# ---- block 1 ----
**Block 1: clock wiring as the flow saved it**

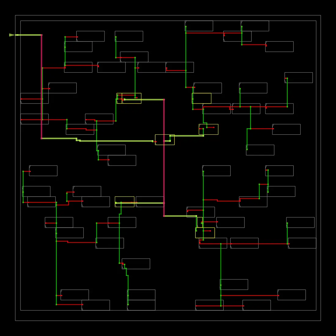

==> src/rtl/demux4_pkg.sv <==
// Shared definitions for the 4-channel demux collector: channel count,
// channel-index type and output-register state encoding.
package demux4_pkg;
  localparam int CH_NUM = 4;

  typedef logic [1:0] ch_idx_t;

  typedef enum logic {
    ST_EMPTY = 1'b0,
    ST_FULL  = 1'b1
  } out_state_e;
endpackage

==> src/rtl/demux4_ch_shifter.sv <==
// One channel's serial-to-parallel shift register and bit counter; reports
// the completed word combinationally in the cycle its last bit is accepted.
module demux4_ch_shifter #(
  parameter int DATA_W    = 8,
  parameter bit MSB_FIRST = 1'b1
) (
  input  logic              i_clk,
  input  logic              i_rst,
  input  logic              i_en,
  input  logic              i_bit,
  output logic [DATA_W-1:0] o_word,
  output logic              o_done
);
  localparam int CNT_W = (DATA_W > 1) ? $clog2(DATA_W) : 1;
  localparam logic [CNT_W-1:0] CNT_LAST = CNT_W'(DATA_W - 1);

  logic [DATA_W-1:0] sh_q, sh_d;
  logic [CNT_W-1:0]  cnt_q, cnt_d;

  always_comb begin
    sh_d  = sh_q;
    cnt_d = cnt_q;
    if (i_en) begin
      // After DATA_W shifts the first bit sits at the far end of the word.
      if (MSB_FIRST) sh_d = (sh_q << 1) | DATA_W'(i_bit);
      else           sh_d = (sh_q >> 1) | (DATA_W'(i_bit) << (DATA_W - 1));
      cnt_d = (cnt_q == CNT_LAST) ? '0 : cnt_q + 1'b1;
    end
  end

  assign o_done = i_en && (cnt_q == CNT_LAST);
  assign o_word = sh_d;

  always_ff @(posedge i_clk) begin
    if (i_rst) begin
      sh_q  <= '0;
      cnt_q <= '0;
    end else begin
      sh_q  <= sh_d;
      cnt_q <= cnt_d;
    end
  end
endmodule

==> src/rtl/demux4_collector.sv <==
// Collects serial bits from the four outputs of a 1-to-4 demux into per-channel
// words and presents completed words through a one-entry valid/ready register.
module demux4_collector
  import demux4_pkg::*;
#(
  parameter int DATA_W    = 8,
  parameter bit MSB_FIRST = 1'b1
) (
  input  logic              i_clk,
  input  logic              i_rst,
  input  logic              i_valid,
  input  logic [1:0]        i_sel,
  input  logic              i_a,
  input  logic              i_b,
  input  logic              i_c,
  input  logic              i_d,
  output logic [DATA_W-1:0] o_data,
  output logic [1:0]        o_ch,
  output logic              o_vld,
  input  logic              i_rdy,
  output logic              o_ovf
);
  logic [CH_NUM-1:0] lines_w;
  logic [CH_NUM-1:0] done_w;
  logic [DATA_W-1:0] word_w [CH_NUM];
  logic              comp_w;
  logic [DATA_W-1:0] comp_word_w;

  assign lines_w = {i_d, i_c, i_b, i_a};

  for (genvar k = 0; k < CH_NUM; k++) begin : g_ch
    demux4_ch_shifter #(
      .DATA_W   (DATA_W),
      .MSB_FIRST(MSB_FIRST)
    ) u_shifter (
      .i_clk (i_clk),
      .i_rst (i_rst),
      .i_en  (i_valid && (i_sel == ch_idx_t'(k))),
      .i_bit (lines_w[k]),
      .o_word(word_w[k]),
      .o_done(done_w[k])
    );
  end

  // At most one channel is enabled per cycle, so the selected one is the completer.
  assign comp_w      = |done_w;
  assign comp_word_w = word_w[i_sel];

  out_state_e        state_q;
  logic [DATA_W-1:0] data_q;
  ch_idx_t           ch_q;
  logic              ovf_q;

  always_ff @(posedge i_clk) begin
    if (i_rst) begin
      state_q <= ST_EMPTY;
      data_q  <= '0;
      ch_q    <= '0;
      ovf_q   <= 1'b0;
    end else begin
      case (state_q)
        ST_EMPTY: begin
          if (comp_w) begin
            data_q  <= comp_word_w;
            ch_q    <= i_sel;
            state_q <= ST_FULL;
          end
        end
        ST_FULL: begin
          if (i_rdy) begin
            if (comp_w) begin
              data_q <= comp_word_w;
              ch_q   <= i_sel;
            end else begin
              state_q <= ST_EMPTY;
            end
          end else if (comp_w) begin
            // Held word wins; the newcomer is dropped and flagged.
            ovf_q <= 1'b1;
          end
        end
        default: state_q <= ST_EMPTY;
      endcase
    end
  end

  assign o_vld  = (state_q == ST_FULL);
  assign o_data = data_q;
  assign o_ch   = ch_q;
  assign o_ovf  = ovf_q;
endmodule

==> config.mk <==
export PLATFORM = sky130hd
export DESIGN_NAME = demux4_collector
export DESIGN_NICKNAME = d
export VERILOG_FILES = /design/src/rtl/demux4_pkg.sv /design/src/rtl/demux4_ch_shifter.sv /design/src/rtl/demux4_collector.sv
export SDC_FILE = /design/constraint.sdc
export NUM_CORES = 1
export LEC_CHECK = 0
export ABC_AREA = 1
export CORE_UTILIZATION = 44
export DETAILED_ROUTE_END_ITERATION = 12
export GPL_TIMING_DRIVEN = 0
export PLACE_DENSITY = 0.62
export SYNTH_ARGS = -nofsm -noshare
export SYNTH_HDL_FRONTEND = slang
export SYNTH_HIERARCHICAL = 1
export SYNTH_SLANG_ARGS = --single-unit
==> constraint.sdc <==
create_clock -name i_clk -period 2.86 [get_ports i_clk]
set_input_delay 0.715 -clock i_clk [delete_from_list [all_inputs] [get_ports i_clk]]
set_output_delay 0.715 -clock i_clk [all_outputs]
set_load 0.01 [all_outputs]
# ---- block 2 ----
File: src/rtl/mem_pkg.sv
// Shared definitions for the ram512x8 requester: opcodes, FSM states, access sizes
// and the alignment rule that keeps every access inside one aligned container.
package mem_pkg;

    localparam logic [5:0] OP_SB  = 6'b101000;
    localparam logic [5:0] OP_SH  = 6'b101001;
    localparam logic [5:0] OP_SW  = 6'b101011;
    localparam logic [5:0] OP_SD  = 6'b111101;
    localparam logic [5:0] OP_LB  = 6'b100000;
    localparam logic [5:0] OP_LH  = 6'b100001;
    localparam logic [5:0] OP_LW  = 6'b100011;
    localparam logic [5:0] OP_LBU = 6'b100100;
    localparam logic [5:0] OP_LHU = 6'b100101;
    localparam logic [5:0] OP_LD  = 6'b110101;

    typedef enum logic [2:0] {
        IDLE,
        SETUP,
        PULSE,
        RECOVER,
        RESP
    } state_e;

    typedef enum logic [1:0] {
        BYTE,
        HALF,
        WORD,
        DOUBLE
    } size_e;

    // Natural alignment also guarantees no access can run past the last byte.
    function automatic logic is_aligned(input size_e sz, input logic [2:0] addr_lo);
        logic ok;
        case (sz)
            BYTE:    ok = 1'b1;
            HALF:    ok = (addr_lo[0] == 1'b0);
            WORD:    ok = (addr_lo[1:0] == 2'b00);
            default: ok = (addr_lo == 3'b000);
        endcase
        return ok;
    endfunction

endpackage

File: src/rtl/mem_op_decode.sv
// Combinational opcode classifier: legality, direction, double-word flag and
// alignment check of the low address bits.
module mem_op_decode
    import mem_pkg::*;
(
    input  logic [5:0] i_op,
    input  logic [2:0] i_addr_lo,
    output logic       o_legal,
    output logic       o_is_store,
    output logic       o_is_double,
    output logic       o_aligned
);

    size_e w_size;

    always_comb begin
        o_legal    = 1'b1;
        o_is_store = 1'b0;
        w_size     = BYTE;
        case (i_op)
            OP_SB:  begin o_is_store = 1'b1; w_size = BYTE;   end
            OP_SH:  begin o_is_store = 1'b1; w_size = HALF;   end
            OP_SW:  begin o_is_store = 1'b1; w_size = WORD;   end
            OP_SD:  begin o_is_store = 1'b1; w_size = DOUBLE; end
            OP_LB:  w_size = BYTE;
            OP_LBU: w_size = BYTE;
            OP_LH:  w_size = HALF;
            OP_LHU: w_size = HALF;
            OP_LW:  w_size = WORD;
            OP_LD:  w_size = DOUBLE;
            default: o_legal = 1'b0;
        endcase
    end

    assign o_is_double = (w_size == DOUBLE);
    assign o_aligned   = is_aligned(w_size, i_addr_lo);

endmodule

File: src/rtl/mem_access_initiator.sv
// Requester-side controller for ram512x8: validates one CPU load/store, pulses the
// RAM Enable once (or twice for double words) and returns data or an error.
module mem_access_initiator
    import mem_pkg::*;
#(
    parameter int TIMEOUT = 16,
    parameter int ADDR_W  = 9
) (
    input  logic              clk,
    input  logic              reset,
    input  logic              req_valid,
    output logic              req_ready,
    input  logic [5:0]        req_op,
    input  logic [ADDR_W-1:0] req_addr,
    input  logic [63:0]       req_wdata,
    output logic              rsp_valid,
    output logic [63:0]       rsp_rdata,
    output logic              rsp_err,
    output logic              ram_enable,
    output logic [ADDR_W-1:0] ram_address,
    output logic [31:0]       ram_datain,
    output logic [5:0]        ram_opcode,
    input  logic [31:0]       ram_dataout,
    input  logic              ram_done,
    input  logic              ram_almostdone
);

    localparam int CNT_W = $clog2(TIMEOUT + 1);
    localparam logic [CNT_W-1:0] CNT_LAST = CNT_W'(TIMEOUT - 1);

    state_e            r_state, r_state_next;
    logic              r_phase, r_phase_next;
    logic              r_err, r_err_next;
    logic              r_is_double, r_is_double_next;
    logic [CNT_W-1:0]  r_cnt, r_cnt_next;
    logic [31:0]       r_wdata_lo, r_wdata_lo_next;
    logic [63:0]       r_data, r_data_next;
    logic              r_ram_enable, r_ram_enable_next;
    logic [ADDR_W-1:0] r_ram_address, r_ram_address_next;
    logic [31:0]       r_ram_datain, r_ram_datain_next;
    logic [5:0]        r_ram_opcode, r_ram_opcode_next;
    logic              r_rsp_valid, r_rsp_valid_next;
    logic [63:0]       r_rsp_rdata, r_rsp_rdata_next;
    logic              r_rsp_err, r_rsp_err_next;

    logic w_legal, w_is_store, w_is_double, w_aligned;

    mem_op_decode u_decode (
        .i_op        (req_op),
        .i_addr_lo   (req_addr[2:0]),
        .o_legal     (w_legal),
        .o_is_store  (w_is_store),
        .o_is_double (w_is_double),
        .o_aligned   (w_aligned)
    );

    always_comb begin
        r_state_next       = r_state;
        r_phase_next       = r_phase;
        r_err_next         = r_err;
        r_is_double_next   = r_is_double;
        r_cnt_next         = r_cnt;
        r_wdata_lo_next    = r_wdata_lo;
        r_data_next        = r_data;
        r_ram_address_next = r_ram_address;
        r_ram_datain_next  = r_ram_datain;
        r_ram_opcode_next  = r_ram_opcode;
        r_rsp_valid_next   = 1'b0;
        r_rsp_rdata_next   = r_rsp_rdata;
        r_rsp_err_next     = r_rsp_err;

        case (r_state)
            IDLE: begin
                if (req_valid) begin
                    r_is_double_next = w_is_double;
                    r_wdata_lo_next  = req_wdata[31:0];
                    r_data_next      = '0;
                    if (!(w_legal && w_aligned)) begin
                        r_err_next   = 1'b1;
                        r_state_next = RESP;
                    end else begin
                        r_ram_address_next = req_addr;
                        r_ram_opcode_next  = req_op;
                        r_ram_datain_next  = (w_is_double && w_is_store) ?
                                             req_wdata[63:32] : req_wdata[31:0];
                        r_state_next       = SETUP;
                    end
                end
            end
            SETUP: begin
                // almostdone here means the RAM was abandoned mid double sequence.
                if (r_is_double && ram_almostdone) begin
                    r_err_next   = 1'b1;
                    r_state_next = RESP;
                end else begin
                    r_cnt_next   = '0;
                    r_state_next = PULSE;
                end
            end
            PULSE: begin
                if (ram_done) begin
                    if (r_is_double && !r_phase)
                        r_data_next[63:32] = ram_dataout;
                    else
                        r_data_next[31:0] = ram_dataout;
                    r_state_next = RECOVER;
                end else if (r_cnt == CNT_LAST) begin
                    r_err_next   = 1'b1;
                    r_state_next = RECOVER;
                end else begin
                    r_cnt_next = r_cnt + 1'b1;
                end
            end
            RECOVER: begin
                if (r_is_double && !r_phase && !r_err) begin
                    if (ram_almostdone) begin
                        // Second word: RAM adds the +4 offset, so only the data changes.
                        r_phase_next      = 1'b1;
                        r_ram_datain_next = r_wdata_lo;
                        r_cnt_next        = '0;
                        r_state_next      = PULSE;
                    end else begin
                        r_err_next   = 1'b1;
                        r_state_next = RESP;
                    end
                end else begin
                    r_state_next = RESP;
                end
            end
            RESP: begin
                r_rsp_valid_next = 1'b1;
                r_rsp_rdata_next = r_data;
                r_rsp_err_next   = r_err;
                r_phase_next     = 1'b0;
                r_err_next       = 1'b0;
                r_state_next     = IDLE;
            end
            default: r_state_next = IDLE;
        endcase

        r_ram_enable_next = (r_state_next == PULSE);
    end

    always_ff @(posedge clk or posedge reset) begin
        if (reset) begin
            r_state       <= IDLE;
            r_phase       <= 1'b0;
            r_err         <= 1'b0;
            r_is_double   <= 1'b0;
            r_cnt         <= '0;
            r_wdata_lo    <= '0;
            r_data        <= '0;
            r_ram_enable  <= 1'b0;
            r_ram_address <= '0;
            r_ram_datain  <= '0;
            r_ram_opcode  <= '0;
            r_rsp_valid   <= 1'b0;
            r_rsp_rdata   <= '0;
            r_rsp_err     <= 1'b0;
        end else begin
            r_state       <= r_state_next;
            r_phase       <= r_phase_next;
            r_err         <= r_err_next;
            r_is_double   <= r_is_double_next;
            r_cnt         <= r_cnt_next;
            r_wdata_lo    <= r_wdata_lo_next;
            r_data        <= r_data_next;
            r_ram_enable  <= r_ram_enable_next;
            r_ram_address <= r_ram_address_next;
            r_ram_datain  <= r_ram_datain_next;
            r_ram_opcode  <= r_ram_opcode_next;
            r_rsp_valid   <= r_rsp_valid_next;
            r_rsp_rdata   <= r_rsp_rdata_next;
            r_rsp_err     <= r_rsp_err_next;
        end
    end

    assign req_ready   = (r_state == IDLE);
    assign rsp_valid   = r_rsp_valid;
    assign rsp_rdata   = r_rsp_rdata;
    assign rsp_err     = r_rsp_err;
    assign ram_enable  = r_ram_enable;
    assign ram_address = r_ram_address;
    assign ram_datain  = r_ram_datain;
    assign ram_opcode  = r_ram_opcode;

endmodule

File: config.mk
export PLATFORM = sky130hd
export DESIGN_NAME = mem_access_initiator
export DESIGN_NICKNAME = d
export VERILOG_FILES = /design/src/rtl/mem_pkg.sv /design/src/rtl/mem_op_decode.sv /design/src/rtl/mem_access_initiator.sv
export SDC_FILE = /design/constraint.sdc
export NUM_CORES = 1
export LEC_CHECK = 0
export CORE_ASPECT_RATIO = 0.6
export CORE_MARGIN = 10
export CORE_UTILIZATION = 50
export CTS_CLUSTER_SIZE = 12
export DETAILED_ROUTE_END_ITERATION = 10
export GPL_ROUTABILITY_DRIVEN = 0
export PLACE_DENSITY = 0.8
export SLEW_MARGIN = 0
export SYNTH_ARGS = -nofsm -noshare
export SYNTH_HDL_FRONTEND = slang
export SYNTH_HIERARCHICAL = 1
export SYNTH_SLANG_ARGS = --single-unit
export TNS_END_PERCENT = 5
File: constraint.sdc
create_clock -name clk -period 7.6 [get_ports clk]
set_input_delay 0.76 -clock clk [delete_from_list [all_inputs] [get_ports clk]]
set_output_delay 0.76 -clock clk [all_outputs]
set_load 0.03 [all_outputs]
# ---- block 3 ----
$ cat config.mk
export PLATFORM = sky130hd
export DESIGN_NAME = tx_frame_assembler
export DESIGN_NICKNAME = d
export VERILOG_FILES = /design/src/rtl/tx_pkg.sv /design/src/rtl/iq_sat_add.sv /design/src/rtl/tx_frame_assembler.sv
export SDC_FILE = /design/constraint.sdc
export NUM_CORES = 1
export LEC_CHECK = 0
export CAP_MARGIN = 20
export CORE_ASPECT_RATIO = 1.4
export CORE_UTILIZATION = 52
export CTS_BUF_LIST = sky130_fd_sc_hd__clkbuf_4 sky130_fd_sc_hd__clkbuf_8 sky130_fd_sc_hd__clkbuf_16
export DETAILED_ROUTE_END_ITERATION = 8
export PLACE_DENSITY = 0.81
export SYNTH_ARGS = -nofsm -noshare
export SYNTH_HDL_FRONTEND = slang
export SYNTH_SLANG_ARGS = --single-unit
$ cat constraint.sdc
create_clock -name clk -period 5.2 [get_ports clk]
set_input_delay 1.3 -clock clk [delete_from_list [all_inputs] [get_ports clk]]
set_output_delay 1.3 -clock clk [all_outputs]
set_load 0.005 [all_outputs]
$ cat src/rtl/tx_pkg.sv
// rtl/tx_pkg.sv - shared widths, preamble lengths and FSM encoding for the TX frame assembler
package tx_pkg;

    localparam int IQ_W    = 8;
    localparam int STS_LEN = 160;
    localparam int LTS_LEN = 160;

    typedef enum logic [2:0] {
        ST_IDLE = 3'd0,
        ST_STS  = 3'd1,
        ST_LTS  = 3'd2,
        ST_DATA = 3'd3,
        ST_TAIL = 3'd4
    } tx_state_t;

endpackage

$ cat src/rtl/iq_sat_add.sv
// rtl/iq_sat_add.sv - one rail of sat(tail + (data >>> 1)) at W+1 bits, clipped to W-bit signed range
module iq_sat_add #(
    parameter int W = 8
) (
    input  logic [W-1:0] tail,
    input  logic [W-1:0] data,
    output logic [W-1:0] sum
);

    logic [W-1:0] half;
    logic [W:0]   wide;

    assign half = {data[W-1], data[W-1:1]};
    assign wide = {tail[W-1], tail} + {half[W-1], half};

    // The two top bits disagree only when the signed sum left the W-bit range.
    always_comb begin
        sum = wide[W-1:0];
        if (wide[W] != wide[W-1]) begin
            sum = wide[W] ? {1'b1, {(W-1){1'b0}}} : {1'b0, {(W-1){1'b1}}};
        end
    end

endmodule

$ cat src/rtl/tx_frame_assembler.sv
// rtl/tx_frame_assembler.sv - sequences STS, LTS and data samples into one frame with LTS tail overlap-add
module tx_frame_assembler #(
    parameter int IQ_W    = tx_pkg::IQ_W,
    parameter int STS_LEN = tx_pkg::STS_LEN,
    parameter int LTS_LEN = tx_pkg::LTS_LEN,
    parameter int CNT_W   = 16
) (
    input  logic             clk,
    input  logic             rst_n,
    input  logic             tx_clr,
    input  logic             tx_start,
    output logic             sts_en,
    input  logic [IQ_W-1:0]  sts_re,
    input  logic [IQ_W-1:0]  sts_im,
    input  logic             sts_dv,
    output logic             lts_en,
    input  logic [IQ_W-1:0]  lts_re,
    input  logic [IQ_W-1:0]  lts_im,
    input  logic             lts_dv,
    input  logic             lts_done,
    output logic             data_en,
    input  logic [IQ_W-1:0]  data_re,
    input  logic [IQ_W-1:0]  data_im,
    input  logic             data_dv,
    input  logic             data_last,
    output logic [IQ_W-1:0]  tx_re,
    output logic [IQ_W-1:0]  tx_im,
    output logic             tx_dv,
    output logic [CNT_W-1:0] tx_index,
    output logic             tx_busy,
    output logic             tx_done,
    output logic             err_underrun
);

    import tx_pkg::tx_state_t;
    import tx_pkg::ST_IDLE;
    import tx_pkg::ST_STS;
    import tx_pkg::ST_LTS;
    import tx_pkg::ST_DATA;
    import tx_pkg::ST_TAIL;

    localparam int MAX_LEN = (STS_LEN > LTS_LEN) ? STS_LEN : LTS_LEN;
    localparam int SEG_W   = $clog2(MAX_LEN) + 1;
    localparam logic [SEG_W-1:0] STS_LAST = SEG_W'(STS_LEN - 1);
    localparam logic [SEG_W-1:0] LTS_LAST = SEG_W'(LTS_LEN - 1);

    tx_state_t        state, state_nxt;
    logic [SEG_W-1:0] seg_cnt, seg_cnt_nxt;
    logic             first_seen;
    logic             data_en_q;
    logic [IQ_W-1:0]  tail_re, tail_im;
    logic [IQ_W-1:0]  add_re, add_im, sat_re, sat_im;
    logic [IQ_W-1:0]  out_re, out_im;
    logic             out_dv;
    logic             start_ok, sts_hit, sts_end, lts_hit, lts_end;
    logic             tail_hit, data_hit, data_end, gap;

    assign start_ok = (state == ST_IDLE) && tx_start;
    assign sts_hit  = (state == ST_STS) && sts_dv;
    assign sts_end  = sts_hit && (seg_cnt == STS_LAST);
    assign lts_hit  = (state == ST_LTS) && lts_dv && !lts_done;
    assign lts_end  = lts_hit && (seg_cnt == LTS_LAST);
    // The windowed tail may arrive in the same cycle as the first data sample.
    assign tail_hit = ((state == ST_LTS) || ((state == ST_DATA) && !first_seen)) && lts_dv && lts_done;
    assign data_hit = (state == ST_DATA) && data_dv;
    assign data_end = data_hit && data_last;
    assign gap      = (state == ST_DATA) && first_seen && !data_dv;

    assign lts_en  = sts_end && !tx_clr;
    assign data_en = (lts_end && !tx_clr) || data_en_q;

    // A zero addend turns the adder into the plain halving needed for the last sample.
    assign add_re = first_seen ? '0 : (tail_hit ? lts_re : tail_re);
    assign add_im = first_seen ? '0 : (tail_hit ? lts_im : tail_im);

    iq_sat_add #(.W(IQ_W)) u_sat_re (.tail(add_re), .data(data_re), .sum(sat_re));
    iq_sat_add #(.W(IQ_W)) u_sat_im (.tail(add_im), .data(data_im), .sum(sat_im));

    always_comb begin
        state_nxt   = state;
        seg_cnt_nxt = seg_cnt;
        out_dv      = 1'b0;
        out_re      = sts_re;
        out_im      = sts_im;
        case (state)
            ST_IDLE: begin
                if (tx_start) begin
                    state_nxt   = ST_STS;
                    seg_cnt_nxt = '0;
                end
            end
            ST_STS: begin
                if (sts_hit) begin
                    out_dv      = 1'b1;
                    seg_cnt_nxt = sts_end ? '0 : seg_cnt + SEG_W'(1);
                    if (sts_end) state_nxt = ST_LTS;
                end
            end
            ST_LTS: begin
                if (lts_hit) begin
                    out_dv      = 1'b1;
                    out_re      = lts_re;
                    out_im      = lts_im;
                    seg_cnt_nxt = lts_end ? '0 : seg_cnt + SEG_W'(1);
                    if (lts_end) state_nxt = ST_DATA;
                end
            end
            ST_DATA: begin
                if (data_hit) begin
                    out_dv = 1'b1;
                    if (!first_seen || data_last) begin
                        out_re = sat_re;
                        out_im = sat_im;
                    end else begin
                        out_re = data_re;
                        out_im = data_im;
                    end
                    if (data_last) state_nxt = ST_TAIL;
                end
            end
            ST_TAIL: state_nxt = ST_IDLE;
            default: state_nxt = ST_IDLE;
        endcase
        if (tx_clr) state_nxt = ST_IDLE;
    end

    always_ff @(posedge clk or negedge rst_n) begin
        if (!rst_n) begin
            state        <= ST_IDLE;
            seg_cnt      <= '0;
            first_seen   <= 1'b0;
            data_en_q    <= 1'b0;
            tail_re      <= '0;
            tail_im      <= '0;
            sts_en       <= 1'b0;
            tx_re        <= '0;
            tx_im        <= '0;
            tx_dv        <= 1'b0;
            tx_index     <= '0;
            tx_busy      <= 1'b0;
            tx_done      <= 1'b0;
            err_underrun <= 1'b0;
        end else if (tx_clr) begin
            state        <= ST_IDLE;
            seg_cnt      <= '0;
            first_seen   <= 1'b0;
            data_en_q    <= 1'b0;
            tail_re      <= '0;
            tail_im      <= '0;
            sts_en       <= 1'b0;
            tx_re        <= '0;
            tx_im        <= '0;
            tx_dv        <= 1'b0;
            tx_index     <= '0;
            tx_busy      <= 1'b0;
            tx_done      <= 1'b0;
            err_underrun <= 1'b0;
        end else begin
            state   <= state_nxt;
            seg_cnt <= seg_cnt_nxt;
            sts_en  <= start_ok;
            tx_dv   <= out_dv;
            if (out_dv) begin
                tx_re <= out_re;
                tx_im <= out_im;
            end
            if (start_ok)   tx_index <= '0;
            else if (tx_dv) tx_index <= tx_index + CNT_W'(1);
            tx_busy <= (state_nxt != ST_IDLE);
            tx_done <= (state == ST_TAIL);
            if (lts_end)       data_en_q <= 1'b1;
            else if (data_end) data_en_q <= 1'b0;
            if (state != ST_DATA) first_seen <= 1'b0;
            else if (data_hit)    first_seen <= 1'b1;
            if (tail_hit) begin
                tail_re <= lts_re;
                tail_im <= lts_im;
            end
            if (gap) err_underrun <= 1'b1;
        end
    end

endmodule
# ---- block 4 ----
==> src/rtl/ncpu32k_fb_arbiter.sv <==
// Arbiter sharing the frontend memory bus between the icache (read-only) and dcache refill ports.
// One transaction in flight at a time; optional B-channel watchdog returns a bus-error response.
module ncpu32k_fb_arbiter #(
    parameter int CONFIG_FIXED_PRIO = 0,
    parameter int CONFIG_TIMEOUT    = 0,
    parameter int AW                = 32,
    parameter int IW                = 32,
    parameter int DW                = 32
) (
    input  logic          clk,
    input  logic          rst,
    // icache port
    input  logic          ibus_AVALID,
    output logic          ibus_AREADY,
    input  logic [AW-1:0] ibus_AADDR,
    input  logic [1:0]    ibus_AEXC,
    output logic          ibus_BVALID,
    input  logic          ibus_BREADY,
    output logic [IW-1:0] ibus_BDATA,
    output logic [1:0]    ibus_BEXC,
    // dcache port
    input  logic          dbus_AVALID,
    output logic          dbus_AREADY,
    input  logic [AW-1:0] dbus_AADDR,
    input  logic [1:0]    dbus_AEXC,
    input  logic [3:0]    dbus_AWMSK,
    input  logic [DW-1:0] dbus_ADATA,
    output logic          dbus_BVALID,
    input  logic          dbus_BREADY,
    output logic [DW-1:0] dbus_BDATA,
    output logic [1:0]    dbus_BEXC,
    // shared bus
    output logic          fb_mbus_AVALID,
    input  logic          fb_mbus_AREADY,
    output logic [AW-1:0] fb_mbus_AADDR,
    output logic [1:0]    fb_mbus_AEXC,
    output logic [3:0]    fb_mbus_AWMSK,
    output logic [DW-1:0] fb_mbus_ADATA,
    input  logic          fb_mbus_BVALID,
    output logic          fb_mbus_BREADY,
    input  logic [DW-1:0] fb_mbus_BDATA,
    input  logic [1:0]    fb_mbus_BEXC
);

    typedef enum logic [1:0] {
        S_IDLE,
        S_REQ,
        S_RESP
    } state_t;

    localparam bit          FIXED_PRIO = (CONFIG_FIXED_PRIO != 0);
    localparam bit          WDOG_EN    = (CONFIG_TIMEOUT != 0);
    localparam logic [15:0] WDOG_LIMIT = CONFIG_TIMEOUT[15:0];

    state_t        state, state_nxt;
    logic          owner, owner_nxt;      // 1 = dbus, 0 = ibus
    logic          rr_ptr, rr_ptr_nxt;    // side that wins the next tie
    logic [15:0]   wdog, wdog_nxt;

    logic          owner_avalid;
    logic          owner_bready;
    logic          timed_out;
    logic          b_valid;
    logic [DW-1:0] b_data;
    logic [1:0]    b_exc;

    // A fields follow the owner; ibus is read-only so write mask/data are forced to zero
    assign fb_mbus_AADDR = owner ? dbus_AADDR : ibus_AADDR;
    assign fb_mbus_AEXC  = owner ? dbus_AEXC  : ibus_AEXC;
    assign fb_mbus_AWMSK = owner ? dbus_AWMSK : '0;
    assign fb_mbus_ADATA = owner ? dbus_ADATA : '0;

    assign owner_avalid = owner ? dbus_AVALID : ibus_AVALID;
    assign owner_bready = owner ? dbus_BREADY : ibus_BREADY;
    assign timed_out    = WDOG_EN && (wdog == WDOG_LIMIT);

    always_comb begin
        state_nxt      = state;
        owner_nxt      = owner;
        rr_ptr_nxt     = rr_ptr;
        wdog_nxt       = wdog;
        fb_mbus_AVALID = 1'b0;
        fb_mbus_BREADY = 1'b0;
        ibus_AREADY    = 1'b0;
        dbus_AREADY    = 1'b0;
        b_valid        = 1'b0;
        b_data         = '0;
        b_exc          = 2'b00;

        case (state)
            S_IDLE: begin
                // Sink any late response left over from a timeout or reset
                fb_mbus_BREADY = 1'b1;
                if (ibus_AVALID || dbus_AVALID) begin
                    owner_nxt = dbus_AVALID && (!ibus_AVALID || FIXED_PRIO || rr_ptr);
                    state_nxt = S_REQ;
                end
            end
            S_REQ: begin
                fb_mbus_AVALID = owner_avalid;
                if (owner) dbus_AREADY = fb_mbus_AREADY;
                else       ibus_AREADY = fb_mbus_AREADY;
                if (!owner_avalid) begin
                    state_nxt = S_IDLE;
                end else if (fb_mbus_AREADY) begin
                    state_nxt = S_RESP;
                    wdog_nxt  = '0;
                end
            end
            S_RESP: begin
                // A real response takes precedence over a same-cycle timeout
                if (fb_mbus_BVALID) begin
                    b_valid        = 1'b1;
                    b_data         = fb_mbus_BDATA;
                    b_exc          = fb_mbus_BEXC;
                    fb_mbus_BREADY = owner_bready;
                    if (owner_bready) begin
                        state_nxt  = S_IDLE;
                        rr_ptr_nxt = ~owner;
                    end
                end else if (timed_out) begin
                    b_valid = 1'b1;
                    b_exc   = 2'b11;
                    if (owner_bready) begin
                        state_nxt  = S_IDLE;
                        rr_ptr_nxt = ~owner;
                    end
                end else if (WDOG_EN) begin
                    wdog_nxt = wdog + 16'd1;
                end
            end
            default: state_nxt = S_IDLE;
        endcase
    end

    assign ibus_BVALID = b_valid & ~owner;
    assign dbus_BVALID = b_valid & owner;
    assign ibus_BDATA  = b_data[IW-1:0];
    assign dbus_BDATA  = b_data;
    assign ibus_BEXC   = b_exc;
    assign dbus_BEXC   = b_exc;

    always_ff @(posedge clk) begin
        if (rst) begin
            state  <= S_IDLE;
            owner  <= 1'b0;
            rr_ptr <= 1'b0;
            wdog   <= '0;
        end else begin
            state  <= state_nxt;
            owner  <= owner_nxt;
            rr_ptr <= rr_ptr_nxt;
            wdog   <= wdog_nxt;
        end
    end

endmodule

==> config.mk <==
export PLATFORM = sky130hd
export DESIGN_NAME = ncpu32k_fb_arbiter
export DESIGN_NICKNAME = d
export VERILOG_FILES = /design/src/rtl/ncpu32k_fb_arbiter.sv
export SDC_FILE = /design/constraint.sdc
export NUM_CORES = 1
export LEC_CHECK = 0
export ABC_AREA = 1
export CAP_MARGIN = 20
export CORE_AREA = 2 2 111 113
export DETAILED_ROUTE_END_ITERATION = 7
export DIE_AREA = 0 0 113 115
export GPL_TIMING_DRIVEN = 1
export PLACE_DENSITY = 0.67
export SLEW_MARGIN = 10
export SYNTH_ARGS = -nofsm -noshare
export SYNTH_HDL_FRONTEND = slang
export SYNTH_SLANG_ARGS = --single-unit
export TNS_END_PERCENT = 100
==> constraint.sdc <==
create_clock -name clk -period 1.15 [get_ports clk]
set_input_delay 0.115 -clock clk [delete_from_list [all_inputs] [get_ports clk]]
set_output_delay 0.115 -clock clk [all_outputs]
set_load 0.005 [all_outputs]

## Gallery

PDN straps and rails.
Pins as bars on the die edge.
panel A
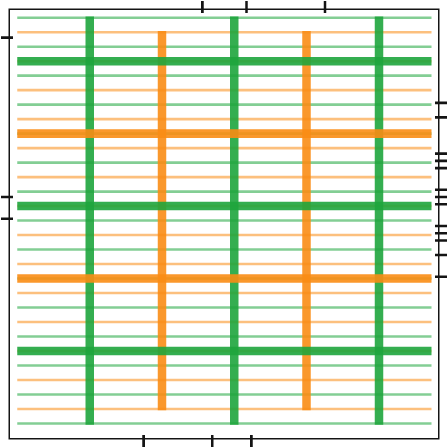
panel B
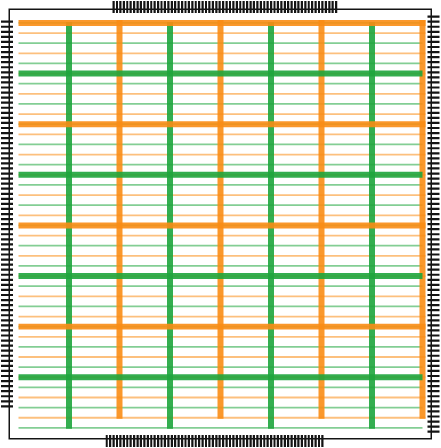
panel C
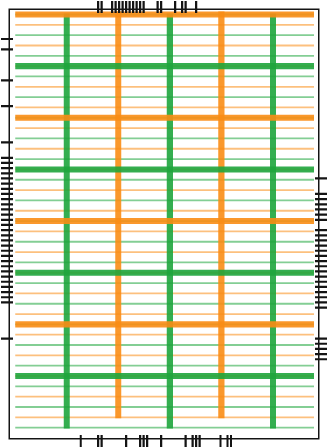
panel D
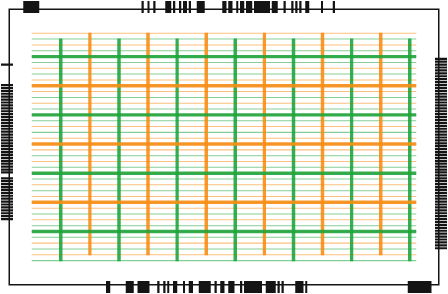
The one with the fewest pins is panel A.
block 3 -> panel C
block 2 -> panel D
block 1 -> panel A
block 4 -> panel B

Key to panel D:
net	colour
VSS	green
VDD	orange
met1 rails	40
signal pins	231
rows	39
met5 straps	7
met4 straps	13

**Block 4: close-up of the layout**

Window x 3 to 53, y 61 to 111 um. Cells in grey, sequential cells in the stronger grey; small squares are vias.
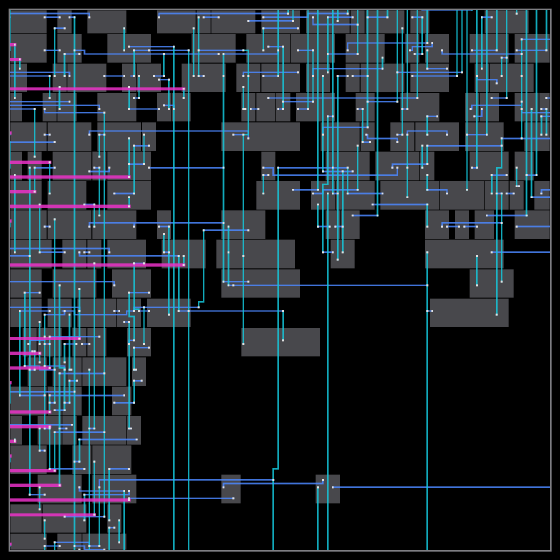
layer	colour
metal 3	magenta
metal 2	cyan
metal 1	blue
most frequent	clkdlybuf4s50_1 (35), buf_6 (20)
cells with their middle in the window	148
sequential cells in the window	0

==> flow_metrics.py, block 4 <==
# Flow results
metrics = {
    "routing": {
        "route.detailed.drc": 20,
        "wl_met1_mm": 3.67,
    },
    "setup_path": {
        "cp.arrival_ps": 1290,
        "critPathTopFamily": "buffers and inverters",
        "cp_slowest_cell": "dfxtp_4",
    },
    "yosys": {
        "syn_avg_cell_area_um2": 4.44,
        "ys_seq_share_pct": 5.22,
        "yosysCellCount": 346,
    },
    "final_layout": {
        "largest_register_ffs": 2,
        "regMostFlops": "state",
        "most-common-layout-cells": "144 x clkdlybuf4s50_1, 116 x buf_2, 90 x nand2_1",
        "design_area_um2": 5570,
        "clkCellAreaFrac_pct": 1.35,
        "final_layout_size_suffix_gt1_share_pct": 59.8,
        "n_all_inverters": 48,
    },
    "die": {
        "ioPinCount": 290,
        "floorplan.core_util_pct": 13.0,
        "n_tap_cell": 147,
    },
    "sta": {
        "fin_crit_sh_pct": 122,
        "setup_ws_ps": -251,
        "hold_violations": 0,
        "tightestPinTransition_ps": 192,
        "setup_viol": 146,
    },
    "power_and_ir_drop": {
        "p_clk_share_pct": 20.4,
    },
    "run_status": {
        "violations": "DRC, setup timing",
        "outcome": "finished, violations left",
    },
    "global_route": {
        "top_usage_layer": "met2",
        "overflow": 0,
    },
    "clocking": {
        "clk_latency_ps": 220,
    },
    "place": {
        "globalplace.congestion": 0.720,
    },
}
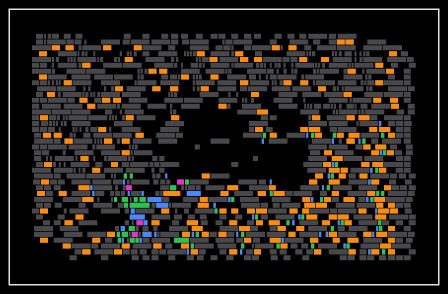
**Above:** block 2 (gate families picked out).
family	colour	cells
mux cells	orange	181
non-inverting ao/oa cells	magenta	4
nor cells	blue	49
aoi and oai cells	green	49

==> flow_metrics.py, block 2 <==
# Flow results
metrics = {
    "run_status": {
        "outcome": "completed",
    },
    "sta": {
        "tns_ps": 0,
    },
    "routing": {
        "dr_wl_met3_mm": 2.17,
        "first_pass_iters": 4,
    },
    "global_route": {
        "grt_max_degree": 81,
        "top_usage_layer": "met2",
        "grt_usage_pct": 19.1,
        "overflow": 0,
    },
    "power_and_ir_drop": {
        "pg_seq_mw": 1.75,
    },
    "final_layout": {
        "fillers": 1412,
        "final_core_util_pct": 66.4,
        "lay_top_count": "clkdlybuf4s50_1",
    },
    "setup_path": {
        "endpoint": "ram_datain[31]$_DFFE_PP0P_",
        "slowest_delay_ps": 630,
    },
    "clocking": {
        "clkSlewWorstSetupHoldPaths_ps": 60,
    },
    "yosys": {
        "syn_avg_cell_area_um2": 12.3,
        "most_common_cell": "dfrtp_1",
    },
    "die": {
        "die_h_um": 128,
    },
}
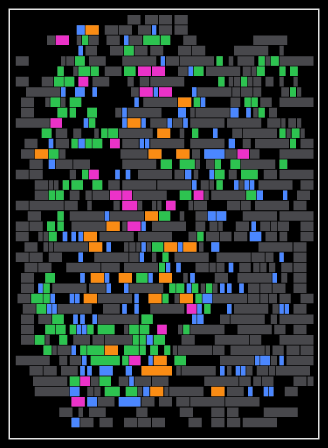
**Above:** block 3 (gate families picked out).
family	colour	cells
aoi and oai cells	green	109
nor cells	blue	114
mux cells	orange	24
non-inverting ao/oa cells	magenta	21

==> flow_metrics.py, block 3 <==
# Flow results
metrics = {
    "run_status": {
        "outcome": "completed",
    },
    "clocking": {
        "cts_tree": "yes",
        "clk_latency_ps": 330,
        "cts_resized": 0,
        "clock_sinks": 67,
    },
    "setup_path": {
        "start_kind": "input pin",
        "path_buffers": 2,
        "cp.arrival_ps": 3270,
        "reg2reg_to": "tx_re[4]$_DFFE_PN0P_",
        "path_class": "input pin to output pin",
    },
    "global_route": {
        "top_usage_layer": "met2",
        "grt_util_met1_pct": 37.9,
        "grt_antenna_before_repair": 0,
    },
    "routing": {
        "routed_wl_mm": 13.3,
        "top_layer_used": "met4",
        "dr_wl_met2_mm": 6.46,
        "first_pass_iters": 5,
    },
    "sta": {
        "holdWs_ps": 488,
        "skew_ps": 7.50,
        "finalCriticalPeriod_ps": 4570,
    },
    "final_layout": {
        "layout.nets": 691,
        "final_layout_size_suffix_gt1_share_pct": 6.97,
        "comb_area_um2": 2740,
        "largest_register_ffs": 16,
        "fillers": 664,
        "comb_share_pct": 46.4,
    },
    "yosys": {
        "yosys-top-cells-area": "dfrtp_1 37%, nor2_1 7.3%, mux2i_1 5.1%",
        "edf_count": 0,
        "adder_share_pct": 5.83,
        "post-synth-top-area-cell": "dfrtp_1",
        "ys_sh_aoi_pct": 20.5,
        "ys_types": 71,
        "async_reset_ff_share_pct": 100,
        "ys_sh_simple_pct": 23.9,
    },
    "power_and_ir_drop": {
        "ir_worst_vdd_mv": 0.199,
        "power.internal_uw": 999,
        "clk-power_uw": 595,
        "p_switching_uw": 311,
    },
    "place": {
        "placed_area_um2": 5580,
        "io_buffers": 95,
    },
}
**Block 1: gate families picked out**

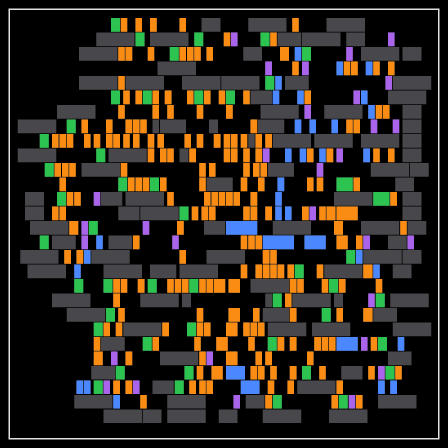
family	colour	cells
aoi and oai cells	green	47
inv cells	purple	30
nand cells	orange	213
nor cells	blue	36

About 'clock wiring as the flow saved it' of block 1:
worst clock skew: 6.22 ps
clk latency of the worst-skew pair: 300 ps
flop count: 56
CTS Buf Count: 5

==> flow_metrics.py, block 1 <==
# Flow results
metrics = {
    "setup_path": {
        "path_depth": 12,
        "reg2reg_setup_slack_ps": 1270,
        "reg2reg_to": "o_ch[0]$_SDFFE_PP0P_",
        "crit_start": "i_sel[1]",
        "endpoint": "o_data[2]$_SDFFE_PP0P_",
        "slowest_delay_ps": 510,
    },
    "routing": {
        "wl_met1_mm": 2.77,
        "first_iter_violations": 101,
        "wl_per_cell_um": 10.6,
        "routed_wl_mm": 5.38,
        "vias_per_cell": 4.68,
        "num_vias": 2374,
        "dr_wl_met2_mm": 2.32,
        "top_layer_used": "met4",
        "first_pass_iters": 4,
        "dr_wl_met3_um": 158,
    },
    "die": {
        "die_h_um": 80.3,
        "die-area_um2": 6450,
        "n_tap_cell": 75,
        "floorplan.core_util_pct": 45.6,
        "rows": 28,
    },
    "final_layout": {
        "seq_share_pct": 35.9,
        "design_area_um2": 3130,
        "n_all_inverters": 30,
        "final_cells": 507,
        "clkCellAreaFrac_pct": 2.88,
        "layout.nets": 449,
        "nMultiInputCombCells": 304,
        "comb_area_um2": 1370,
        "seqCellArea_um2": 1120,
    },
    "yosys": {
        "async_reset_ff_share_pct": 0,
        "adder_share_pct": 3.71,
        "netlist_area_um2": 2700,
        "ys_chip_area_um2": 2700,
        "common_cells": "197 x nand2_1, 56 x dfxtp_1, 41 x a21oi_1",
        "syn_avg_cell_area_um2": 6.70,
        "ys_dominant_reg_cell": "dfxtp_1",
        "top_area_share_pct": 41.5,
        "ys_sh_aoi_pct": 8.99,
        "yosys-top-cells-area": "dfxtp_1 42%, nand2_1 27%, a21oi_1 7.6%",
    },
    "global_route": {
        "first_global_vias": 2096,
        "grt_util_met1_pct": 24.9,
        "grt_usage_pct": 18.5,
    },
    "place": {
        "place_ws_ps": -409,
        "place_hpwl_mm": 4.11,
        "dp.cells": 499,
        "globalplace.congestion": 0.838,
    },
    "power_and_ir_drop": {
        "p_sw_share_pct": 23.1,
        "power-top-group": "sequential cells",
        "leakagePower_nw": 1.57,
        "total_power_mw": 1.33,
        "comb_cell_power_uw": 97.8,
    },
    "sta": {
        "tightestPinTransition_ps": 479,
        "drv_slew": 0,
        "rsz0062_at_grt": "no",
        "setup_viol": 0,
        "holdWs_ps": 472,
        "relSlewSlack_pct": 68.0,
    },
    "clocking": {
        "clock_sinks": 56,
        "clkSlewWorstSetupHoldPaths_ps": 90,
        "h-tree-depth": 2,
        "cts_tree": "yes",
        "clockBufferDepth": 2,
    },
    "run": {
        "warnings": 26,
        "cap_violations": 0,
    },
    "hold_path": {
        "worstHoldStart": "o_ch[0]$_SDFFE_PP0P_",
        "hold_path_class": "flop to flop",
    },
    "run_status": {
        "outcome": "completed",
    },
}

# ---- block 5 ----
**Block 5: placement density heat map**

The bar under the picture is 10 um long. 8 x 9 tiles, from dark blue (low) to red (high), 0 to 100% covered.
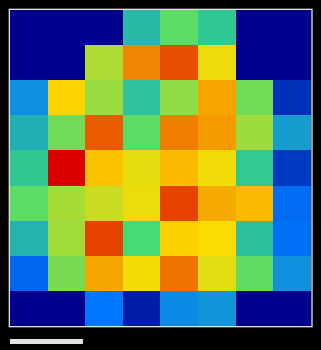

### config.mk
export PLATFORM = sky130hd
export DESIGN_NAME = gate_bist_settle_cnt
export DESIGN_NICKNAME = d
export VERILOG_FILES = /design/src/rtl/gate_bist_settle_cnt.sv
export SDC_FILE = /design/constraint.sdc
export NUM_CORES = 1
export LEC_CHECK = 0
export CAP_MARGIN = 25
export CORE_AREA = 2 2 39 41
export DETAILED_ROUTE_END_ITERATION = 10
export DIE_AREA = 0 0 41 43
export GPL_TIMING_DRIVEN = 0
export PLACE_DENSITY = 0.69
export SETUP_SLACK_MARGIN = 0.3
export SLEW_MARGIN = 10
export SYNTH_ARGS = -nofsm -noshare
export SYNTH_HDL_FRONTEND = slang
export SYNTH_SLANG_ARGS = --single-unit
### constraint.sdc
create_clock -name clk -period 1.8 [get_ports clk]
set_input_delay 0.54 -clock clk [delete_from_list [all_inputs] [get_ports clk]]
set_output_delay 0.54 -clock clk [all_outputs]
set_load 0.02 [all_outputs]
### src/rtl/gate_bist_settle_cnt.sv
// Loadable down-counter with a zero flag; times how long each vector settles.
module gate_bist_settle_cnt #(
  parameter int CNT_W = 8
) (
  input  logic             clk,
  input  logic             rst_n,
  input  logic             load_i,
  input  logic             en_i,
  input  logic [CNT_W-1:0] load_val_i,
  output logic             zero_o
);

  logic [CNT_W-1:0] cnt_q;

  // Load takes priority; decrement stops at zero so the flag stays asserted.
  always_ff @(posedge clk or negedge rst_n) begin
    if (!rst_n) begin
      cnt_q <= {CNT_W{1'b0}};
    end else if (load_i) begin
      cnt_q <= load_val_i;
    end else if (en_i && (cnt_q != {CNT_W{1'b0}})) begin
      cnt_q <= cnt_q - CNT_W'(1);
    end else begin
      cnt_q <= cnt_q;
    end
  end

  assign zero_o = (cnt_q == {CNT_W{1'b0}});

endmodule

# ---- block 6 ----
==> src/rtl/logic_gate_array_reg.sv <==
// Registered multi-channel bitwise gate unit with optional multi-beat folding.
// One result per single beat or per closed group, latency 1, valid/ready both sides.

module logic_gate_array_reg_lane #(
    parameter int NUM_IN = 4
) (
    input  logic [NUM_IN-1:0] bits,
    input  logic [2:0]        op,
    output logic              red
);
    // Base reduction of one bit position across all channels; inversion is applied later.
    always_comb begin
        red = 1'b0;
        case (op)
            3'b000, 3'b011: red = &bits;
            3'b001, 3'b100: red = |bits;
            3'b010, 3'b101: red = ^bits;
            3'b110:         red = bits[0];
            default:        red = 1'b0;
        endcase
    end
endmodule

module logic_gate_array_reg #(
    parameter int WIDTH  = 8,
    parameter int NUM_IN = 4
) (
    input  logic                    clk,
    input  logic                    rst_n,
    input  logic                    in_valid,
    output logic                    in_ready,
    input  logic [NUM_IN*WIDTH-1:0] in_data,
    input  logic [2:0]              in_op,
    input  logic                    in_acc,
    input  logic                    in_last,
    output logic                    out_valid,
    input  logic                    out_ready,
    output logic [WIDTH-1:0]        out_data,
    output logic                    out_any,
    output logic                    out_all,
    output logic [7:0]              out_beats
);
    typedef enum logic {IDLE, ACCUM} state_t;

    state_t                         state;
    logic [WIDTH-1:0]               acc;
    logic [2:0]                     grp_op;
    logic [7:0]                     beats;

    logic [NUM_IN-1:0][WIDTH-1:0]   ch;
    logic [2:0]                     beat_op;
    logic [WIDTH-1:0]               beat_red;
    logic [WIDTH-1:0]               acc_fold;
    logic [WIDTH-1:0]               res;
    logic [WIDTH-1:0]               res_out;
    logic [7:0]                     beats_inc;
    logic [7:0]                     res_beats;
    logic                           accept;
    logic                           inv;

    assign ch       = in_data;
    assign in_ready = !out_valid | out_ready;
    assign accept   = in_valid & in_ready;

    // Inside a group the latched op governs both the beat reduce and the fold.
    assign beat_op  = (state == ACCUM) ? grp_op : in_op;

    for (genvar b = 0; b < WIDTH; b++) begin : g_bit
        logic [NUM_IN-1:0] col;
        for (genvar k = 0; k < NUM_IN; k++) begin : g_ch
            assign col[k] = ch[k][b];
        end
        logic_gate_array_reg_lane #(.NUM_IN(NUM_IN)) u_lane (
            .bits (col),
            .op   (beat_op),
            .red  (beat_red[b])
        );
    end

    always_comb begin
        acc_fold = '0;
        case (grp_op)
            3'b000, 3'b011: acc_fold = acc & beat_red;
            3'b001, 3'b100: acc_fold = acc | beat_red;
            3'b010, 3'b101: acc_fold = acc ^ beat_red;
            3'b110:         acc_fold = acc;
            default:        acc_fold = '0;
        endcase
    end

    assign inv       = (beat_op == 3'b011) || (beat_op == 3'b100) || (beat_op == 3'b101);
    assign beats_inc = (beats == 8'hFF) ? beats : beats + 8'd1;
    assign res       = (state == ACCUM) ? acc_fold : beat_red;
    assign res_out   = inv ? ~res : res;
    assign res_beats = (state == ACCUM) ? beats_inc : 8'd1;

    always_ff @(posedge clk or negedge rst_n) begin
        if (!rst_n) begin
            state     <= IDLE;
            acc       <= '0;
            grp_op    <= '0;
            beats     <= '0;
            out_valid <= 1'b0;
            out_data  <= '0;
            out_any   <= 1'b0;
            out_all   <= 1'b0;
            out_beats <= '0;
        end else begin
            if (out_ready)
                out_valid <= 1'b0;
            if (accept) begin
                if ((state == IDLE && in_acc && !in_last) || (state == ACCUM && !in_last)) begin
                    acc    <= res;
                    beats  <= res_beats;
                    state  <= ACCUM;
                    if (state == IDLE)
                        grp_op <= in_op;
                end else begin
                    out_valid <= 1'b1;
                    out_data  <= res_out;
                    out_any   <= |res_out;
                    out_all   <= &res_out;
                    out_beats <= res_beats;
                    state     <= IDLE;
                    acc       <= '0;
                    grp_op    <= '0;
                    beats     <= '0;
                end
            end
        end
    end
endmodule

==> config.mk <==
export PLATFORM = sky130hd
export DESIGN_NAME = logic_gate_array_reg
export DESIGN_NICKNAME = d
export VERILOG_FILES = /design/src/rtl/logic_gate_array_reg.sv
export SDC_FILE = /design/constraint.sdc
export NUM_CORES = 1
export LEC_CHECK = 0
export CAP_MARGIN = 5
export CORE_MARGIN = 2
export CORE_UTILIZATION = 40
export CTS_CLUSTER_DIAMETER = 150
export DETAILED_ROUTE_END_ITERATION = 10
export GPL_TIMING_DRIVEN = 0
export PLACE_DENSITY = 0.67
export SLEW_MARGIN = 20
export SYNTH_ARGS = -nofsm -noshare
export SYNTH_HDL_FRONTEND = slang
export SYNTH_SLANG_ARGS = --single-unit
==> constraint.sdc <==
create_clock -name clk -period 4.87 [get_ports clk]
set_input_delay 0.974 -clock clk [delete_from_list [all_inputs] [get_ports clk]]
set_output_delay 0.974 -clock clk [all_outputs]
set_load 0.02 [all_outputs]
# ---- block 7 ----
===== src/rtl/eu_arbiter.sv =====
// Two-port arbiter that shares one combinational Extension_Unit between decode (port 0)
// and the branch-target predecoder (port 1); returns registered, ID-tagged immediates.
module eu_arbiter #(
    parameter int unsigned FIXED_PRIO = 0
) (
    input  logic        clk,
    input  logic        rst,
    input  logic        req0_valid,
    input  logic [31:0] req0_instr,
    output logic        req0_ready,
    input  logic        req1_valid,
    input  logic [31:0] req1_instr,
    output logic        req1_ready,
    output logic        resp_valid,
    input  logic        resp_ready,
    output logic        resp_id,
    output logic [31:0] resp_imm,
    output logic        resp_err,
    output logic [2:0]  eu_ceu,
    output logic [24:0] eu_dint,
    input  logic [31:0] eu_dout
);

    typedef enum logic [1:0] {StIdle, StExt, StResp} state_e;

    localparam logic [2:0] CeuNone = 3'd7;

    state_e      state_q, state_d;
    logic        last_grant_q;
    logic        id_q;
    logic [31:0] instr_q;
    logic        gnt_valid;
    logic        gnt_id;
    logic        accept;
    logic [2:0]  cls;
    logic        cls_err;

    function automatic logic [2:0] classify(input logic [6:0] op);
        case (op)
            7'b0010011, 7'b0000011, 7'b1100111, 7'b1110011: return 3'd0;
            7'b0100011:                                     return 3'd1;
            7'b1100011:                                     return 3'd2;
            7'b0110111, 7'b0010111:                         return 3'd3;
            7'b1101111:                                     return 3'd4;
            default:                                        return CeuNone;
        endcase
    endfunction

    assign cls     = classify(instr_q[6:0]);
    assign cls_err = (cls == CeuNone);

    // Round-robin favours whoever did not win last; a lone requester always wins.
    always_comb begin
        gnt_valid = req0_valid | req1_valid;
        if (req0_valid && req1_valid) begin
            gnt_id = (FIXED_PRIO != 0) ? 1'b0 : ~last_grant_q;
        end else begin
            gnt_id = ~req0_valid;
        end
        accept     = (state_q == StIdle) && gnt_valid && !rst;
        req0_ready = accept && !gnt_id;
        req1_ready = accept && gnt_id;
        eu_ceu     = (state_q == StExt) ? cls : CeuNone;
        eu_dint    = instr_q[31:7];
    end

    always_comb begin
        state_d = state_q;
        case (state_q)
            StIdle:  if (accept) state_d = StExt;
            StExt:   state_d = StResp;
            StResp:  if (resp_ready) state_d = StIdle;
            default: state_d = StIdle;
        endcase
    end

    always_ff @(posedge clk) begin
        if (rst) begin
            state_q      <= StIdle;
            last_grant_q <= 1'b1;
            id_q         <= 1'b0;
            instr_q      <= '0;
            resp_valid   <= 1'b0;
            resp_id      <= 1'b0;
            resp_imm     <= '0;
            resp_err     <= 1'b0;
        end else begin
            state_q <= state_d;
            if (accept) begin
                instr_q      <= gnt_id ? req1_instr : req0_instr;
                id_q         <= gnt_id;
                last_grant_q <= gnt_id;
            end
            if (state_q == StExt) begin
                resp_valid <= 1'b1;
                resp_id    <= id_q;
                resp_err   <= cls_err;
                resp_imm   <= cls_err ? 32'd0 : eu_dout;
            end else if (state_q == StResp && resp_ready) begin
                resp_valid <= 1'b0;
            end
        end
    end

endmodule

===== config.mk =====
export PLATFORM = sky130hd
export DESIGN_NAME = eu_arbiter
export DESIGN_NICKNAME = d
export VERILOG_FILES = /design/src/rtl/eu_arbiter.sv
export SDC_FILE = /design/constraint.sdc
export NUM_CORES = 1
export LEC_CHECK = 0
export CORE_ASPECT_RATIO = 0.7
export CORE_MARGIN = 2
export CORE_UTILIZATION = 34
export DETAILED_ROUTE_END_ITERATION = 8
export PLACE_DENSITY_LB_ADDON = 0.12
export SYNTH_ARGS = -nofsm -noshare
export SYNTH_HDL_FRONTEND = slang
export SYNTH_SLANG_ARGS = --single-unit

===== constraint.sdc =====
create_clock -name clk -period 2.53 [get_ports clk]
set_input_delay 0.3795 -clock clk [delete_from_list [all_inputs] [get_ports clk]]
set_output_delay 0.3795 -clock clk [all_outputs]
set_load 0.01 [all_outputs]

**Block 7: where the registers sit**

Other sequential cells in the stronger grey, the rest of the logic in the fainter grey.
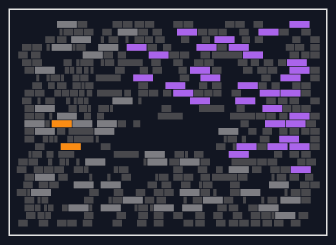
name in the netlist	colour	placed flops
`state_q`	orange	2
`resp_imm`	purple	32

**Block 7: clock wiring as the flow saved it**

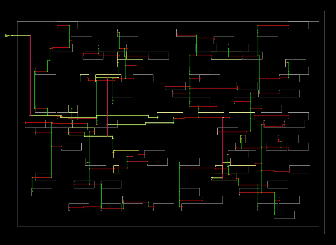
clk latency of the worst-skew pair: 320 ps
Clock Sinks: 71

==> flow_metrics.py, block 7 <==
# Flow results
metrics = {
    "yosys": {
        "post-synth-top-area-cell": "dfxtp_1",
        "ys_sh_aoi_pct": 25.3,
        "yosys-top-cells-area": "dfxtp_1 51%, a222oi_1 11%, a22o_1 10%",
        "netlist_area_um2": 2800,
        "muxShareOfSynthArea_pct": 0.357,
        "ys_warn_count": 0,
        "common_cells": "71 x dfxtp_1, 34 x inv_1, 32 x a222oi_1, 32 x a22o_1, 27 x buf_4",
        "adder_share_pct": 0,
        "ys_seq_share_pct": 50.8,
    },
    "sta": {
        "max_freq_ghz": 0.415,
        "drv_slew": 0,
        "tightestPinTransition_ps": 401,
        "rsz0062_at_grt": "no",
        "fin_crit_sh_pct": 95.3,
    },
    "power_and_ir_drop": {
        "ir_worst_vdd_mv": 0.456,
        "power.internal_mw": 2.26,
        "clk-power_mw": 1.25,
        "p_comb_share_pct": 16.4,
    },
    "place": {
        "dp.cells": 491,
        "place_hpwl_mm": 5.69,
        "place_ws_ps": 283,
        "io_buffers": 165,
    },
    "run": {
        "warnings": 26,
    },
    "global_route": {
        "grt_util_met1_pct": 23.8,
        "grt_use_met2_pct": 28.9,
        "grt_usage_pct": 18.0,
    },
    "setup_path": {
        "cp.arrival_ps": 2030,
        "path_depth": 4,
        "crit_required_ps": 2150,
        "crit_start": "instr_q[6]$_SDFFE_PP0P_",
        "slowest_delay_ps": 540,
        "endpoint_kind": "output pin",
        "endpoint": "eu_ceu[0]",
        "start_kind": "flop",
    },
    "final_layout": {
        "final_core_util_pct": 58.3,
        "n_all_buffers": 171,
        "largest_cell_class": "non-clock buffers",
        "final_cells": 507,
        "comb_share_pct": 20.5,
        "most-common-layout-cells": "165 x clkdlybuf4s50_1, 71 x dfxtp_1, 34 x inv_1",
        "n_all_inverters": 34,
    },
    "hold_path": {
        "hold_path_class": "flop to flop",
    },
    "clocking": {
        "clockBufferDepth": 2,
        "cts_root_buf": "clkbuf_16",
        "cts_tree": "yes",
    },
    "die": {
        "n_tap_cell": 101,
        "floorplan.core_util_pct": 35.3,
        "die-area_um2": 8990,
    },
    "routing": {
        "vias_per_cell": 5.06,
        "top_layer_used": "met4",
        "num_vias": 2564,
        "wl_met1_mm": 3.69,
    },
    "run_status": {
        "outcome": "completed",
    },
}
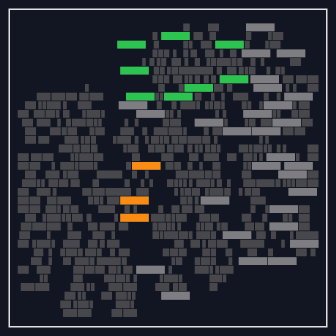
**Above:** block 6 (where the registers sit).
Other sequential cells in the stronger grey, the rest of the logic in the fainter grey.
name in the netlist	colour	placed flops
`beats`	green	8
`grp_op`	orange	3

**Block 6: PDN straps and rails**

Pins as bars on the die edge.
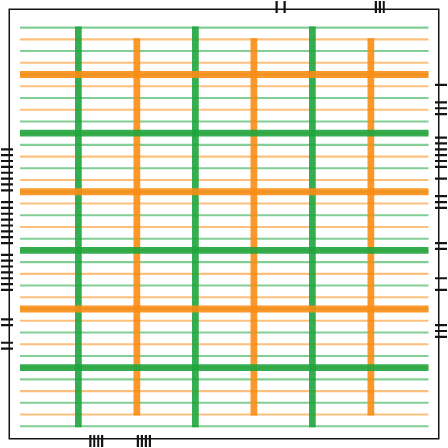
net	colour
VSS	green
VDD	orange
rows	34
met5 straps	6
met4 straps	6

==> flow_metrics.py, block 6 <==
# Flow results
metrics = {
    "run_status": {
        "outcome": "completed",
    },
    "hold_path": {
        "worstHoldStart": "out_beats[2]$_DFFE_PN0P_",
        "hold_depth": 2,
        "hold_path_class": "flop to flop",
    },
    "final_layout": {
        "comb_share_pct": 52.2,
        "seq_cell_count": 39,
        "fillers": 832,
        "seqCellArea_um2": 976,
        "n_all_inverters": 54,
        "lay_top_count": "clkdlybuf4s50_1",
    },
    "die": {
        "n_tap_cell": 108,
    },
    "yosys": {
        "most_common_cell": "nand2_1",
        "ys_types": 55,
        "synth.net_count": 527,
        "post-synth-top-area-cell": "dfrtp_1",
        "yosys-top-cells-area": "dfrtp_1 27%, ha_1 16%, nand2_1 5.9%",
        "muxShareOfSynthArea_pct": 6.37,
    },
    "setup_path": {
        "path_buffers": 2,
        "cp_max_fo": 5,
        "worstPathCellList": "clkdlybuf4s50_1, mux2_2, xnor2_1, and2_1, o2bb2ai_2, inv_1, ha_1, mux2_2, a211oi_1, a21oi_1, mux2i_1, and4_1, a22oi_1, o41ai_2",
        "crit_required_ps": 5070,
        "path_class": "input pin to flop",
    },
    "power_and_ir_drop": {
        "powerDensity_nw_per_um2": 317,
        "pg_seq_uw": 419,
        "clk-power_uw": 278,
        "p_sw_share_pct": 40.2,
        "p_switching_uw": 572,
        "leakagePower_nw": 2.00,
        "comb_cell_power_uw": 728,
        "p_seq_share_pct": 29.4,
    },
    "routing": {
        "first_iter_violations": 149,
        "route.detailed.drc": 0,
        "wl_per_cell_um": 14.1,
    },
    "global_route": {
        "grt_util_met1_pct": 24.1,
        "top_usage_layer": "met2",
        "grt_antenna_before_repair": 0,
    },
    "place": {
        "placed_area_um2": 4380,
        "io_buffers": 60,
        "globalplace.congestion": 0.876,
    },
    "clocking": {
        "cts_resized": 0,
    },
    "sta": {
        "setup_viol": 0,
        "relSlewSlack_pct": 57.5,
        "max_freq_ghz": 0.222,
        "rsz0062_at_grt": "no",
    },
}
**Block 5: clock wiring as the flow saved it**

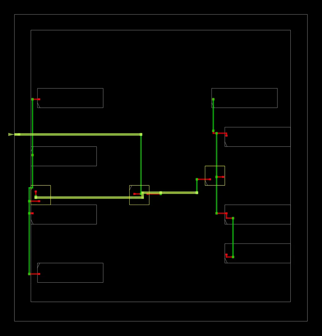
Clock Sinks: 8
CTS Buf Count: 3

Notes on 'placement density heat map' of block 5 above:
densest ninth of the die	centre
fullest tile	100%
tiles over 75% full	24%
mean over tiles	48%
nearly empty tiles	18%

==> flow_metrics.py, block 5 <==
# Flow results
metrics = {
    "setup_path": {
        "cp_slowest_cell": "or4_4",
        "path_buffers": 2,
        "cp.arrival_ps": 1520,
        "path_depth": 4,
    },
    "final_layout": {
        "final_cells": 99,
        "seq_share_pct": 23.2,
        "clkCellAreaFrac_pct": 2.60,
        "final_layout_size_suffix_gt1_share_pct": 38.6,
        "most-common-layout-cells": "9 x clkdlybuf4s50_1, 8 x dfrtp_1, 6 x buf_6, 6 x buf_4",
        "final_core_util_pct": 62.5,
        "nMultiInputCombCells": 45,
        "seq_cell_count": 8,
    },
    "power_and_ir_drop": {
        "total_power_uw": 543,
        "leakagePower_nw": 0.345,
        "p_comb_share_pct": 34.7,
        "power.internal_uw": 384,
        "pg_seq_uw": 223,
    },
    "clocking": {
        "cts_resized": 19,
        "cts_tree": "yes",
    },
    "sta": {
        "tightestPinTransition_ps": 378,
        "tns_ps": -356,
        "setup_ws_ps": -262,
        "setup_viol": 3,
        "holdWs_ps": 575,
        "rsz0062_at_grt": "yes",
        "relSlewSlack_pct": 74.6,
    },
    "yosys": {
        "syn_avg_cell_area_um2": 9.10,
        "netlist_area_um2": 528,
        "adder_share_pct": 4.74,
        "ys_sh_simple_pct": 27.5,
        "common_cells": "8 x dfrtp_1, 5 x nor2_1",
        "ys_sh_xor_pct": 0,
        "edf_count": 0,
        "ys_ff": 8,
    },
    "run_status": {
        "violations": "setup timing",
        "outcome": "finished, violations left",
    },
    "routing": {
        "num_vias": 571,
        "vias_per_cell": 5.77,
        "dr_wl_met3_um": 77,
    },
    "die": {
        "die-area_um2": 1760,
        "die_h_um": 43,
        "n_tap_cell": 16,
    },
    "global_route": {
        "use_met3_pct": 7.85,
        "grt_antenna_before_repair": 0,
    },
}

## Gallery

Gate families picked out.
(a)
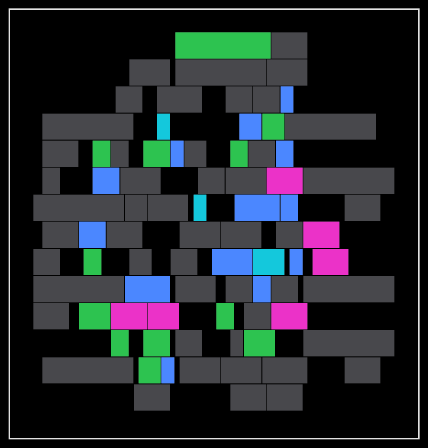
(b)
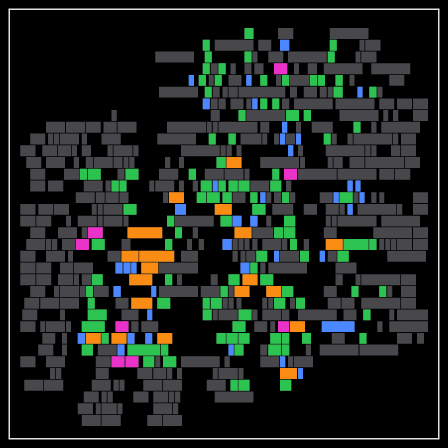
(c)
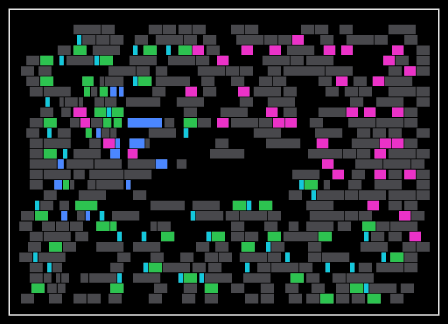
block 6 -> (b)
block 5 -> (a)
block 7 -> (c)
The one with the fewest cells is (a).

Key to (a):
family	colour	cells
aoi and oai cells	green	12
inv cells	cyan	3
non-inverting ao/oa cells	magenta	6
nor cells	blue	13



==> gallery <==
Close-up of the layout.
Plate I
Window x 25 to 75, y 71 to 121 um. Cells in grey, sequential cells in the stronger grey; small squares are vias.
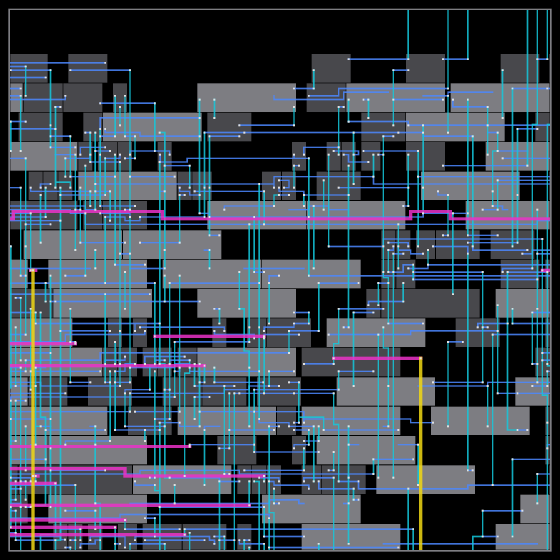
Plate II
Window x 0 to 50, y 60 to 110 um. Cells in grey, sequential cells in the stronger grey; small squares are vias.
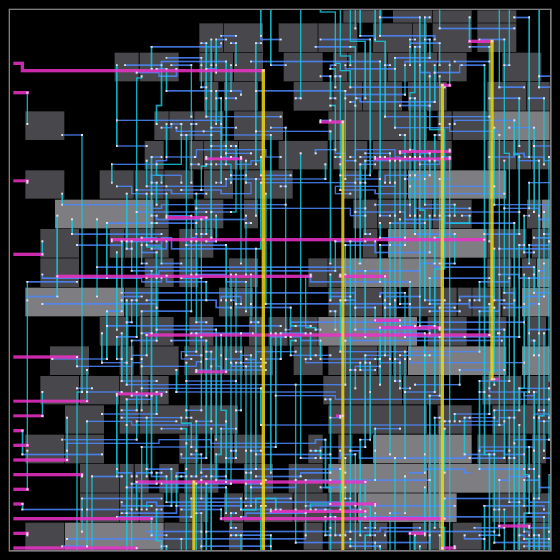
Plate III
Window x 0 to 50, y 30 to 80 um. Cells in grey, sequential cells in the stronger grey; small squares are vias.
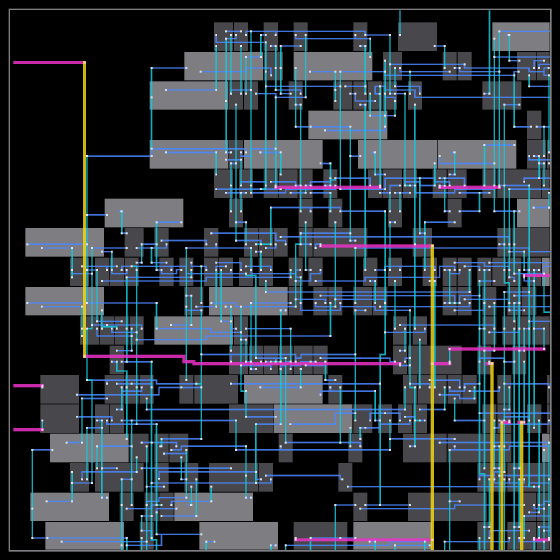
Plate IV
Window x 3 to 53, y 30 to 80 um. Cells in grey, sequential cells in the stronger grey; small squares are vias.
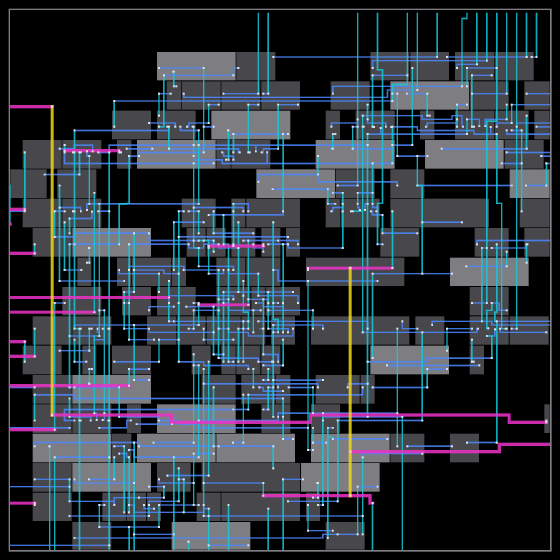
Plate V
Window x 0 to 50, y 49 to 99 um. Cells in grey, sequential cells in the stronger grey; small squares are vias.
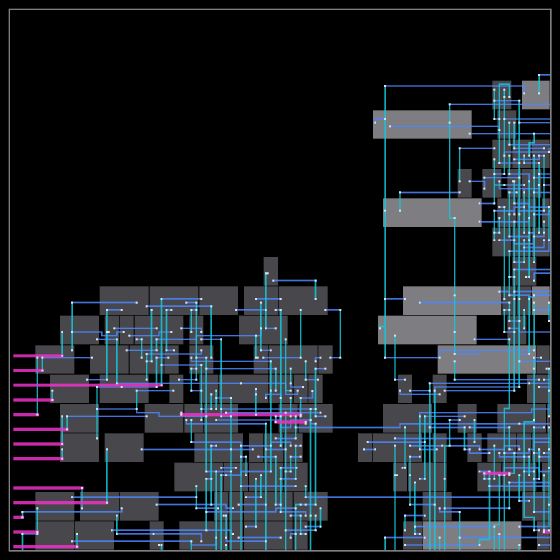
Block 2 is Plate I.
Block 1 is Plate III.
Block 3 is Plate II.
Block 6 is Plate V.
Block 7 is Plate IV.


## Gallery

Clock wiring as the flow saved it.
picture 1
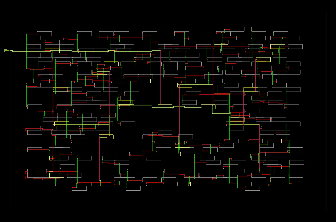
picture 2
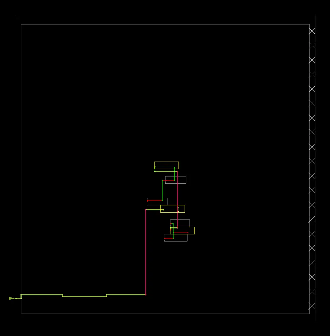
picture 3
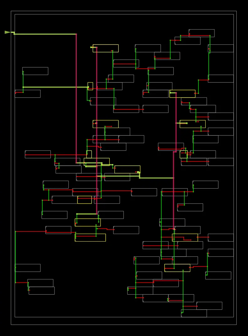
picture 4
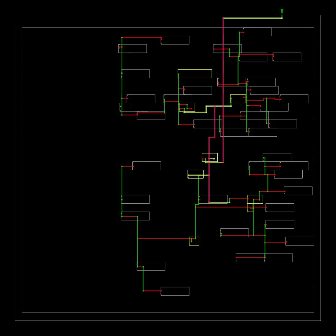
block 6 -> picture 4
block 3 -> picture 3
block 4 -> picture 2
block 2 -> picture 1

Power and IR drop assume default switching activity.
